######## logic_alu_pipe ########
Figure 1. Metal layers overlaid (logic_alu_pipe).
Two of the layers only.
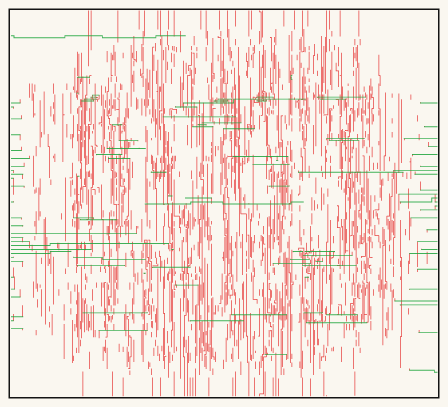

<file path="config.mk">
export PLATFORM = sky130hd
export DESIGN_NAME = logic_alu_pipe
export DESIGN_NICKNAME = d
export VERILOG_FILES = /design/src/rtl/logic_alu_pkg.sv /design/src/rtl/logic_alu_core.sv /design/src/rtl/logic_alu_pipe.sv
export SDC_FILE = /design/constraint.sdc
export NUM_CORES = 1
export LEC_CHECK = 0
export ABC_AREA = 1
export CORE_ASPECT_RATIO = 0.9
export CORE_MARGIN = 3
export CORE_UTILIZATION = 45
export DETAILED_ROUTE_END_ITERATION = 16
export MAX_ROUTING_LAYER = met4
export PLACE_DENSITY_LB_ADDON = 0.15
export SLEW_MARGIN = 20
export SYNTH_ARGS = -nofsm -noshare
export SYNTH_HDL_FRONTEND = slang
export SYNTH_SLANG_ARGS = --single-unit
export TNS_END_PERCENT = 50
</file>
<file path="constraint.sdc">
create_clock -name clk -period 4.2 [get_ports clk]
set_input_delay 0.84 -clock clk [delete_from_list [all_inputs] [get_ports clk]]
set_output_delay 0.84 -clock clk [all_outputs]
set_load 0.02 [all_outputs]
</file>
<file path="src/rtl/logic_alu_pkg.sv">
// Shared definitions for the pipelined bitwise logic unit.
// Latency: n/a (type and constant definitions only).
// Backpressure: n/a.
package logic_alu_pkg;

    localparam int OP_W = 3;

    typedef enum logic [OP_W-1:0] {
        OP_AND    = 3'd0,
        OP_OR     = 3'd1,
        OP_NOR    = 3'd2,
        OP_NAND   = 3'd3,
        OP_XOR    = 3'd4,
        OP_XNOR   = 3'd5,
        OP_NOT_A  = 3'd6,
        OP_PASS_A = 3'd7
    } op_e;

endpackage

</file>
<file path="src/rtl/logic_alu_core.sv">
// Combinational W-bit two-operand logic function selected by op.
// Latency: 0 cycles (pure combinational, sits between the S1 and S2 registers).
// Backpressure: none; no state.
//
// Ports: op (operation select), a/b (operands), y (result).
module logic_alu_core
    import logic_alu_pkg::*;
#(
    parameter int W = 32
) (
    input  logic [OP_W-1:0] op,
    input  logic [W-1:0]    a,
    input  logic [W-1:0]    b,
    output logic [W-1:0]    y
);

    always_comb begin
        y = '0;
        case (op_e'(op))
            OP_AND:    y = a & b;
            OP_OR:     y = a | b;
            OP_NOR:    y = ~(a | b);
            OP_NAND:   y = ~(a & b);
            OP_XOR:    y = a ^ b;
            OP_XNOR:   y = ~(a ^ b);
            OP_NOT_A:  y = ~a;
            OP_PASS_A: y = a;
            default:   y = '0;
        endcase
    end

endmodule

</file>
<file path="src/rtl/logic_alu_pipe.sv">
// Two-stage registered bitwise logic unit: S1 input register, S2 result register.
// Latency: input presented in cycle c appears on result/out_valid in cycle c+2; 1 result/cycle.
// Backpressure: S2 holds while out_valid && !out_ready; in_ready drops once S1 is also full.
//
// Ports: clk, rst_n (async active-low); in_valid/in_ready/op/a/b upstream handshake;
// out_valid/out_ready/result downstream handshake. With LOGIC_ALU_FLAGS_EN defined the
// zero and parity flag outputs are added, registered alongside result.
module logic_alu_pipe
    import logic_alu_pkg::*;
#(
    parameter int W = 32
) (
    input  logic            clk,
    input  logic            rst_n,
    input  logic            in_valid,
    output logic            in_ready,
    input  logic [OP_W-1:0] op,
    input  logic [W-1:0]    a,
    input  logic [W-1:0]    b,
    output logic            out_valid,
    input  logic            out_ready,
    output logic [W-1:0]    result
`ifdef LOGIC_ALU_FLAGS_EN
    ,
    output logic            zero,
    output logic            parity
`endif
);

    // Set on the first clock after reset release; keeps in_ready low during
    // reset and for the remainder of the release cycle.
    logic            rst_done;

    logic            s1_v;
    logic [OP_W-1:0] s1_op;
    logic [W-1:0]    s1_a;
    logic [W-1:0]    s1_b;
    logic            s2_v;
    logic [W-1:0]    core_y;

    logic            s1_load;
    logic            s2_load;

    // Only combinational path through the unit: out_ready -> in_ready.
    assign in_ready  = rst_done & (~s1_v | ~s2_v | out_ready);
    assign s1_load   = in_valid & in_ready;
    assign s2_load   = s1_v & (~s2_v | out_ready);
    assign out_valid = s2_v;

    logic_alu_core #(.W(W)) u_core (
        .op (s1_op),
        .a  (s1_a),
        .b  (s1_b),
        .y  (core_y)
    );

    always_ff @(posedge clk or negedge rst_n) begin
        if (!rst_n) begin
            rst_done <= 1'b0;
            s1_v     <= 1'b0;
            s1_op    <= '0;
            s1_a     <= '0;
            s1_b     <= '0;
            s2_v     <= 1'b0;
            result   <= '0;
        end else begin
            rst_done <= 1'b1;

            if (s1_load) begin
                s1_op <= op;
                s1_a  <= a;
                s1_b  <= b;
            end

            // A new accept refills S1 even while its old content moves to S2.
            if (s1_load)
                s1_v <= 1'b1;
            else if (s2_load)
                s1_v <= 1'b0;

            if (s2_load)
                result <= core_y;

            if (s2_load)
                s2_v <= 1'b1;
            else if (out_ready)
                s2_v <= 1'b0;
        end
    end

`ifdef LOGIC_ALU_FLAGS_EN
    always_ff @(posedge clk or negedge rst_n) begin
        if (!rst_n) begin
            zero   <= 1'b0;
            parity <= 1'b0;
        end else if (s2_load) begin
            zero   <= (core_y == '0);
            parity <= ^core_y;
        end
    end
`endif

endmodule

</file>
######## max_pool_2x2_stream ########
### src/rtl/max_pool_2x2_stream.sv
// max_pool_2x2_stream
//   Streaming 2x2, stride-2 max-pool engine. Pixels arrive in raster order
//   with channels interleaved (channel fastest, then column, then row).
//   A per-channel holding register keeps the even-column pixel. A half-width
//   line buffer keeps the horizontal pair maxima of each even row. On every
//   odd-row/odd-column pixel the full 2x2 maximum is registered to the output.
//
// Ports
//   clk        : rising-edge clock
//   rst_n      : asynchronous active-low reset
//   clr        : synchronous frame abort (highest priority)
//   in_valid   : input pixel valid
//   in_ready   : engine can accept a pixel
//   in_data    : input pixel (DATA_W)
//   out_valid  : pooled pixel valid
//   out_ready  : downstream accepts the pooled pixel
//   out_data   : pooled pixel (DATA_W)
//   out_last   : marks the final pooled pixel of a frame
//   frame_done : one-cycle pulse after the final pooled pixel is accepted
//
// Handshake: a transfer happens on a rising edge where valid and ready are
// both high. out_data/out_last hold while out_valid=1 and out_ready=0.
// in_ready = ~out_valid | out_ready, so a new result can only be produced
// when the single output register is empty or being drained that same cycle.
module max_pool_2x2_stream #(
  parameter int DATA_W   = 16,
  parameter int IMG_W    = 32,
  parameter int IMG_H    = 32,
  parameter int CHANNELS = 1,
  parameter int SIGNED   = 1
) (
  input  logic              clk,
  input  logic              rst_n,
  input  logic              clr,
  input  logic              in_valid,
  output logic              in_ready,
  input  logic [DATA_W-1:0] in_data,
  output logic              out_valid,
  input  logic              out_ready,
  output logic [DATA_W-1:0] out_data,
  output logic              out_last,
  output logic              frame_done
);

  localparam int CH_W     = (CHANNELS > 1) ? $clog2(CHANNELS) : 1;
  localparam int COL_W    = $clog2(IMG_W);
  localparam int ROW_W    = $clog2(IMG_H);
  localparam int LB_DEPTH = (IMG_W / 2) * CHANNELS;
  localparam int AW       = (LB_DEPTH > 1) ? $clog2(LB_DEPTH) : 1;

  logic [CH_W-1:0]   ch;
  logic [COL_W-1:0]  col;
  logic [ROW_W-1:0]  row;
  logic [DATA_W-1:0] hold [CHANNELS];
  logic [DATA_W-1:0] lb   [LB_DEPTH];

  logic              accept;
  logic              ch_last;
  logic              col_last;
  logic              row_last;
  logic              produce;
  logic              is_last;
  logic [AW-1:0]     lb_addr;
  logic [DATA_W-1:0] hold_cur;
  logic [DATA_W-1:0] lb_cur;
  logic [DATA_W-1:0] pair_max;
  logic [DATA_W-1:0] pool_max;

  function automatic logic a_gt_b(input logic [DATA_W-1:0] a,
                                  input logic [DATA_W-1:0] b);
    if (SIGNED != 0) return $signed(a) > $signed(b);
    else             return a > b;
  endfunction

  // Ties return b; both operands are equal so the result is the same.
  function automatic logic [DATA_W-1:0] vmax(input logic [DATA_W-1:0] a,
                                             input logic [DATA_W-1:0] b);
    return a_gt_b(a, b) ? a : b;
  endfunction

  // Held low during reset so nothing is accepted before the engine is live.
  assign in_ready = rst_n & (~out_valid | out_ready);
  assign accept   = in_valid & in_ready & ~clr;

  assign ch_last  = (ch  == CH_W'(CHANNELS - 1));
  assign col_last = (col == COL_W'(IMG_W - 1));
  assign row_last = (row == ROW_W'(IMG_H - 1));
  assign is_last  = row_last & col_last & ch_last;

  // One line-buffer slot per (column pair, channel).
  assign lb_addr  = AW'((int'(col) >> 1) * CHANNELS + int'(ch));
  assign hold_cur = hold[ch];
  assign lb_cur   = lb[lb_addr];
  assign pair_max = vmax(hold_cur, in_data);
  assign pool_max = vmax(lb_cur, pair_max);
  assign produce  = accept & row[0] & col[0];

  // Position counters: channel -> column -> row, frame wraps to row 0.
  always_ff @(posedge clk or negedge rst_n) begin
    if (!rst_n) begin
      ch  <= '0;
      col <= '0;
      row <= '0;
    end else if (clr) begin
      ch  <= '0;
      col <= '0;
      row <= '0;
    end else if (accept) begin
      if (ch_last) begin
        ch <= '0;
        if (col_last) begin
          col <= '0;
          row <= row_last ? '0 : row + ROW_W'(1);
        end else begin
          col <= col + COL_W'(1);
        end
      end else begin
        ch <= ch + CH_W'(1);
      end
    end
  end

  // Even-column pixel of the current horizontal pair, per channel.
  always_ff @(posedge clk or negedge rst_n) begin
    if (!rst_n) begin
      for (int i = 0; i < CHANNELS; i++) hold[i] <= '0;
    end else if (accept && !col[0]) begin
      hold[ch] <= in_data;
    end
  end

  // Line buffer holds the even-row pair maxima; no reset so it maps to RAM.
  always_ff @(posedge clk) begin
    if (accept && !row[0] && col[0]) lb[lb_addr] <= pair_max;
  end

  // Single output register. A new result overwrites a value being drained
  // in the same cycle, so there is no bubble between back-to-back results.
  always_ff @(posedge clk or negedge rst_n) begin
    if (!rst_n) begin
      out_valid  <= 1'b0;
      out_data   <= '0;
      out_last   <= 1'b0;
      frame_done <= 1'b0;
    end else if (clr) begin
      out_valid  <= 1'b0;
      out_last   <= 1'b0;
      frame_done <= 1'b0;
    end else begin
      frame_done <= out_valid & out_ready & out_last;
      if (produce) begin
        out_valid <= 1'b1;
        out_data  <= pool_max;
        out_last  <= is_last;
      end else if (out_ready) begin
        out_valid <= 1'b0;
        out_last  <= 1'b0;
      end
    end
  end

endmodule

### config.mk
export PLATFORM = sky130hd
export DESIGN_NAME = max_pool_2x2_stream
export DESIGN_NICKNAME = d
export VERILOG_FILES = /design/src/rtl/max_pool_2x2_stream.sv
export SDC_FILE = /design/constraint.sdc
export NUM_CORES = 1
export LEC_CHECK = 0
export CORE_MARGIN = 10
export CORE_UTILIZATION = 55
export CTS_BUF_LIST = sky130_fd_sc_hd__clkbuf_4 sky130_fd_sc_hd__clkbuf_8 sky130_fd_sc_hd__clkbuf_16
export DETAILED_ROUTE_END_ITERATION = 10
export GPL_ROUTABILITY_DRIVEN = 0
export GPL_TIMING_DRIVEN = 1
export HOLD_SLACK_MARGIN = 0.02
export PLACE_DENSITY_LB_ADDON = 0.12
export SKIP_CTS_REPAIR_TIMING = 1
export SYNTH_ARGS = -nofsm -noshare
export SYNTH_HDL_FRONTEND = slang
export SYNTH_SLANG_ARGS = --single-unit
### constraint.sdc
create_clock -name clk -period 4.4 [get_ports clk]
set_input_delay 0.88 -clock clk [delete_from_list [all_inputs] [get_ports clk]]
set_output_delay 0.88 -clock clk [all_outputs]
set_load 0.03 [all_outputs]
######## seq_stream_ctrl ########
### src/rtl/seq_stream_pkg.sv
// Shared definitions for the serial stream controller: FSM encoding,
// default length width and the pattern-length clamp.
package seq_stream_pkg;

   localparam logic [1:0] ST_IDLE  = 2'd0;
   localparam logic [1:0] ST_LOAD  = 2'd1;
   localparam logic [1:0] ST_SHIFT = 2'd2;
   localparam logic [1:0] ST_DONE  = 2'd3;

   typedef enum logic [1:0] {
      IDLE  = ST_IDLE,
      LOAD  = ST_LOAD,
      SHIFT = ST_SHIFT,
      DONE  = ST_DONE
   } state_e;

   localparam int PAT_MAX_DFLT = 8;
   localparam int LEN_W        = $clog2(PAT_MAX_DFLT) + 1;

   // A zero length still compares one bit; anything beyond the history depth is capped.
   function automatic logic [7:0] clamp_len(input logic [7:0] len, input logic [7:0] max_len);
      if (len == 8'd0) return 8'd1;
      if (len > max_len) return max_len;
      return len;
   endfunction

endpackage

### src/rtl/seq_match_core.sv
// Serial pattern matcher: bit history spanning words, fill tracking,
// masked comparison of the newest len bits and a registered match pulse.
module seq_match_core #(
   parameter int PAT_MAX = 8,
   parameter int LW      = 4
) (
   input  logic               clk,
   input  logic               rst_n,
   input  logic               clr_i,
   input  logic               adv_i,
   input  logic               bit_i,
   input  logic [PAT_MAX-1:0] pattern_i,
   input  logic [LW-1:0]      len_i,
   output logic               hit_o,
   output logic               match_pulse_o
);

   logic [PAT_MAX-2:0] hist_q, hist_d;
   logic [PAT_MAX-1:0] hist_now, mask;
   logic [LW-1:0]      fill_q, fill_d;
   logic               pulse_q;

   always_comb begin
      hist_now = {hist_q, bit_i};
      mask     = '0;
      for (int i = 0; i < PAT_MAX; i++) mask[i] = (i < int'(len_i));
      // The current bit already sits in hist_now, so it counts towards the fill.
      hit_o = adv_i && (({1'b0, fill_q} + 1'b1) >= {1'b0, len_i}) &&
              (((hist_now ^ pattern_i) & mask) == '0);
      hist_d = hist_q;
      fill_d = fill_q;
      if (clr_i) begin
         hist_d = '0;
         fill_d = '0;
      end else if (adv_i) begin
         hist_d = hist_now[PAT_MAX-2:0];
         if (fill_q != LW'(PAT_MAX)) fill_d = fill_q + 1'b1;
      end
   end

   always_ff @(posedge clk or negedge rst_n) begin
      if (!rst_n) begin
         hist_q  <= '0;
         fill_q  <= '0;
         pulse_q <= 1'b0;
      end else begin
         hist_q  <= hist_d;
         fill_q  <= fill_d;
         pulse_q <= hit_o;
      end
   end

   assign match_pulse_o = pulse_q;

endmodule

### src/rtl/seq_stream_ctrl.sv
// Stream controller: accepts words over valid/ready, shifts them MSB-first
// into the matcher and ends a run on match target, timeout or abort.
module seq_stream_ctrl
   import seq_stream_pkg::*;
#(
   parameter int WORD_W  = 8,
   parameter int PAT_MAX = 8,
   parameter int CNT_W   = 8,
   parameter int TO_W    = 16
) (
   input  logic                     clk,
   input  logic                     rst_n,
   input  logic                     start,
   input  logic                     abort,
   input  logic [PAT_MAX-1:0]       cfg_pattern,
   input  logic [$clog2(PAT_MAX):0] cfg_len,
   input  logic [CNT_W-1:0]         cfg_target,
   input  logic [TO_W-1:0]          cfg_timeout,
   input  logic                     in_valid,
   output logic                     in_ready,
   input  logic [WORD_W-1:0]        in_data,
   output logic                     bit_valid,
   output logic                     bit_out,
   output logic                     match_pulse,
   output logic [CNT_W-1:0]         match_cnt,
   output logic                     busy,
   output logic                     done,
   output logic                     timeout_flag
);

   localparam int LW = $clog2(PAT_MAX) + 1;
   localparam int IW = (WORD_W > 1) ? $clog2(WORD_W) : 1;

   state_e             state_q, state_d;
   logic [WORD_W-1:0]  word_q, word_d;
   logic [IW-1:0]      idx_q, idx_d;
   logic [PAT_MAX-1:0] pat_q, pat_d;
   logic [LW-1:0]      len_q, len_d;
   logic [CNT_W-1:0]   tgt_q, tgt_d, cnt_q, cnt_d;
   logic [TO_W-1:0]    tmo_q, tmo_d, tcnt_q, tcnt_d;
   logic               tflag_q, tflag_d;
   logic               shifting, running, adv, clr, hit;
   logic [CNT_W:0]     cnt_inc;
   logic [TO_W:0]      tcnt_inc;

   assign shifting = (state_q == SHIFT);
   assign running  = (state_q == LOAD) || shifting;
   // An aborting edge must not register a match.
   assign adv      = shifting && !abort;
   assign clr      = (state_q == IDLE) && start;
   assign cnt_inc  = {1'b0, cnt_q} + 1'b1;
   assign tcnt_inc = {1'b0, tcnt_q} + 1'b1;

   seq_match_core #(.PAT_MAX(PAT_MAX), .LW(LW)) u_core (
      .clk           (clk),
      .rst_n         (rst_n),
      .clr_i         (clr),
      .adv_i         (adv),
      .bit_i         (word_q[idx_q]),
      .pattern_i     (pat_q),
      .len_i         (len_q),
      .hit_o         (hit),
      .match_pulse_o (match_pulse)
   );

   always_comb begin
      state_d = state_q;
      word_d  = word_q;
      idx_d   = idx_q;
      pat_d   = pat_q;
      len_d   = len_q;
      tgt_d   = tgt_q;
      tmo_d   = tmo_q;
      cnt_d   = cnt_q;
      tcnt_d  = tcnt_q;
      tflag_d = tflag_q;
      unique case (state_q)
         IDLE: if (start) begin
            pat_d   = cfg_pattern;
            len_d   = LW'(clamp_len(8'(cfg_len), 8'(PAT_MAX)));
            tgt_d   = cfg_target;
            tmo_d   = cfg_timeout;
            cnt_d   = '0;
            tcnt_d  = '0;
            tflag_d = 1'b0;
            state_d = LOAD;
         end
         LOAD: if (in_valid) begin
            word_d  = in_data;
            idx_d   = IW'(WORD_W - 1);
            state_d = SHIFT;
         end
         SHIFT: begin
            idx_d = idx_q - 1'b1;
            if (idx_q == '0) state_d = LOAD;
         end
         DONE: state_d = IDLE;
         default: state_d = IDLE;
      endcase
      // Run-end conditions override the word sequencing; a hit always beats the timeout.
      if (running) begin
         if (hit) begin
            tcnt_d = '0;
            if (!cnt_inc[CNT_W]) cnt_d = cnt_inc[CNT_W-1:0];
            if (tgt_q != '0 && cnt_inc == {1'b0, tgt_q}) state_d = DONE;
         end else begin
            tcnt_d = tcnt_inc[TO_W-1:0];
            if (tmo_q != '0 && tcnt_inc == {1'b0, tmo_q}) begin
               state_d = DONE;
               tflag_d = 1'b1;
            end
         end
      end
      if (abort && state_q != IDLE) begin
         state_d = IDLE;
         cnt_d   = cnt_q;
         tcnt_d  = tcnt_q;
         tflag_d = tflag_q;
      end
   end

   always_ff @(posedge clk or negedge rst_n) begin
      if (!rst_n) begin
         state_q <= IDLE;
         word_q  <= '0;
         idx_q   <= '0;
         pat_q   <= '0;
         len_q   <= '0;
         tgt_q   <= '0;
         tmo_q   <= '0;
         cnt_q   <= '0;
         tcnt_q  <= '0;
         tflag_q <= 1'b0;
      end else begin
         state_q <= state_d;
         word_q  <= word_d;
         idx_q   <= idx_d;
         pat_q   <= pat_d;
         len_q   <= len_d;
         tgt_q   <= tgt_d;
         tmo_q   <= tmo_d;
         cnt_q   <= cnt_d;
         tcnt_q  <= tcnt_d;
         tflag_q <= tflag_d;
      end
   end

   assign in_ready     = (state_q == LOAD);
   assign bit_valid    = shifting;
   assign bit_out      = shifting & word_q[idx_q];
   assign busy         = running;
   assign done         = (state_q == DONE);
   assign match_cnt    = cnt_q;
   assign timeout_flag = tflag_q;

endmodule

### config.mk
export PLATFORM = sky130hd
export DESIGN_NAME = seq_stream_ctrl
export DESIGN_NICKNAME = d
export VERILOG_FILES = /design/src/rtl/seq_stream_pkg.sv /design/src/rtl/seq_match_core.sv /design/src/rtl/seq_stream_ctrl.sv
export SDC_FILE = /design/constraint.sdc
export NUM_CORES = 1
export LEC_CHECK = 0
export CAP_MARGIN = 20
export CORE_AREA = 2 2 127 80
export CTS_BUF_LIST = sky130_fd_sc_hd__clkbuf_2 sky130_fd_sc_hd__clkbuf_4 sky130_fd_sc_hd__clkbuf_8
export CTS_CLUSTER_DIAMETER = 200
export CTS_CLUSTER_SIZE = 28
export DETAILED_ROUTE_END_ITERATION = 7
export DIE_AREA = 0 0 129 82
export GPL_ROUTABILITY_DRIVEN = 0
export MAX_ROUTING_LAYER = met4
export PLACE_DENSITY = 0.87
export SLEW_MARGIN = 20
export SYNTH_ARGS = -nofsm -noshare
export SYNTH_HDL_FRONTEND = slang
export SYNTH_SLANG_ARGS = --single-unit
### constraint.sdc
create_clock -name clk -period 6.9 [get_ports clk]
set_input_delay 2.07 -clock clk [delete_from_list [all_inputs] [get_ports clk]]
set_output_delay 2.07 -clock clk [all_outputs]
set_load 0.005 [all_outputs]
Figure 2. Zoomed window (logic_alu_pipe).
Bar = 10 µm. Region (59, 51) to (89, 81) µm. Cells in grey, sequential cells in the stronger grey; small squares are vias.
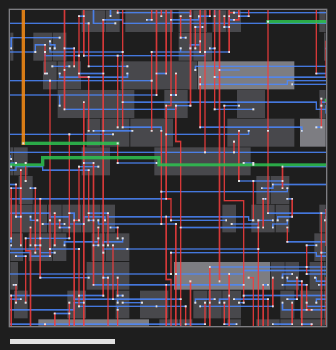
Key: blue = met1; red = met2; green = met3; orange = met4
57 logic cells have their middle in the window. Most frequent: nand2_1 (13), inv_1 (9). Sequential cells in the window: 2. Netlist names of flops here include `s1_a` (1), `s1_b` (1).

Figure 3. The metal 4 layer (logic_alu_pipe).
Supply wires on this layer in grey.
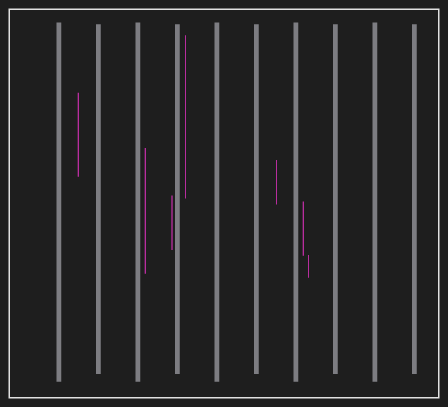
The layer holds 0.93% of the routed length. The wires run mostly vertical. 4 nets have wire on it. The longest straight run is 55.8 µm. The layer carries 186 µm of wire.
total wire length: 19900 µm
count of vias placed by the detailed router: 7219

About Figure 1:
Key: green = met3 [wire length 1130 µm]; red = met2 [wire length 9130 µm]
Global Route Usage Sum: 21.6%
average routed wire per standard cell: 14.0 µm

==> results.txt, logic_alu_pipe <==
Notes from the flow run.

Status:
- The run finished with clean final reports.

Die:
- The run puts the placeable core region at about 17000 µm².
- The run puts the die boundary height at around 130 µm.

Global route:
- The run gives the met3 track demand over resource in global routing as roughly 4%.
- The run puts the wire length of the first global-routing pass at 34000 µm.
- Looking at the global route congestion table, the highest-usage layer is met2.
- The run gives the initial antenna violation count as 0.

Detailed routing:
- The run gives the length of the first detailed-routing pass in iterations as 5.
- The run puts the number of remaining DRC errors at 0.

Power and ir drop:
- The run gives the total power as between 3 and 4 mW.

Place:
- The run gives the placer congestion estimate as around 0.81.
- The run puts the number of buffer cells added on primary ports at around 100.

Finish:
- The final report lists a non-filler cell total of 1421.
- The run gives the layout multi-input combinational cell count as between 700 and 800.
- The run puts the layout overhead on the synthesized area at 13.9%.
- The run gives the fill cell total of the finished layout as between 1.5k and 2k.
- According to the finish report, the design has a final net count of roughly 1.3k.

Logic synthesis:
- Yosys reported a register bit count of approximately 100.
- The run gives the area share of the largest cell type after synthesis as between 30% and 40%.

Clocking:
- The run gives the TritonCTS clock tree as done.

Setup path:
- The startpoint identified for the worst register-to-register timing path is s1_op[1].
Figure 4. The metal 4 layer (max_pool_2x2_stream).
Supply wires on this layer in grey.
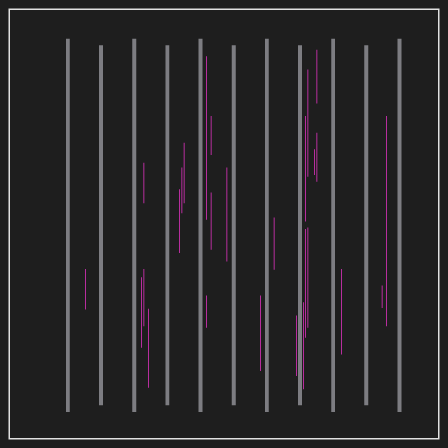
The longest straight run is 85.7 µm. The layer holds 2.8% of the routed length. The wires run mostly vertical.
total wire length: 29000 µm
count of vias placed by the detailed router: 7236

==> results.txt, max_pool_2x2_stream <==
Notes from the flow run.

STA:
- The run puts the number of hold violations in the final report at 0.

Power and ir drop:
- The run gives the top contributor to total power as sequential cells.
- The run gives the clock network fraction of total power as a little over a third.
- The run puts the maximum vdd drop at between 0.4 and 0.5 mV.
- The run gives the reported clock group power as 2.59 mW.
- The run gives the power share of the combinational group as between 10% and 20%.

Die:
- The run puts the placeable core region at between 20000 and 25000 µm².

Finish:
- The run gives the area fraction of clock buffers and clock inverters as between 6 and 7%.
- The run gives the register area as 8820 µm².
- The largest register by flop count is lb.
- The number of sequential cells reported for the layout is 301.

Setup path:
- The run gives the data required time of the worst path as slightly below 5 ns.
- The run puts the worst endpoint data arrival time at between 4 and 5 ns.

Status:
- The flow ran to the end, and the final reports show no timing, DRC or antenna violations.

Global route:
- The run puts the initial antenna violation count at 0.
- The run gives the met1 usage as around a quarter.

Detailed routing:
- Detailed routing placed a total of approximately 14000 µm of wire on met2.
Figure 5. Clock routing (seq_stream_ctrl).
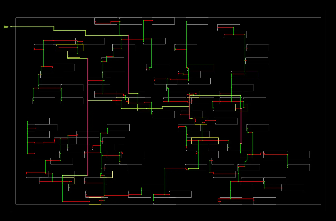
clock sink count: 86
Clk Latency, worst-skew pair: 0.37 ns

==> results.txt, seq_stream_ctrl <==
Notes from the flow run.

Die:
- For this design the top-level I/O count stands at 64.
- The run gives the die width as between 100 and 150 µm.
- The run gives the total number of tap cells as 135.
- The run gives the placeable core region as around 9500 µm².

Global route:
- The run gives the overflow left after global routing as 0.
- The run puts the pin count of the biggest net entering global routing at a little under 90.
- After global routing, the most crowded layer is met2.
- The run puts the via count of the first global-routing pass at between 4k and 5k.

Place:
- The run gives the post-DP HPWL as between 8000 and 9000 µm.
- The run puts the number of buffer cells added on primary ports at approximately 63.

Finish:
- The run gives the count of placed standard cells in the final layout, fillers left out as ~740.
- The run gives the antenna diode count as 0.

Logic synthesis:
- The run puts the synthesized-area fraction occupied by xor and xnor cells at just over 8%.
- Synthesis produced a netlist whose cell count is around 550.
- Ranked by instance count, the synthesized netlist is headed by 133 x sky130_fd_sc_hd__nand2_1, 86 x sky130_fd_sc_hd__dfrtp_1, 34 x sky130_fd_sc_hd__nor2_1.

Worst hold path:
- The run puts the cell depth of the worst hold path at 2.

Power and ir drop:
- Per report_power, the top consumer among the power groups is sequential cells.
- The design draws between 1.5 and 2 mW.
- The run puts the power density over the cells at approximately 300 nW/µm².

Setup path:
- The run gives the count of buffer and inverter cells on the critical path as 1.
- The run gives the data required time of the worst path as 7.19 ns.
- STA classifies the critical path endpoint as a register.
- Across all register-to-register paths, the minimum setup slack is 3.47 ns.

Clocking:
- TritonCTS built the clock tree.

Detailed routing:
- The run puts the routed length on met1 at 5780 µm.
- The run gives the routed wirelength normalized by instance count as about 17 µm.

STA:
- The critical path in the final layout is reported with a setup slack of around 2.4 ns.

Status:
- The run finished with clean final reports.

Job:
- The run gives the max-cap violation count as 0.

==> layout pictures side by side <==
Metal 1.
Supply wires on this layer in grey.
(a)
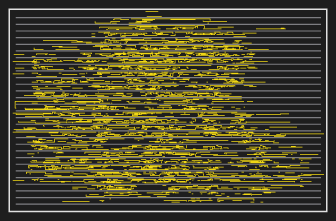
(b)
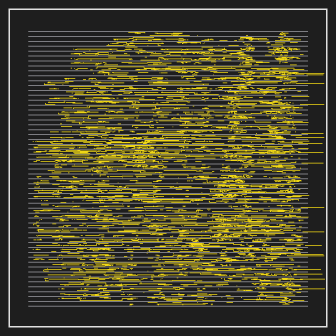
(c)
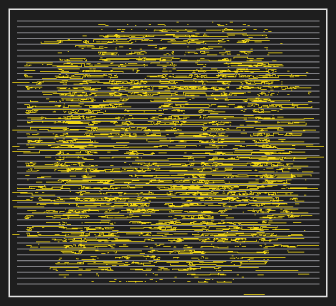
- seq_stream_ctrl = (a)
- logic_alu_pipe = (c)
- max_pool_2x2_stream = (b)


######## prio_merge ########
Figure 6. Clock routing (prio_merge).
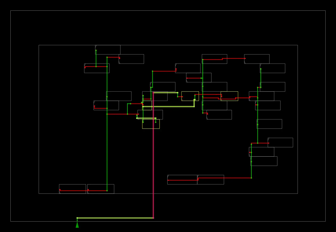

### src/rtl/prio_merge_pkg.sv
// -----------------------------------------------------------------------------
// prio_merge_pkg
//   Shared declarations for the prio_merge priority merger.
//   - state_e : arbiter lock state (IDLE / LOCKED)
//   - cw_of() : channel-index width for a given channel count, never below 1
// -----------------------------------------------------------------------------
package prio_merge_pkg;

  typedef enum logic {
    IDLE   = 1'b0,
    LOCKED = 1'b1
  } state_e;

  // Width needed to index n channels; a single channel still gets one bit.
  function automatic int unsigned cw_of(input int unsigned n);
    int unsigned w;
    w = $clog2(n);
    return (w < 1) ? 1 : w;
  endfunction

endpackage

### src/rtl/prio_merge_buf.sv
// -----------------------------------------------------------------------------
// prio_merge_buf
//   Two-entry FIFO holding {data, last, chan} beats for the merger output.
//   The head entry is registered and drives the out_* ports directly; when
//   the FIFO drains the head keeps the last value it presented.
//
// Ports
//   clk, rst_n                 clock, synchronous active-low reset
//   push_i                     write one beat (ignored when full without pop)
//   push_data_i/_last_i/_chan_i  beat contents
//   pop_i                      consume head (ignored when empty)
//   count_o                    occupancy, 0..2
//   out_valid_o                head present
//   out_data_o/_last_o/_chan_o head contents
// -----------------------------------------------------------------------------
module prio_merge_buf #(
  parameter int unsigned WIDTH = 8,
  parameter int unsigned CW    = 2
) (
  input  logic             clk,
  input  logic             rst_n,
  input  logic             push_i,
  input  logic [WIDTH-1:0] push_data_i,
  input  logic             push_last_i,
  input  logic [CW-1:0]    push_chan_i,
  input  logic             pop_i,
  output logic [1:0]       count_o,
  output logic             out_valid_o,
  output logic [WIDTH-1:0] out_data_o,
  output logic             out_last_o,
  output logic [CW-1:0]    out_chan_o
);

  localparam int unsigned EW = WIDTH + 1 + CW;

  logic [EW-1:0] head_q, head_d;
  logic [EW-1:0] tail_q, tail_d;
  logic [1:0]    count_q, count_d;
  logic [EW-1:0] in_ent;
  logic          do_pop;
  logic          do_push;

  assign in_ent  = {push_data_i, push_last_i, push_chan_i};
  assign do_pop  = pop_i && (count_q != 2'd0);
  assign do_push = push_i && ((count_q != 2'd2) || do_pop);

  // Head/tail shift organisation: the head register only changes when a new
  // beat becomes the head, so an empty FIFO keeps showing the last popped beat.
  always_comb begin
    head_d  = head_q;
    tail_d  = tail_q;
    count_d = count_q;
    unique case ({do_push, do_pop})
      2'b10: begin
        if (count_q == 2'd0) begin
          head_d = in_ent;
        end else begin
          tail_d = in_ent;
        end
        count_d = count_q + 2'd1;
      end
      2'b01: begin
        if (count_q == 2'd2) begin
          head_d = tail_q;
        end
        count_d = count_q - 2'd1;
      end
      2'b11: begin
        if (count_q == 2'd1) begin
          head_d = in_ent;
        end else begin
          head_d = tail_q;
          tail_d = in_ent;
        end
      end
      default: begin
      end
    endcase
  end

  always_ff @(posedge clk) begin
    if (!rst_n) begin
      head_q  <= '0;
      tail_q  <= '0;
      count_q <= '0;
    end else begin
      head_q  <= head_d;
      tail_q  <= tail_d;
      count_q <= count_d;
    end
  end

  assign count_o     = count_q;
  assign out_valid_o = (count_q != 2'd0);
  assign out_data_o  = head_q[EW-1 -: WIDTH];
  assign out_last_o  = head_q[CW];
  assign out_chan_o  = head_q[CW-1:0];

endmodule

### src/rtl/prio_merge.sv
// -----------------------------------------------------------------------------
// prio_merge
//   Merges NCH source channels into one output stream. A fixed-priority
//   arbiter (highest or lowest valid index, per LAST_WINS) picks a channel;
//   once a non-final beat is taken the arbiter locks onto that channel until
//   its end-of-packet beat is accepted, so packets are never interleaved.
//   Accepted beats pass through a 2-entry FIFO (prio_merge_buf).
//
// Ports
//   clk, rst_n   clock, synchronous active-low reset
//   src_valid    per-channel beat valid            [NCH]
//   src_data     per-channel data, ch i at [i*WIDTH +: WIDTH]
//   src_last     per-channel end-of-packet         [NCH]
//   src_ready    per-channel accept, one-hot or zero [NCH]
//   out_valid    head entry present
//   out_data     head data
//   out_last     head end-of-packet
//   out_chan     head source channel index         [CW]
//   out_ready    downstream accept
// -----------------------------------------------------------------------------
module prio_merge
  import prio_merge_pkg::*;
#(
  parameter  int unsigned WIDTH     = 8,
  parameter  int unsigned NCH       = 3,
  parameter  int unsigned LAST_WINS = 1,
  localparam int unsigned CW        = cw_of(NCH)
) (
  input  logic                 clk,
  input  logic                 rst_n,
  input  logic [NCH-1:0]       src_valid,
  input  logic [NCH*WIDTH-1:0] src_data,
  input  logic [NCH-1:0]       src_last,
  output logic [NCH-1:0]       src_ready,
  output logic                 out_valid,
  output logic [WIDTH-1:0]     out_data,
  output logic                 out_last,
  output logic [CW-1:0]        out_chan,
  input  logic                 out_ready
);

  state_e          state_q, state_d;
  logic [CW-1:0]   lk_q, lk_d;

  logic            sel_found;
  logic [CW-1:0]   sel;
  logic [WIDTH-1:0] sel_data;
  logic            sel_last;
  logic [1:0]      buf_count;
  logic            accept;

  // Scan order makes the winning channel the last one visited: ascending for
  // highest-index priority, descending for lowest-index priority.
  always_comb begin : arb
    automatic int unsigned ch;
    sel_found = 1'b0;
    sel       = '0;
    for (int unsigned i = 0; i < NCH; i++) begin
      ch = (LAST_WINS != 0) ? i : (NCH - 1 - i);
      if (src_valid[ch] && ((state_q == IDLE) || (lk_q == CW'(ch)))) begin
        sel_found = 1'b1;
        sel       = CW'(ch);
      end
    end
  end

  always_comb begin
    sel_data = '0;
    sel_last = 1'b0;
    for (int unsigned i = 0; i < NCH; i++) begin
      if (CW'(i) == sel) begin
        sel_data = src_data[i*WIDTH +: WIDTH];
        sel_last = src_last[i];
      end
    end
  end

  // Space is judged on the registered count only, so src_ready never depends
  // combinationally on out_ready.
  assign accept = sel_found && (buf_count != 2'd2) && rst_n;

  always_comb begin
    src_ready = '0;
    for (int unsigned i = 0; i < NCH; i++) begin
      src_ready[i] = accept && (CW'(i) == sel);
    end
  end

  always_comb begin
    state_d = state_q;
    lk_d    = lk_q;
    if (accept) begin
      if ((state_q == IDLE) && !sel_last) begin
        state_d = LOCKED;
        lk_d    = sel;
      end else if ((state_q == LOCKED) && sel_last) begin
        state_d = IDLE;
      end
    end
  end

  always_ff @(posedge clk) begin
    if (!rst_n) begin
      state_q <= IDLE;
      lk_q    <= '0;
    end else begin
      state_q <= state_d;
      lk_q    <= lk_d;
    end
  end

  prio_merge_buf #(
    .WIDTH(WIDTH),
    .CW   (CW)
  ) u_buf (
    .clk        (clk),
    .rst_n      (rst_n),
    .push_i     (accept),
    .push_data_i(sel_data),
    .push_last_i(sel_last),
    .push_chan_i(sel),
    .pop_i      (out_ready),
    .count_o    (buf_count),
    .out_valid_o(out_valid),
    .out_data_o (out_data),
    .out_last_o (out_last),
    .out_chan_o (out_chan)
  );

endmodule

### config.mk
export PLATFORM = sky130hd
export DESIGN_NAME = prio_merge
export DESIGN_NICKNAME = d
export VERILOG_FILES = /design/src/rtl/prio_merge_pkg.sv /design/src/rtl/prio_merge_buf.sv /design/src/rtl/prio_merge.sv
export SDC_FILE = /design/constraint.sdc
export NUM_CORES = 1
export LEC_CHECK = 0
export ABC_AREA = 1
export CAP_MARGIN = 20
export CORE_ASPECT_RATIO = 0.6
export CORE_MARGIN = 8
export CORE_UTILIZATION = 50
export CTS_BUF_LIST = sky130_fd_sc_hd__clkbuf_8
export CTS_CLUSTER_DIAMETER = 100
export CTS_CLUSTER_SIZE = 12
export DETAILED_ROUTE_END_ITERATION = 7
export PLACE_DENSITY = 0.83
export SLEW_MARGIN = 40
export SYNTH_ARGS = -nofsm -noshare
export SYNTH_HDL_FRONTEND = slang
export SYNTH_HIERARCHICAL = 1
export SYNTH_SLANG_ARGS = --single-unit
### constraint.sdc
create_clock -name clk -period 1.8 [get_ports clk]
set_input_delay 0.54 -clock clk [delete_from_list [all_inputs] [get_ports clk]]
set_output_delay 0.54 -clock clk [all_outputs]
set_load 0.005 [all_outputs]
######## fifo_stream_reader ########
$ cat src/rtl/fifo_stream_reader.sv
// Read-side consumer for the synchronous FIFO: absorbs the one-cycle read latency
// through a 2-entry skid buffer and presents words on a valid/ready stream.
`timescale 1ns/1ps

module fifo_stream_reader_chk (
    input  logic       clk,
    input  logic       rst_n,
    input  logic [1:0] buf_count,
    input  logic       inflight
);
    // Buffered plus in-flight words must always fit in the two skid entries.
    property p_no_overflow;
        @(posedge clk) disable iff (!rst_n)
            ({1'b0, buf_count} + {2'b00, inflight}) <= 3'd2;
    endproperty
    a_no_overflow: assert property (p_no_overflow);
endmodule

module fifo_stream_reader #(
    parameter int FIFO_WIDTH = 16,
    parameter int CNT_WIDTH  = 16
) (
    input  logic                  clk,
    input  logic                  rst_n,
    input  logic                  enable,
    input  logic                  fifo_empty,
    input  logic [FIFO_WIDTH-1:0] fifo_data_out,
    input  logic                  fifo_underflow,
    output logic                  fifo_rd_en,
    output logic [FIFO_WIDTH-1:0] m_data,
    output logic                  m_valid,
    input  logic                  m_ready,
    output logic [CNT_WIDTH-1:0]  rd_count,
    input  logic                  clr_err,
    output logic                  err_underflow
);
    logic [FIFO_WIDTH-1:0] mem_q [2];
    logic [FIFO_WIDTH-1:0] mem_d [2];
    logic                  head_q, head_d;
    logic                  tail_q, tail_d;
    logic [1:0]            buf_count_q, buf_count_d;
    logic                  inflight_q, inflight_d;
    logic [CNT_WIDTH-1:0]  rd_count_q, rd_count_d;
    logic                  err_q, err_d;
    logic                  pop_s;

    assign m_valid       = (buf_count_q != 2'd0);
    assign m_data        = mem_q[head_q];
    assign rd_count      = rd_count_q;
    assign err_underflow = err_q;

    // Next-state and FIFO read-enable: a read is issued only if its word will have a slot next cycle.
    always_comb begin
        pop_s       = m_valid && m_ready;
        buf_count_d = buf_count_q + {1'b0, inflight_q} - {1'b0, pop_s};
        fifo_rd_en  = rst_n && enable && !fifo_empty && (buf_count_d < 2'd2);
        inflight_d  = fifo_rd_en;
        mem_d       = mem_q;

        if (inflight_q) begin
            mem_d[tail_q] = fifo_data_out;
            tail_d        = tail_q + 1'b1;
        end else begin
            tail_d        = tail_q;
        end

        if (pop_s) begin
            head_d = head_q + 1'b1;
        end else begin
            head_d = head_q;
        end

        if (fifo_rd_en) begin
            rd_count_d = rd_count_q + {{(CNT_WIDTH-1){1'b0}}, 1'b1};
        end else begin
            rd_count_d = rd_count_q;
        end

        // A new underflow outranks a simultaneous clear.
        if (fifo_underflow) begin
            err_d = 1'b1;
        end else if (clr_err) begin
            err_d = 1'b0;
        end else begin
            err_d = err_q;
        end
    end

    // State registers; reset drops any word still in flight.
    always_ff @(posedge clk or negedge rst_n) begin
        if (!rst_n) begin
            mem_q[0]    <= {FIFO_WIDTH{1'b0}};
            mem_q[1]    <= {FIFO_WIDTH{1'b0}};
            head_q      <= 1'b0;
            tail_q      <= 1'b0;
            buf_count_q <= 2'd0;
            inflight_q  <= 1'b0;
            rd_count_q  <= {CNT_WIDTH{1'b0}};
            err_q       <= 1'b0;
        end else begin
            mem_q[0]    <= mem_d[0];
            mem_q[1]    <= mem_d[1];
            head_q      <= head_d;
            tail_q      <= tail_d;
            buf_count_q <= buf_count_d;
            inflight_q  <= inflight_d;
            rd_count_q  <= rd_count_d;
            err_q       <= err_d;
        end
    end

    fifo_stream_reader_chk u_chk (
        .clk       (clk),
        .rst_n     (rst_n),
        .buf_count (buf_count_q),
        .inflight  (inflight_q)
    );
endmodule

$ cat config.mk
export PLATFORM = sky130hd
export DESIGN_NAME = fifo_stream_reader
export DESIGN_NICKNAME = d
export VERILOG_FILES = /design/src/rtl/fifo_stream_reader.sv
export SDC_FILE = /design/constraint.sdc
export NUM_CORES = 1
export LEC_CHECK = 0
export CORE_MARGIN = 2
export CORE_UTILIZATION = 50
export CTS_CLUSTER_SIZE = 28
export DETAILED_ROUTE_END_ITERATION = 7
export MAX_ROUTING_LAYER = met4
export PLACE_DENSITY = 0.81
export SLEW_MARGIN = 15
export SYNTH_ARGS = -nofsm -noshare
export SYNTH_HDL_FRONTEND = slang
export SYNTH_HIERARCHICAL = 1
export SYNTH_SLANG_ARGS = --single-unit
$ cat constraint.sdc
create_clock -name clk -period 3.9 [get_ports clk]
set_clock_uncertainty 0.2 [all_clocks]
set_input_delay 0.39 -clock clk [delete_from_list [all_inputs] [get_ports clk]]
set_output_delay 0.39 -clock clk [all_outputs]
set_load 0.05 [all_outputs]
######## game_score_bcd_decoder ########
[config.mk]
export PLATFORM = sky130hd
export DESIGN_NAME = game_score_bcd_decoder
export DESIGN_NICKNAME = d
export VERILOG_FILES = /design/src/rtl/game_score_bcd_decoder.sv
export SDC_FILE = /design/constraint.sdc
export NUM_CORES = 1
export LEC_CHECK = 0
export CAP_MARGIN = 20
export CELL_PAD_IN_SITES_DETAIL_PLACEMENT = 0
export CELL_PAD_IN_SITES_GLOBAL_PLACEMENT = 1
export CORE_MARGIN = 5
export CORE_UTILIZATION = 37
export CTS_CLUSTER_DIAMETER = 150
export DETAILED_ROUTE_END_ITERATION = 12
export HOLD_SLACK_MARGIN = 0.12
export PLACE_DENSITY_LB_ADDON = 0.3
export SYNTH_ARGS = -nofsm -noshare
export SYNTH_HDL_FRONTEND = slang
export SYNTH_SLANG_ARGS = --single-unit
[constraint.sdc]
create_clock -name clk_i -period 1.7 [get_ports clk_i]
set_input_delay 0.34 -clock clk_i [delete_from_list [all_inputs] [get_ports clk_i]]
set_output_delay 0.34 -clock clk_i [all_outputs]
set_load 0.01 [all_outputs]
[src/rtl/game_score_bcd_decoder.sv]
`default_nettype none
// ============================================================================
// Module      : game_score_bcd_decoder (with package score_pkg)
// Description : Converts NUM_CH binary game scores to decimal glyphs using a
//               single shared, sequential double-dabble converter. Channels
//               are converted one after another; each channel's digits are
//               updated atomically on its WRITE cycle.
// Option      : SCORE_BLANK_LZ_EN - blank leading zeros above digit 0.
// Revision    : 1.0 - initial release
// ============================================================================

package score_pkg;
    // Glyph codes; the all-zeros code is the blank glyph
    typedef enum logic [3:0] {
        BLANK = 4'd0,
        ZERO  = 4'd1,
        ONE   = 4'd2,
        TWO   = 4'd3,
        THREE = 4'd4,
        FOUR  = 4'd5,
        FIVE  = 4'd6,
        SIX   = 4'd7,
        SEVEN = 4'd8,
        EIGHT = 4'd9,
        NEIN  = 4'd10
    } score_t;
endpackage

module game_score_bcd_decoder
    import score_pkg::*;
#(
    parameter int NUM_CH     = 2,
    parameter int SCORE_W    = 7,
    parameter int NUM_DIGITS = 2
) (
    input  logic                               clk_i,
    input  logic                               rst_ni,
    input  logic                               start_i,
    input  logic [NUM_CH-1:0][SCORE_W-1:0]     score_i,
    output logic                               busy_o,
    output logic                               done_o,
    output score_t [NUM_CH-1:0][NUM_DIGITS-1:0] digits_o,
    output logic [NUM_CH-1:0]                  sat_o
);

    // Decimal digits needed for the largest SCORE_W-bit value
    function automatic int calc_nib(input int w);
        longint unsigned v;
        int              n;
        v = (64'd1 << w) - 64'd1;
        n = 1;
        while (v >= 64'd10) begin
            v = v / 64'd10;
            n++;
        end
        return n;
    endfunction

    localparam int BIN_NIB = calc_nib(SCORE_W);
    localparam int ACC_NIB = (BIN_NIB > NUM_DIGITS) ? BIN_NIB : NUM_DIGITS;
    localparam int ACC_W   = 4 * ACC_NIB;
    localparam int CH_W    = (NUM_CH > 1) ? $clog2(NUM_CH) : 1;
    localparam int CNT_W   = (SCORE_W > 1) ? $clog2(SCORE_W) : 1;
    localparam logic [CH_W-1:0]  LAST_CH  = CH_W'(NUM_CH - 1);
    localparam logic [CNT_W-1:0] LAST_BIT = CNT_W'(SCORE_W - 1);

    typedef enum logic [1:0] {
        ST_IDLE  = 2'd0,
        ST_SHIFT = 2'd1,
        ST_WRITE = 2'd2
    } state_t;

    state_t                           r_state;
    state_t                           w_next_state;
    logic [NUM_CH-1:0][SCORE_W-1:0]   r_snap;
    logic [CH_W-1:0]                  r_ch;
    logic [CNT_W-1:0]                 r_cnt;
    logic [SCORE_W-1:0]               r_shreg;
    logic [ACC_W-1:0]                 r_acc;
    logic [ACC_W-1:0]                 w_acc_corr;
    logic                             r_pending;
    logic                             w_load;
    logic                             w_shift;
    logic                             w_write;
    logic                             w_next_ch;
    logic                             w_final;
    logic                             w_sat;
    score_t [NUM_DIGITS-1:0]          w_glyphs;

    // BCD nibble to glyph; corrected nibbles never exceed 9
    function automatic score_t nib_to_glyph(input logic [3:0] nib);
        case (nib)
            4'd0:    return ZERO;
            4'd1:    return ONE;
            4'd2:    return TWO;
            4'd3:    return THREE;
            4'd4:    return FOUR;
            4'd5:    return FIVE;
            4'd6:    return SIX;
            4'd7:    return SEVEN;
            4'd8:    return EIGHT;
            4'd9:    return NEIN;
            default: return ZERO;
        endcase
    endfunction

    assign busy_o = (r_state != ST_IDLE);

    // State register
    always_ff @(posedge clk_i or negedge rst_ni) begin
        if (!rst_ni) begin
            r_state <= ST_IDLE;
        end else begin
            r_state <= w_next_state;
        end
    end

    // Next-state and datapath control strobes
    always_comb begin
        w_next_state = r_state;
        w_load       = 1'b0;
        w_shift      = 1'b0;
        w_write      = 1'b0;
        w_next_ch    = 1'b0;
        w_final      = 1'b0;
        unique case (r_state)
            ST_IDLE: begin
                if (start_i) begin
                    w_load       = 1'b1;
                    w_next_state = ST_SHIFT;
                end
            end
            ST_SHIFT: begin
                w_shift = 1'b1;
                if (r_cnt == LAST_BIT) begin
                    w_next_state = ST_WRITE;
                end
            end
            ST_WRITE: begin
                w_write = 1'b1;
                if (r_ch != LAST_CH) begin
                    w_next_ch    = 1'b1;
                    w_next_state = ST_SHIFT;
                end else begin
                    w_final = 1'b1;
                    // A request arriving on the final WRITE itself also restarts
                    if (r_pending || start_i) begin
                        w_load       = 1'b1;
                        w_next_state = ST_SHIFT;
                    end else begin
                        w_next_state = ST_IDLE;
                    end
                end
            end
            default: w_next_state = ST_IDLE;
        endcase
    end

    // Add-3 correction of every nibble that is 5 or more before the shift
    always_comb begin
        w_acc_corr = r_acc;
        for (int i = 0; i < ACC_NIB; i++) begin
            if (r_acc[4*i +: 4] >= 4'd5) begin
                w_acc_corr[4*i +: 4] = r_acc[4*i +: 4] + 4'd3;
            end
        end
    end

    // Saturation detect and glyph mapping of the finished accumulator
    always_comb begin
`ifdef SCORE_BLANK_LZ_EN
        logic lz;
        lz = 1'b1;
`endif
        w_sat = 1'b0;
        for (int i = NUM_DIGITS; i < ACC_NIB; i++) begin
            w_sat = w_sat | (r_acc[4*i +: 4] != 4'd0);
        end
        for (int i = NUM_DIGITS - 1; i >= 0; i--) begin
            w_glyphs[i] = nib_to_glyph(r_acc[4*i +: 4]);
`ifdef SCORE_BLANK_LZ_EN
            lz = lz & (r_acc[4*i +: 4] == 4'd0);
            if (lz && (i != 0)) begin
                w_glyphs[i] = BLANK;
            end
`endif
            if (w_sat) begin
                w_glyphs[i] = NEIN;
            end
        end
    end

    // Snapshot, shift/accumulate, pending request and channel output update
    always_ff @(posedge clk_i or negedge rst_ni) begin
        if (!rst_ni) begin
            r_snap    <= '0;
            r_ch      <= '0;
            r_cnt     <= '0;
            r_shreg   <= '0;
            r_acc     <= '0;
            r_pending <= 1'b0;
            done_o    <= 1'b0;
            sat_o     <= '0;
            for (int c = 0; c < NUM_CH; c++) begin
                for (int d = 0; d < NUM_DIGITS; d++) begin
`ifdef SCORE_BLANK_LZ_EN
                    digits_o[c][d] <= (d == 0) ? ZERO : BLANK;
`else
                    digits_o[c][d] <= ZERO;
`endif
                end
            end
        end else begin
            if (w_load) begin
                r_snap  <= score_i;
                r_ch    <= '0;
                r_cnt   <= '0;
                r_shreg <= score_i[0];
                r_acc   <= '0;
            end else if (w_next_ch) begin
                r_ch    <= r_ch + CH_W'(1);
                r_cnt   <= '0;
                r_shreg <= r_snap[r_ch + CH_W'(1)];
                r_acc   <= '0;
            end else if (w_shift) begin
                r_cnt   <= r_cnt + CNT_W'(1);
                r_shreg <= r_shreg << 1;
                r_acc   <= {w_acc_corr[ACC_W-2:0], r_shreg[SCORE_W-1]};
            end

            if (w_load) begin
                r_pending <= 1'b0;
            end else if (busy_o && start_i) begin
                r_pending <= 1'b1;
            end

            if (w_write) begin
                digits_o[r_ch] <= w_glyphs;
                sat_o[r_ch]    <= w_sat;
            end

            done_o <= w_final;
        end
    end

endmodule
`default_nettype wire

######## keypad_scanner ########
$ cat src/rtl/keypad_scanner.sv
// 4x3 keypad front end: row strobing, 2-flop column sync, per-scan snapshot,
// scan-level debounce and one-shot key events with held row/col levels.
module keypad_scanner #(
  parameter int SCAN_DIV     = 1000,
  parameter int DEBOUNCE_CNT = 4
) (
  input  logic       clk,
  input  logic       rst_n,
  input  logic [2:0] col_in,
  output logic [3:0] row_drive,
  output logic       key_valid,
  output logic [3:0] key_code,
  output logic       key_held,
  output logic [3:0] pressed_row,
  output logic [2:0] pressed_col
);

  localparam int DW = (SCAN_DIV > 1) ? $clog2(SCAN_DIV) : 1;
  localparam int CW = $clog2(DEBOUNCE_CNT + 1);
  localparam logic [DW-1:0] DWELL_LAST = DW'(SCAN_DIV - 1);
  localparam logic [CW-1:0] CNT_DONE   = CW'(DEBOUNCE_CNT);
  localparam logic [CW-1:0] CNT_ONE    = CW'(1);
  localparam logic [CW-1:0] CNT_ZERO   = CW'(0);

  typedef enum logic [1:0] {
    ST_IDLE     = 2'd0,
    ST_DEBOUNCE = 2'd1,
    ST_PRESSED  = 2'd2,
    ST_RELEASE  = 2'd3
  } state_t;

  function automatic logic [3:0] popcount12(input logic [11:0] v);
    logic [3:0] n;
    n = 4'd0;
    for (int i = 0; i < 12; i++) begin
      n = n + {3'b000, v[i]};
    end
    return n;
  endfunction

  function automatic logic [3:0] first_index(input logic [11:0] v);
    logic [3:0] idx;
    idx = 4'd0;
    for (int i = 11; i >= 0; i--) begin
      if (v[i]) begin
        idx = 4'(i);
      end else begin
        idx = idx;
      end
    end
    return idx;
  endfunction

  // Sample position 3*row+col maps to the safe core's key code
  function automatic logic [3:0] code_of(input logic [3:0] idx);
    logic [3:0] code;
    case (idx)
      4'd9:    code = 4'hA;
      4'd10:   code = 4'h0;
      4'd11:   code = 4'hB;
      default: code = (idx < 4'd9) ? idx + 4'd1 : 4'h0;
    endcase
    return code;
  endfunction

  function automatic logic [6:0] onehot_of(input logic [3:0] idx);
    logic [6:0] rc;
    case (idx)
      4'd0:    rc = 7'b0001_001;
      4'd1:    rc = 7'b0001_010;
      4'd2:    rc = 7'b0001_100;
      4'd3:    rc = 7'b0010_001;
      4'd4:    rc = 7'b0010_010;
      4'd5:    rc = 7'b0010_100;
      4'd6:    rc = 7'b0100_001;
      4'd7:    rc = 7'b0100_010;
      4'd8:    rc = 7'b0100_100;
      4'd9:    rc = 7'b1000_001;
      4'd10:   rc = 7'b1000_010;
      4'd11:   rc = 7'b1000_100;
      default: rc = 7'b0000_000;
    endcase
    return rc;
  endfunction

  logic [2:0]    col_meta_r, col_sync_r;
  logic [DW-1:0] dwell_r;
  logic [1:0]    row_idx_r;
  logic [3:0]    row_drive_r;
  logic [8:0]    samples_r;
  logic          last_dwell_s, scan_end_s;
  logic [11:0]   snap_s;
  logic [3:0]    ones_s, key_idx_s;
  logic          is_key_s, is_none_s;
  state_t        state_r, state_nxt_s;
  logic [CW-1:0] cnt_r, cnt_nxt_s, cnt_inc_s;
  logic [3:0]    cand_r, cand_nxt_s;
  logic          press_evt_s, release_evt_s;
  logic          key_valid_r, key_valid_nxt_s;
  logic [3:0]    key_code_r, key_code_nxt_s;
  logic          key_held_r, key_held_nxt_s;
  logic [3:0]    pressed_row_r, pressed_row_nxt_s;
  logic [2:0]    pressed_col_r, pressed_col_nxt_s;

  // Two-flop synchronizer for the asynchronous column lines
  always_ff @(posedge clk or negedge rst_n) begin
    if (!rst_n) begin
      col_meta_r <= 3'b000;
      col_sync_r <= 3'b000;
    end else begin
      col_meta_r <= col_in;
      col_sync_r <= col_meta_r;
    end
  end

  assign last_dwell_s = (dwell_r == DWELL_LAST);
  assign scan_end_s   = last_dwell_s && (row_idx_r == 2'd3);

  // Row dwell timer, row strobe and end-of-dwell column samples for rows 1..3
  always_ff @(posedge clk or negedge rst_n) begin
    if (!rst_n) begin
      dwell_r     <= '0;
      row_idx_r   <= 2'd0;
      row_drive_r <= 4'b0001;
      samples_r   <= 9'd0;
    end else if (last_dwell_s) begin
      dwell_r     <= '0;
      row_idx_r   <= row_idx_r + 2'd1;
      row_drive_r <= {row_drive_r[2:0], row_drive_r[3]};
      case (row_idx_r)
        2'd0:    samples_r[2:0] <= col_sync_r;
        2'd1:    samples_r[5:3] <= col_sync_r;
        2'd2:    samples_r[8:6] <= col_sync_r;
        default: samples_r      <= samples_r;
      endcase
    end else begin
      dwell_r <= dwell_r + DW'(1);
    end
  end

  // Row 4 is taken live from the synchronizer on the scan-end cycle itself
  always_comb begin
    snap_s    = {col_sync_r, samples_r};
    ones_s    = popcount12(snap_s);
    key_idx_s = first_index(snap_s);
    is_key_s  = (ones_s == 4'd1);
    is_none_s = (ones_s == 4'd0);
    cnt_inc_s = cnt_r + CNT_ONE;
  end

  // FSM state, debounce count and candidate key
  always_ff @(posedge clk or negedge rst_n) begin
    if (!rst_n) begin
      state_r <= ST_IDLE;
      cnt_r   <= CNT_ZERO;
      cand_r  <= 4'd0;
    end else begin
      state_r <= state_nxt_s;
      cnt_r   <= cnt_nxt_s;
      cand_r  <= cand_nxt_s;
    end
  end

  // Next-state logic, only advanced on the scan-end cycle
  always_comb begin
    state_nxt_s   = state_r;
    cnt_nxt_s     = cnt_r;
    cand_nxt_s    = cand_r;
    press_evt_s   = 1'b0;
    release_evt_s = 1'b0;
    if (scan_end_s) begin
      case (state_r)
        ST_IDLE: begin
          if (is_key_s) begin
            cand_nxt_s = key_idx_s;
            if (DEBOUNCE_CNT == 1) begin
              state_nxt_s = ST_PRESSED;
              cnt_nxt_s   = CNT_ZERO;
              press_evt_s = 1'b1;
            end else begin
              state_nxt_s = ST_DEBOUNCE;
              cnt_nxt_s   = CNT_ONE;
            end
          end else begin
            cnt_nxt_s = CNT_ZERO;
          end
        end
        ST_DEBOUNCE: begin
          if (is_key_s && (key_idx_s == cand_r)) begin
            if (cnt_inc_s == CNT_DONE) begin
              state_nxt_s = ST_PRESSED;
              cnt_nxt_s   = CNT_ZERO;
              press_evt_s = 1'b1;
            end else begin
              cnt_nxt_s = cnt_inc_s;
            end
          end else begin
            state_nxt_s = ST_IDLE;
            cnt_nxt_s   = CNT_ZERO;
          end
        end
        ST_PRESSED: begin
          if (is_none_s) begin
            if (DEBOUNCE_CNT == 1) begin
              state_nxt_s   = ST_IDLE;
              cnt_nxt_s     = CNT_ZERO;
              release_evt_s = 1'b1;
            end else begin
              state_nxt_s = ST_RELEASE;
              cnt_nxt_s   = CNT_ONE;
            end
          end else begin
            cnt_nxt_s = CNT_ZERO;
          end
        end
        ST_RELEASE: begin
          if (is_none_s) begin
            if (cnt_inc_s == CNT_DONE) begin
              state_nxt_s   = ST_IDLE;
              cnt_nxt_s     = CNT_ZERO;
              release_evt_s = 1'b1;
            end else begin
              cnt_nxt_s = cnt_inc_s;
            end
          end else begin
            state_nxt_s = ST_PRESSED;
            cnt_nxt_s   = CNT_ZERO;
          end
        end
        default: begin
          state_nxt_s = ST_IDLE;
          cnt_nxt_s   = CNT_ZERO;
        end
      endcase
    end else begin
      state_nxt_s = state_r;
    end
  end

  // Output values for the edge that enters PRESSED or returns to IDLE
  always_comb begin
    key_valid_nxt_s   = 1'b0;
    key_code_nxt_s    = key_code_r;
    key_held_nxt_s    = key_held_r;
    pressed_row_nxt_s = pressed_row_r;
    pressed_col_nxt_s = pressed_col_r;
    if (press_evt_s) begin
      key_valid_nxt_s = 1'b1;
      key_code_nxt_s  = code_of(cand_nxt_s);
      key_held_nxt_s  = 1'b1;
      {pressed_row_nxt_s, pressed_col_nxt_s} = onehot_of(cand_nxt_s);
    end else if (release_evt_s) begin
      key_held_nxt_s    = 1'b0;
      pressed_row_nxt_s = 4'b0000;
      pressed_col_nxt_s = 3'b000;
    end else begin
      key_valid_nxt_s = 1'b0;
    end
  end

  // Registered outputs
  always_ff @(posedge clk or negedge rst_n) begin
    if (!rst_n) begin
      key_valid_r   <= 1'b0;
      key_code_r    <= 4'h0;
      key_held_r    <= 1'b0;
      pressed_row_r <= 4'b0000;
      pressed_col_r <= 3'b000;
    end else begin
      key_valid_r   <= key_valid_nxt_s;
      key_code_r    <= key_code_nxt_s;
      key_held_r    <= key_held_nxt_s;
      pressed_row_r <= pressed_row_nxt_s;
      pressed_col_r <= pressed_col_nxt_s;
    end
  end

  assign row_drive   = row_drive_r;
  assign key_valid   = key_valid_r;
  assign key_code    = key_code_r;
  assign key_held    = key_held_r;
  assign pressed_row = pressed_row_r;
  assign pressed_col = pressed_col_r;

endmodule

$ cat config.mk
export PLATFORM = sky130hd
export DESIGN_NAME = keypad_scanner
export DESIGN_NICKNAME = d
export VERILOG_FILES = /design/src/rtl/keypad_scanner.sv
export SDC_FILE = /design/constraint.sdc
export NUM_CORES = 1
export LEC_CHECK = 0
export CAP_MARGIN = 10
export CORE_ASPECT_RATIO = 2
export CORE_MARGIN = 2
export CORE_UTILIZATION = 45
export CTS_CLUSTER_DIAMETER = 80
export CTS_CLUSTER_SIZE = 16
export DETAILED_ROUTE_END_ITERATION = 7
export GPL_TIMING_DRIVEN = 0
export PLACE_DENSITY = 0.76
export SYNTH_ARGS = -nofsm -noshare
export SYNTH_HDL_FRONTEND = slang
export SYNTH_SLANG_ARGS = --single-unit
$ cat constraint.sdc
create_clock -name clk -period 6.3 [get_ports clk]
set_input_delay 0.945 -clock clk [delete_from_list [all_inputs] [get_ports clk]]
set_output_delay 0.945 -clock clk [all_outputs]
set_load 0.03 [all_outputs]
Figure 7. Metal 1 (game_score_bcd_decoder).
Supply wires on this layer in grey.
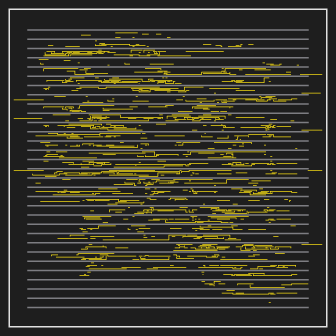
312 nets have wire on it. The wires run mostly horizontal. The longest straight run is 24.8 µm. The layer carries 2530 µm of wire. The layer holds 48% of the routed length.
count of vias placed by the detailed router: 2011
total wire length: 5280 µm
global routing usage on met1: 16.8%

==> results.txt, game_score_bcd_decoder <==
Notes from the flow run.

Status:
- The flow ran to the end, and the final reports show no timing, DRC or antenna violations.

Die:
- The run gives the die boundary height as about 93 µm.
- The run gives the top-level port count as 37.

Clocking:
- The run gives the clock tree buffer depth as 2.
- The run gives the hold buffer count at cts as 1.

Setup path:
- The run puts the slack of the worst reg-to-reg path at between 0.1 and 0.15 ns.
- Looking at the reg2reg group, the worst path ends at r_acc[2].
- The run gives the startpoint of the worst-slack reg-to-reg timing path as r_acc[0].
- The run gives the data required time of the worst path as about 1.4 ns.
- Per STA, the highest per-stage delay on the worst path measures 0.46 ns.

Finish:
- Non-clock buffers make up roughly 18% of the layout cell area.
- The run gives the antenna diode count as 0.
- The run puts the layout overhead on the synthesized area at 30.4%.
- More flip-flops sit in one register than any other, and that register is digits_o.
- The run gives the number of signal-net inverters in the final layout as 13.
- The run gives the combinational gate area as approximately 1200 µm².

Logic synthesis:
- The run puts the area share of the largest cell type after synthesis at 47.2%.
- The run gives the mapped cell area as between 2000 and 3000 µm².
- The run gives the number of standard cells after synthesis as 265.

STA:
- The final timing report gives a worst setup slack of roughly 0.058 ns.

Detailed routing:
- The run puts the number of remaining DRC errors at 0.

Power and ir drop:
- For the clock group, total power comes out at between 0.8 and 0.9 mW.
- The run puts the reported combinational group power at around 2.7 mW.
- The design draws ~5.6 mW.

Worst hold path:
- The path with the worst hold slack has its endpoint at digits_o[0].
- The run gives the launch point of the worst hold path as digits_o[0].

Job:
- The run puts the max-cap violation count at 0.

Global route:
- met2 is the most crowded layer.

Place:
- The run puts the number of buffer cells added on primary ports at 36.
Figure 8. Metal 1 (prio_merge).
Supply wires on this layer in grey.
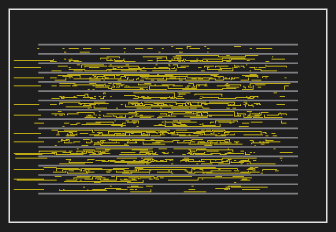
The layer holds 46% of the routed length. The layer carries 2410 µm of wire. The wires run mostly horizontal. The longest straight run is 29.0 µm. 374 nets have wire on it.
count of vias placed by the detailed router: 2056
total wire length: 5250 µm
global routing usage on met1: 21.5%

About Figure 6:
sequential cell count: 27
Clk Latency, worst-skew pair: 0.28 ns
tally of clock buffers in the finished layout: 3
Clock net power: 0.357 mW

==> results.txt, prio_merge <==
Notes from the flow run.

Status:
- The flow ran to the end, but the final reports show violations.
- The final reports fail on setup timing.

Worst hold path:
- The run gives the launch point of the worst hold path as u_buf/tail_q[7].

Place:
- The run puts the cell area after placement at about 2500 µm².

Die:
- The run gives the die boundary height as around 62 µm.
- The run gives the total number of tap cells as roughly 45.
- The run gives the floorplan die area as ~5700 µm².

Finish:
- The run puts the non-clock buffer area fraction after layout at 29.1%.
- The largest registers in the layout are u_buf/head_q (11), u_buf/tail_q (11).
- The run puts the layout overhead on the synthesized area at 50.0%.

STA:
- For this run, the final setup violation count is recorded as 4.
- The run puts the final worst-path setup slack at -0.0712 ns.

Logic synthesis:
- The run puts the simple logic cell fraction of the synthesized area at 45.0%.
- The synthesis report lists the most area-consuming cells as sky130_fd_sc_hd__dfxtp_1 31%, sky130_fd_sc_hd__nand2_1 19%, sky130_fd_sc_hd__inv_1 11%.
- The run gives the largest combinational cell category by area as simple AND/OR/NAND/NOR gates.

Power and ir drop:
- The run puts the reported combinational group power at 2.80 mW.
- Ranked by power, first place goes to combinational cells.
- Per report_power, the sequential group accounts for around 25% of the total.

Clocking:
- The run puts the number of gates resized after CTS at 30.
- The tree is rooted in a sky130_fd_sc_hd__clkbuf_8.
- Looking at the worst setup and hold paths, the clock pins of their registers show a slew of 0.10 ns.

Detailed routing:
- The run gives the highest metal layer with signal wires as met4.

Setup path:
- The run puts the count of buffer and inverter cells on the critical path at 4.
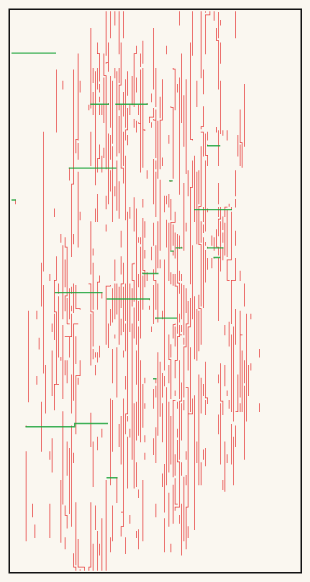
Figure 9: keypad_scanner, metal layers overlaid.
Two of the layers only.
Key: green = met3 [wire length 92.7 µm]; red = met2 [wire length 3390 µm]
average routed wire per standard cell: 14.5 µm
count of vias placed by the detailed router: 2186

==> results.txt, keypad_scanner <==
Notes from the flow run.

Finish:
- Per the run report, area growth between synthesis and finish was 18.2%.
- Ranked by flip-flop count, first place goes to dwell_r.
- In the final design database the tool counted 345 nets.
- The run gives the sequential cell count of the final layout as 53.
- Counting only logic cells after layout, the most numerous master is sky130_fd_sc_hd__dfrtp_1.

Logic synthesis:
- The run puts the simple logic cell fraction of the synthesized area at between 15 and 20%.
- The run gives the async set-or-reset flop fraction in the synthesized netlist as 100%.
- In the post-synthesis netlist, the cell with the most instances is sky130_fd_sc_hd__dfrtp_1.
- In this run, the synthesized area fraction spent on xor and xnor cells is recorded as under 10%.

Die:
- The run puts the top-level port count at 22.

Worst hold path:
- The run puts the cell depth of the worst hold path at 0.
- The run gives the launch point of the worst hold path as col_meta_r[2].
- The endpoint of the worst hold path is reported as col_sync_r[2].

Status:
- The run finished with clean final reports.

Clocking:
- TritonCTS built the clock tree.

Setup path:
- The run gives the slack of the worst reg-to-reg path as roughly 0.38 ns.
- The run gives the critical path's largest stage delay as between 0.5 and 0.6 ns.
- The startpoint identified for the worst register-to-register timing path is samples_r[2].

Global route:
- The run gives the met3 track demand over resource in global routing as approximately 3.4%.

STA:
- Dividing the final minimum period by the clock period gives a little over nine tenths.
Figure 10. Metal 1 (fifo_stream_reader).
Supply wires on this layer in grey.
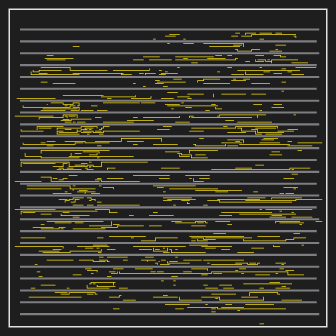
The wires run mostly horizontal. The layer holds 42% of the routed length.
total wire length: 4540 µm
count of vias placed by the detailed router: 1473
global routing usage on met1: 23.8%

==> results.txt, fifo_stream_reader <==
Notes from the flow run.

Logic synthesis:
- The run gives the largest combinational cell category by area as multiplexers.
- Per the Yosys statistics, synthesis produced 166 cells.
- Summing the areas of all fa, ha and maj instances in the mapped netlist gives ~1.6% of the synthesized area.
- The run puts the area share of the largest cell type after synthesis at 57.6%.
- The synthesis stat section lists a flop and latch total of between 50 and 60.
- The run puts the summed standard-cell area reported by yosys at between 2000 and 2500 µm².

Global route:
- Global routing used under 10% of the available met3 tracks.
- The run gives the initial antenna violation count as 0.

STA:
- The run gives the number of hold violations in the final report as 0.

Finish:
- The most common logic cells in the final layout are 56 x sky130_fd_sc_hd__clkdlybuf4s50_1, 54 x sky130_fd_sc_hd__dfrtp_1, 49 x sky130_fd_sc_hd__mux2_2.
- The run gives the fraction of layout cells with a size suffix above 1 as between 20% and 30%.
- The run puts the non-clock buffer area fraction after layout at between 10% and 20%.

Setup path:
- The run gives the critical path's largest stage delay as 0.87 ns.

Power and ir drop:
- Looking at the power breakdown, the clock network takes between 10% and 20% of the total.

Detailed routing:
- The routed layout reports a DRC error count of 0.

Clocking:
- The run gives the TritonCTS clock tree as done.

Status:
- The run finished with clean final reports.

Place:
- The run gives the number of buffer cells added on primary ports as 57.

######## pipe_hazard_ctrl_flat ########
File: src/rtl/riscv_pkg.sv
`default_nettype none
// ============================================================================
// Module      : riscv_pkg
// Description : Opcodes, system encodings and hazard-control state encoding
//               for the 5-stage RISC-V core.
// Revision    : 1.0 - initial release
// ============================================================================
package riscv_pkg;

    localparam logic [6:0] c_OP     = 7'b0110011;
    localparam logic [6:0] c_OP_IMM = 7'b0010011;
    localparam logic [6:0] c_LOAD   = 7'b0000011;
    localparam logic [6:0] c_STORE  = 7'b0100011;
    localparam logic [6:0] c_BRANCH = 7'b1100011;
    localparam logic [6:0] c_JAL    = 7'b1101111;
    localparam logic [6:0] c_JALR   = 7'b1100111;
    localparam logic [6:0] c_LUI    = 7'b0110111;
    localparam logic [6:0] c_AUIPC  = 7'b0010111;

    localparam logic [31:0] c_ECALL  = 32'h0000_0073;
    localparam logic [31:0] c_EBREAK = 32'h0010_0073;

    typedef enum logic [1:0] {
        ST_RUN      = 2'd0,
        ST_MEM_WAIT = 2'd1,
        ST_FLUSH    = 2'd2,
        ST_HALT     = 2'd3
    } state_t;

endpackage
`default_nettype wire

File: src/rtl/pipe_hazard_ctrl_if.sv
`default_nettype none
// ============================================================================
// Module      : pipe_hazard_ctrl_if
// Description : Pipeline status inputs and sequencing controls of the
//               hazard control unit.
// Revision    : 1.0 - initial release
// ============================================================================
interface pipe_hazard_ctrl_if #(
    parameter int CNT_W = 16
);
    logic [31:0]      id_instr;
    logic             ex_mem_read;
    logic [4:0]       ex_rd;
    logic             ex_branch_taken;
    logic             mem_req;
    logic             mem_ready;
    logic             resume;
    logic             pc_we;
    logic             ifid_we;
    logic             ifid_flush;
    logic             idex_bubble;
    logic             exmem_hold;
    logic             halted;
    logic [CNT_W-1:0] stall_cnt;
    logic [CNT_W-1:0] flush_cnt;

    modport master (
        output id_instr, ex_mem_read, ex_rd, ex_branch_taken,
               mem_req, mem_ready, resume,
        input  pc_we, ifid_we, ifid_flush, idex_bubble, exmem_hold,
               halted, stall_cnt, flush_cnt
    );

    modport slave (
        input  id_instr, ex_mem_read, ex_rd, ex_branch_taken,
               mem_req, mem_ready, resume,
        output pc_we, ifid_we, ifid_flush, idex_bubble, exmem_hold,
               halted, stall_cnt, flush_cnt
    );
endinterface
`default_nettype wire

File: src/rtl/rv_src_decode.sv
`default_nettype none
// ============================================================================
// Module      : rv_src_decode
// Description : Source-register usage decode of an RV32I instruction.
// Revision    : 1.0 - initial release
// ============================================================================
module rv_src_decode
    import riscv_pkg::*;
(
    input  logic [31:0] id_instr,
    output logic        uses_rs1,
    output logic        uses_rs2,
    output logic [4:0]  rs1,
    output logic [4:0]  rs2
);

    assign rs1 = id_instr[19:15];
    assign rs2 = id_instr[24:20];

    always_comb begin
        uses_rs1 = 1'b0;
        uses_rs2 = 1'b0;
        case (id_instr[6:0])
            c_OP, c_STORE, c_BRANCH: begin
                uses_rs1 = 1'b1;
                uses_rs2 = 1'b1;
            end
            c_OP_IMM, c_LOAD, c_JALR: uses_rs1 = 1'b1;
            default: ;
        endcase
    end

endmodule
`default_nettype wire

File: src/rtl/pipe_hazard_ctrl.sv
`default_nettype none
// ============================================================================
// Module      : pipe_hazard_ctrl
// Description : Stall/flush/bubble sequencing of PC, IF/ID and ID/EX for
//               load-use, redirects, memory wait states and system halts.
// Revision    : 1.0 - initial release
// ============================================================================
module pipe_hazard_ctrl
    import riscv_pkg::*;
#(
    parameter int FLUSH_CYCLES = 1,
    parameter int CNT_W        = 16
) (
    input  logic                   clk,
    input  logic                   rst,
    pipe_hazard_ctrl_if.slave      bus
);

    localparam logic [2:0] c_RELOAD = 3'(FLUSH_CYCLES - 1);

    state_t           r_state;
    state_t           w_state_nxt;
    logic [2:0]       r_cnt;
    logic [2:0]       w_cnt_nxt;
    logic [CNT_W-1:0] r_stall_cnt;
    logic [CNT_W-1:0] r_flush_cnt;

    logic       w_uses_rs1;
    logic       w_uses_rs2;
    logic [4:0] w_rs1;
    logic [4:0] w_rs2;
    logic       w_load_use;
    logic       w_mem_stall;
    logic       w_sys;
    logic       w_flush_inc;

    logic w_pc_we;
    logic w_ifid_we;
    logic w_ifid_flush;
    logic w_idex_bubble;
    logic w_exmem_hold;
    logic w_halted;

    rv_src_decode u_src_decode (
        .id_instr (bus.id_instr),
        .uses_rs1 (w_uses_rs1),
        .uses_rs2 (w_uses_rs2),
        .rs1      (w_rs1),
        .rs2      (w_rs2)
    );

    assign w_load_use  = bus.ex_mem_read && (bus.ex_rd != 5'd0) &&
                         ((w_uses_rs1 && (w_rs1 == bus.ex_rd)) ||
                          (w_uses_rs2 && (w_rs2 == bus.ex_rd)));
    assign w_mem_stall = bus.mem_req && !bus.mem_ready;
    assign w_sys       = (bus.id_instr == c_ECALL) || (bus.id_instr == c_EBREAK);

    always_comb begin
        w_pc_we       = 1'b1;
        w_ifid_we     = 1'b1;
        w_ifid_flush  = 1'b0;
        w_idex_bubble = 1'b0;
        w_exmem_hold  = 1'b0;
        w_halted      = 1'b0;
        w_flush_inc   = 1'b0;
        w_state_nxt   = r_state;
        w_cnt_nxt     = r_cnt;

        case (r_state)
            // MEM_WAIT behaves as RUN: the stall keeps it there, release applies RUN rules
            ST_RUN, ST_MEM_WAIT: begin
                if (w_mem_stall) begin
                    w_pc_we      = 1'b0;
                    w_ifid_we    = 1'b0;
                    w_exmem_hold = 1'b1;
                    w_state_nxt  = ST_MEM_WAIT;
                end else begin
                    w_state_nxt = ST_RUN;
                    if (bus.ex_branch_taken) begin
                        w_ifid_flush  = 1'b1;
                        w_idex_bubble = 1'b1;
                        w_flush_inc   = 1'b1;
                        if (FLUSH_CYCLES > 1) begin
                            w_state_nxt = ST_FLUSH;
                            w_cnt_nxt   = c_RELOAD;
                        end
                    end else if (w_sys) begin
                        w_pc_we       = 1'b0;
                        w_ifid_we     = 1'b0;
                        w_idex_bubble = 1'b1;
                        w_state_nxt   = ST_HALT;
                    end else if (w_load_use) begin
                        w_pc_we       = 1'b0;
                        w_ifid_we     = 1'b0;
                        w_idex_bubble = 1'b1;
                    end
                end
            end
            ST_FLUSH: begin
                if (w_mem_stall) begin
                    w_pc_we      = 1'b0;
                    w_ifid_we    = 1'b0;
                    w_exmem_hold = 1'b1;
                end else begin
                    w_ifid_flush  = 1'b1;
                    w_idex_bubble = 1'b1;
                    if (bus.ex_branch_taken) begin
                        w_flush_inc = 1'b1;
                        w_cnt_nxt   = c_RELOAD;
                    end else begin
                        w_cnt_nxt = (r_cnt != 3'd0) ? r_cnt - 3'd1 : 3'd0;
                        if (r_cnt <= 3'd1) begin
                            w_state_nxt = ST_RUN;
                        end
                    end
                end
            end
            ST_HALT: begin
                w_halted      = 1'b1;
                w_pc_we       = 1'b0;
                w_ifid_we     = 1'b0;
                w_idex_bubble = 1'b1;
                // a pending data access blocks resume and keeps the back end held
                if (w_mem_stall) begin
                    w_exmem_hold = 1'b1;
                end else if (bus.resume) begin
                    w_ifid_flush = 1'b1;
                    w_pc_we      = 1'b1;
                    w_state_nxt  = ST_RUN;
                end
            end
            default: w_state_nxt = ST_RUN;
        endcase

        if (!rst) begin
            w_pc_we       = 1'b0;
            w_ifid_we     = 1'b0;
            w_ifid_flush  = 1'b1;
            w_idex_bubble = 1'b1;
            w_exmem_hold  = 1'b0;
            w_halted      = 1'b0;
            w_flush_inc   = 1'b0;
        end
    end

    always_ff @(posedge clk or negedge rst) begin
        if (!rst) begin
            r_state     <= ST_RUN;
            r_cnt       <= 3'd0;
            r_stall_cnt <= '0;
            r_flush_cnt <= '0;
        end else begin
            r_state <= w_state_nxt;
            r_cnt   <= w_cnt_nxt;
            if (!w_pc_we && (r_stall_cnt != '1)) begin
                r_stall_cnt <= r_stall_cnt + CNT_W'(1);
            end
            if (w_flush_inc && (r_flush_cnt != '1)) begin
                r_flush_cnt <= r_flush_cnt + CNT_W'(1);
            end
        end
    end

    assign bus.pc_we       = w_pc_we;
    assign bus.ifid_we     = w_ifid_we;
    assign bus.ifid_flush  = w_ifid_flush;
    assign bus.idex_bubble = w_idex_bubble;
    assign bus.exmem_hold  = w_exmem_hold;
    assign bus.halted      = w_halted;
    assign bus.stall_cnt   = r_stall_cnt;
    assign bus.flush_cnt   = r_flush_cnt;

endmodule
`default_nettype wire

File: src/flat_wrapper.sv
// flat-port wrapper written by rule: the top's interface ports become plain ports
module pipe_hazard_ctrl_flat import riscv_pkg::*;
#(
    parameter int FLUSH_CYCLES = 1,
    parameter int CNT_W        = 16
)
  (clk, rst, bus_id_instr, bus_ex_mem_read, bus_ex_rd, bus_ex_branch_taken, bus_mem_req, bus_mem_ready, bus_resume, bus_pc_we, bus_ifid_we, bus_ifid_flush, bus_idex_bubble, bus_exmem_hold, bus_halted, bus_stall_cnt, bus_flush_cnt);
  pipe_hazard_ctrl_if #(.CNT_W(CNT_W)) bus_i ();
  input  logic clk;
  input  logic rst;
  input wire logic [$bits(bus_i.id_instr)-1:0] bus_id_instr;
  input wire logic [$bits(bus_i.ex_mem_read)-1:0] bus_ex_mem_read;
  input wire logic [$bits(bus_i.ex_rd)-1:0] bus_ex_rd;
  input wire logic [$bits(bus_i.ex_branch_taken)-1:0] bus_ex_branch_taken;
  input wire logic [$bits(bus_i.mem_req)-1:0] bus_mem_req;
  input wire logic [$bits(bus_i.mem_ready)-1:0] bus_mem_ready;
  input wire logic [$bits(bus_i.resume)-1:0] bus_resume;
  output wire logic [$bits(bus_i.pc_we)-1:0] bus_pc_we;
  output wire logic [$bits(bus_i.ifid_we)-1:0] bus_ifid_we;
  output wire logic [$bits(bus_i.ifid_flush)-1:0] bus_ifid_flush;
  output wire logic [$bits(bus_i.idex_bubble)-1:0] bus_idex_bubble;
  output wire logic [$bits(bus_i.exmem_hold)-1:0] bus_exmem_hold;
  output wire logic [$bits(bus_i.halted)-1:0] bus_halted;
  output wire logic [$bits(bus_i.stall_cnt)-1:0] bus_stall_cnt;
  output wire logic [$bits(bus_i.flush_cnt)-1:0] bus_flush_cnt;
  assign bus_i.id_instr = bus_id_instr;
  assign bus_i.ex_mem_read = bus_ex_mem_read;
  assign bus_i.ex_rd = bus_ex_rd;
  assign bus_i.ex_branch_taken = bus_ex_branch_taken;
  assign bus_i.mem_req = bus_mem_req;
  assign bus_i.mem_ready = bus_mem_ready;
  assign bus_i.resume = bus_resume;
  assign bus_pc_we = bus_i.pc_we;
  assign bus_ifid_we = bus_i.ifid_we;
  assign bus_ifid_flush = bus_i.ifid_flush;
  assign bus_idex_bubble = bus_i.idex_bubble;
  assign bus_exmem_hold = bus_i.exmem_hold;
  assign bus_halted = bus_i.halted;
  assign bus_stall_cnt = bus_i.stall_cnt;
  assign bus_flush_cnt = bus_i.flush_cnt;
  pipe_hazard_ctrl #(.FLUSH_CYCLES(FLUSH_CYCLES), .CNT_W(CNT_W)) u_core (.clk(clk), .rst(rst), .bus(bus_i));
endmodule
File: config.mk
export PLATFORM = sky130hd
export DESIGN_NAME = pipe_hazard_ctrl_flat
export DESIGN_NICKNAME = d
export VERILOG_FILES = /design/src/rtl/riscv_pkg.sv /design/src/rtl/pipe_hazard_ctrl_if.sv /design/src/rtl/rv_src_decode.sv /design/src/rtl/pipe_hazard_ctrl.sv /design/src/flat_wrapper.sv
export SDC_FILE = /design/constraint.sdc
export NUM_CORES = 1
export LEC_CHECK = 0
export CORE_MARGIN = 2
export CORE_UTILIZATION = 47
export DETAILED_ROUTE_END_ITERATION = 10
export PLACE_DENSITY = 0.82
export SYNTH_ARGS = -nofsm -noshare
export SYNTH_HDL_FRONTEND = slang
export SYNTH_SLANG_ARGS = --single-unit
File: constraint.sdc
create_clock -name clk -period 3.9 [get_ports clk]
set_input_delay 0.78 -clock clk [delete_from_list [all_inputs] [get_ports clk]]
set_output_delay 0.78 -clock clk [all_outputs]
set_load 0.02 [all_outputs]
Figure 11. Clock routing (pipe_hazard_ctrl_flat).
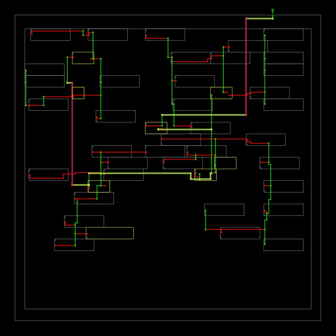
clock sink count: 37
number of buffers created by CTS: 5
Clock net power: 0.350 mW

==> results.txt <==
Notes from the flow run.

Logic synthesis:
- The run puts the multiplexer fraction of the synthesized cell area at between 2 and 3%.
- The run puts the async set-or-reset flop fraction in the synthesized netlist at 100%.
- Yosys stat counts roughly 210 cells in the synthesized netlist.

Finish:
- The run puts the count of placed standard cells in the final layout, fillers left out at between 300 and 400.
- The most common logic cell in the final layout is sky130_fd_sc_hd__clkdlybuf4s50_1.
- The run puts the fraction of layout cells with a size suffix above 1 at 10.6%.
- At the end of the flow, the number of nets in the layout was ~350.
- Per the layout area report, the combinational fraction of cell area is a little under two fifths.

Setup path:
- Looking at the critical path, the single cell with the biggest stage delay is sky130_fd_sc_hd__or4_1.
- Counting both buffers and inverters, the worst setup path holds a total of 4.
- The run gives the capturing element type of the critical path as a primary output.
- Counting cells, the worst reg-to-reg path comes to 7.

Status:
- The flow ran to the end, and the final reports show no timing, DRC or antenna violations.

Clocking:
- The run gives the clock network latency to the later pin of the worst-skew pair as 0.30 ns.
- Looking at the worst setup and hold paths, the clock pins of their registers show a slew of around 0.080 ns.

Global route:
- The run gives the via count of the first global-routing pass as 2002.

Job:
- The run puts the number of warnings in the stage logs at 28.

Power and ir drop:
- The run puts the power share of the combinational group at between 30% and 40%.

Place:
- The run puts the post-placement worst setup slack at between 0.05 and 0.06 ns.

STA:
- The run gives the fmax as 285 MHz.
- The run gives the total negative slack for setup checks as 0 ns.

Die:
- The run gives the die width as 71.2 µm.
- The run gives the placeable core region as approximately 4400 µm².
Figure 12. Metal 1 (pipe_hazard_ctrl_flat).
Supply wires on this layer in grey.
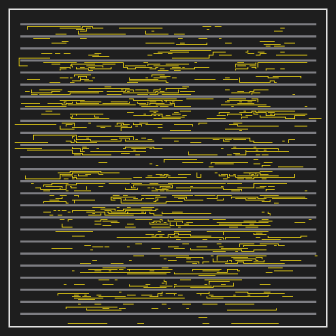
300 nets have wire on it. The layer holds 42% of the routed length.
total wire length: 5310 µm
count of vias placed by the detailed router: 1890



==> layout pictures side by side <==
Metal layers overlaid.
Two of the layers only.
Plate I
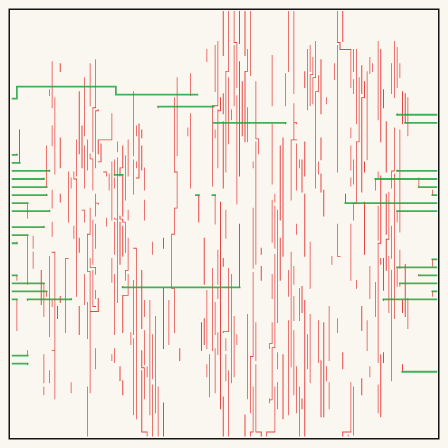
Plate II
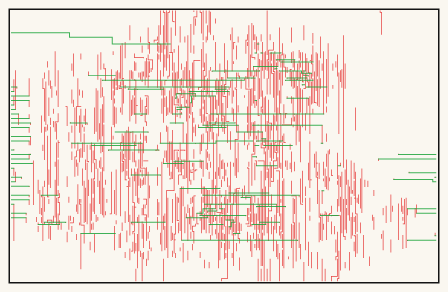
Plate III
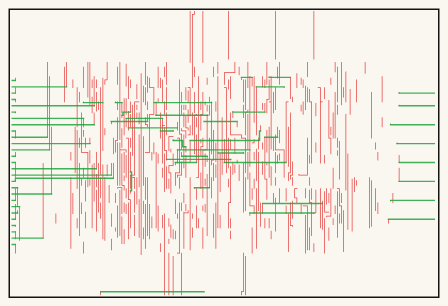
Plate IV
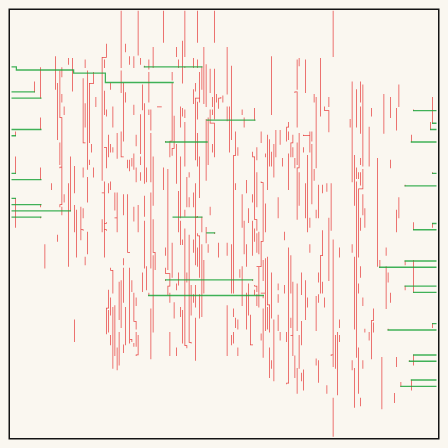
Plate V
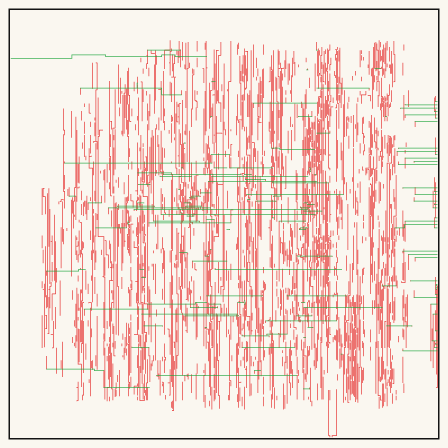
Plate VI
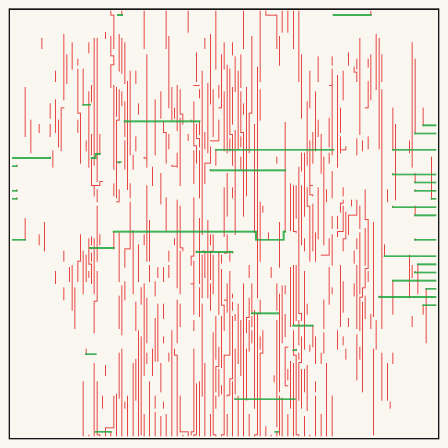
pipe_hazard_ctrl_flat -> Plate VI
game_score_bcd_decoder -> Plate IV
seq_stream_ctrl -> Plate II
fifo_stream_reader -> Plate I
max_pool_2x2_stream -> Plate V
prio_merge -> Plate III

Key to Plate I:
Key: red = met2 [wire length 2370 µm]; green = met3 [wire length 232 µm]


==> gallery <==
Wires at chosen ports, followed through buffers.
Bar = 20 µm.
image #1
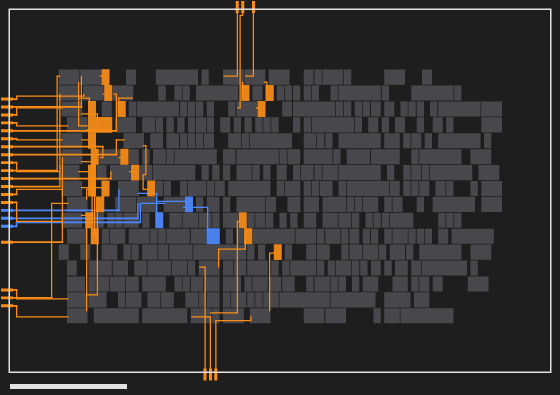
image #2
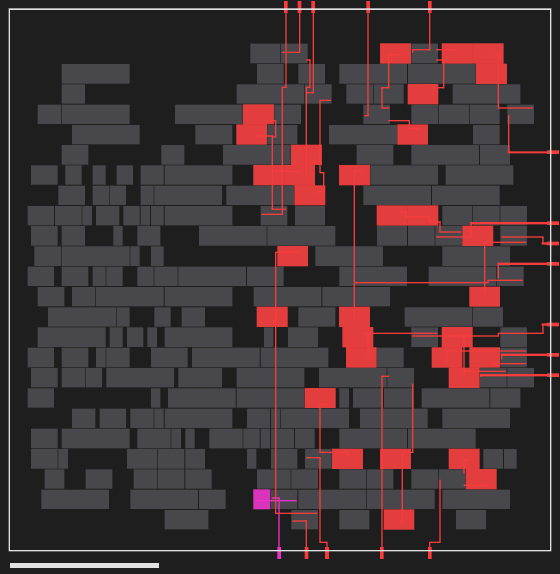
image #3
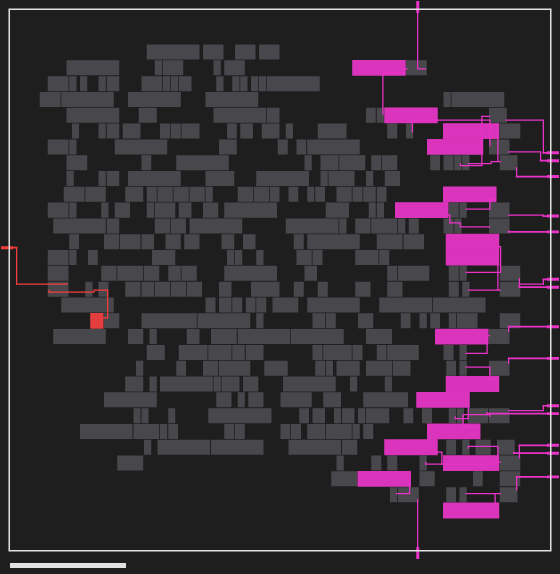
image #4
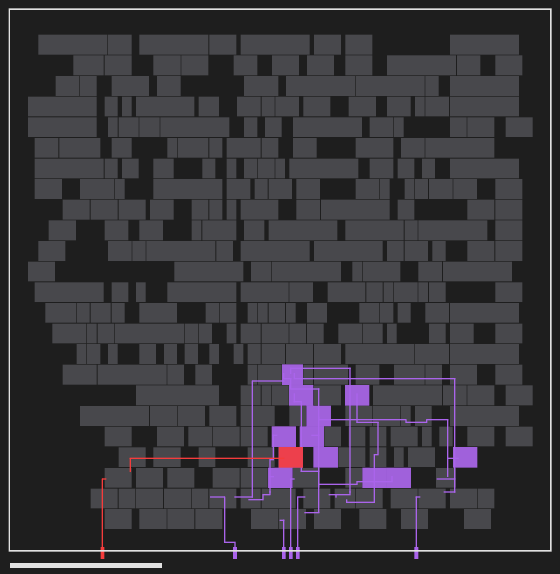
The one with the fewest cells is image #2.
The one with the largest die is image #3.
game_score_bcd_decoder -> image #3
pipe_hazard_ctrl_flat -> image #4
fifo_stream_reader -> image #2
prio_merge -> image #1

Power figures rest on the tool's default switching activity, not on a simulated workload.
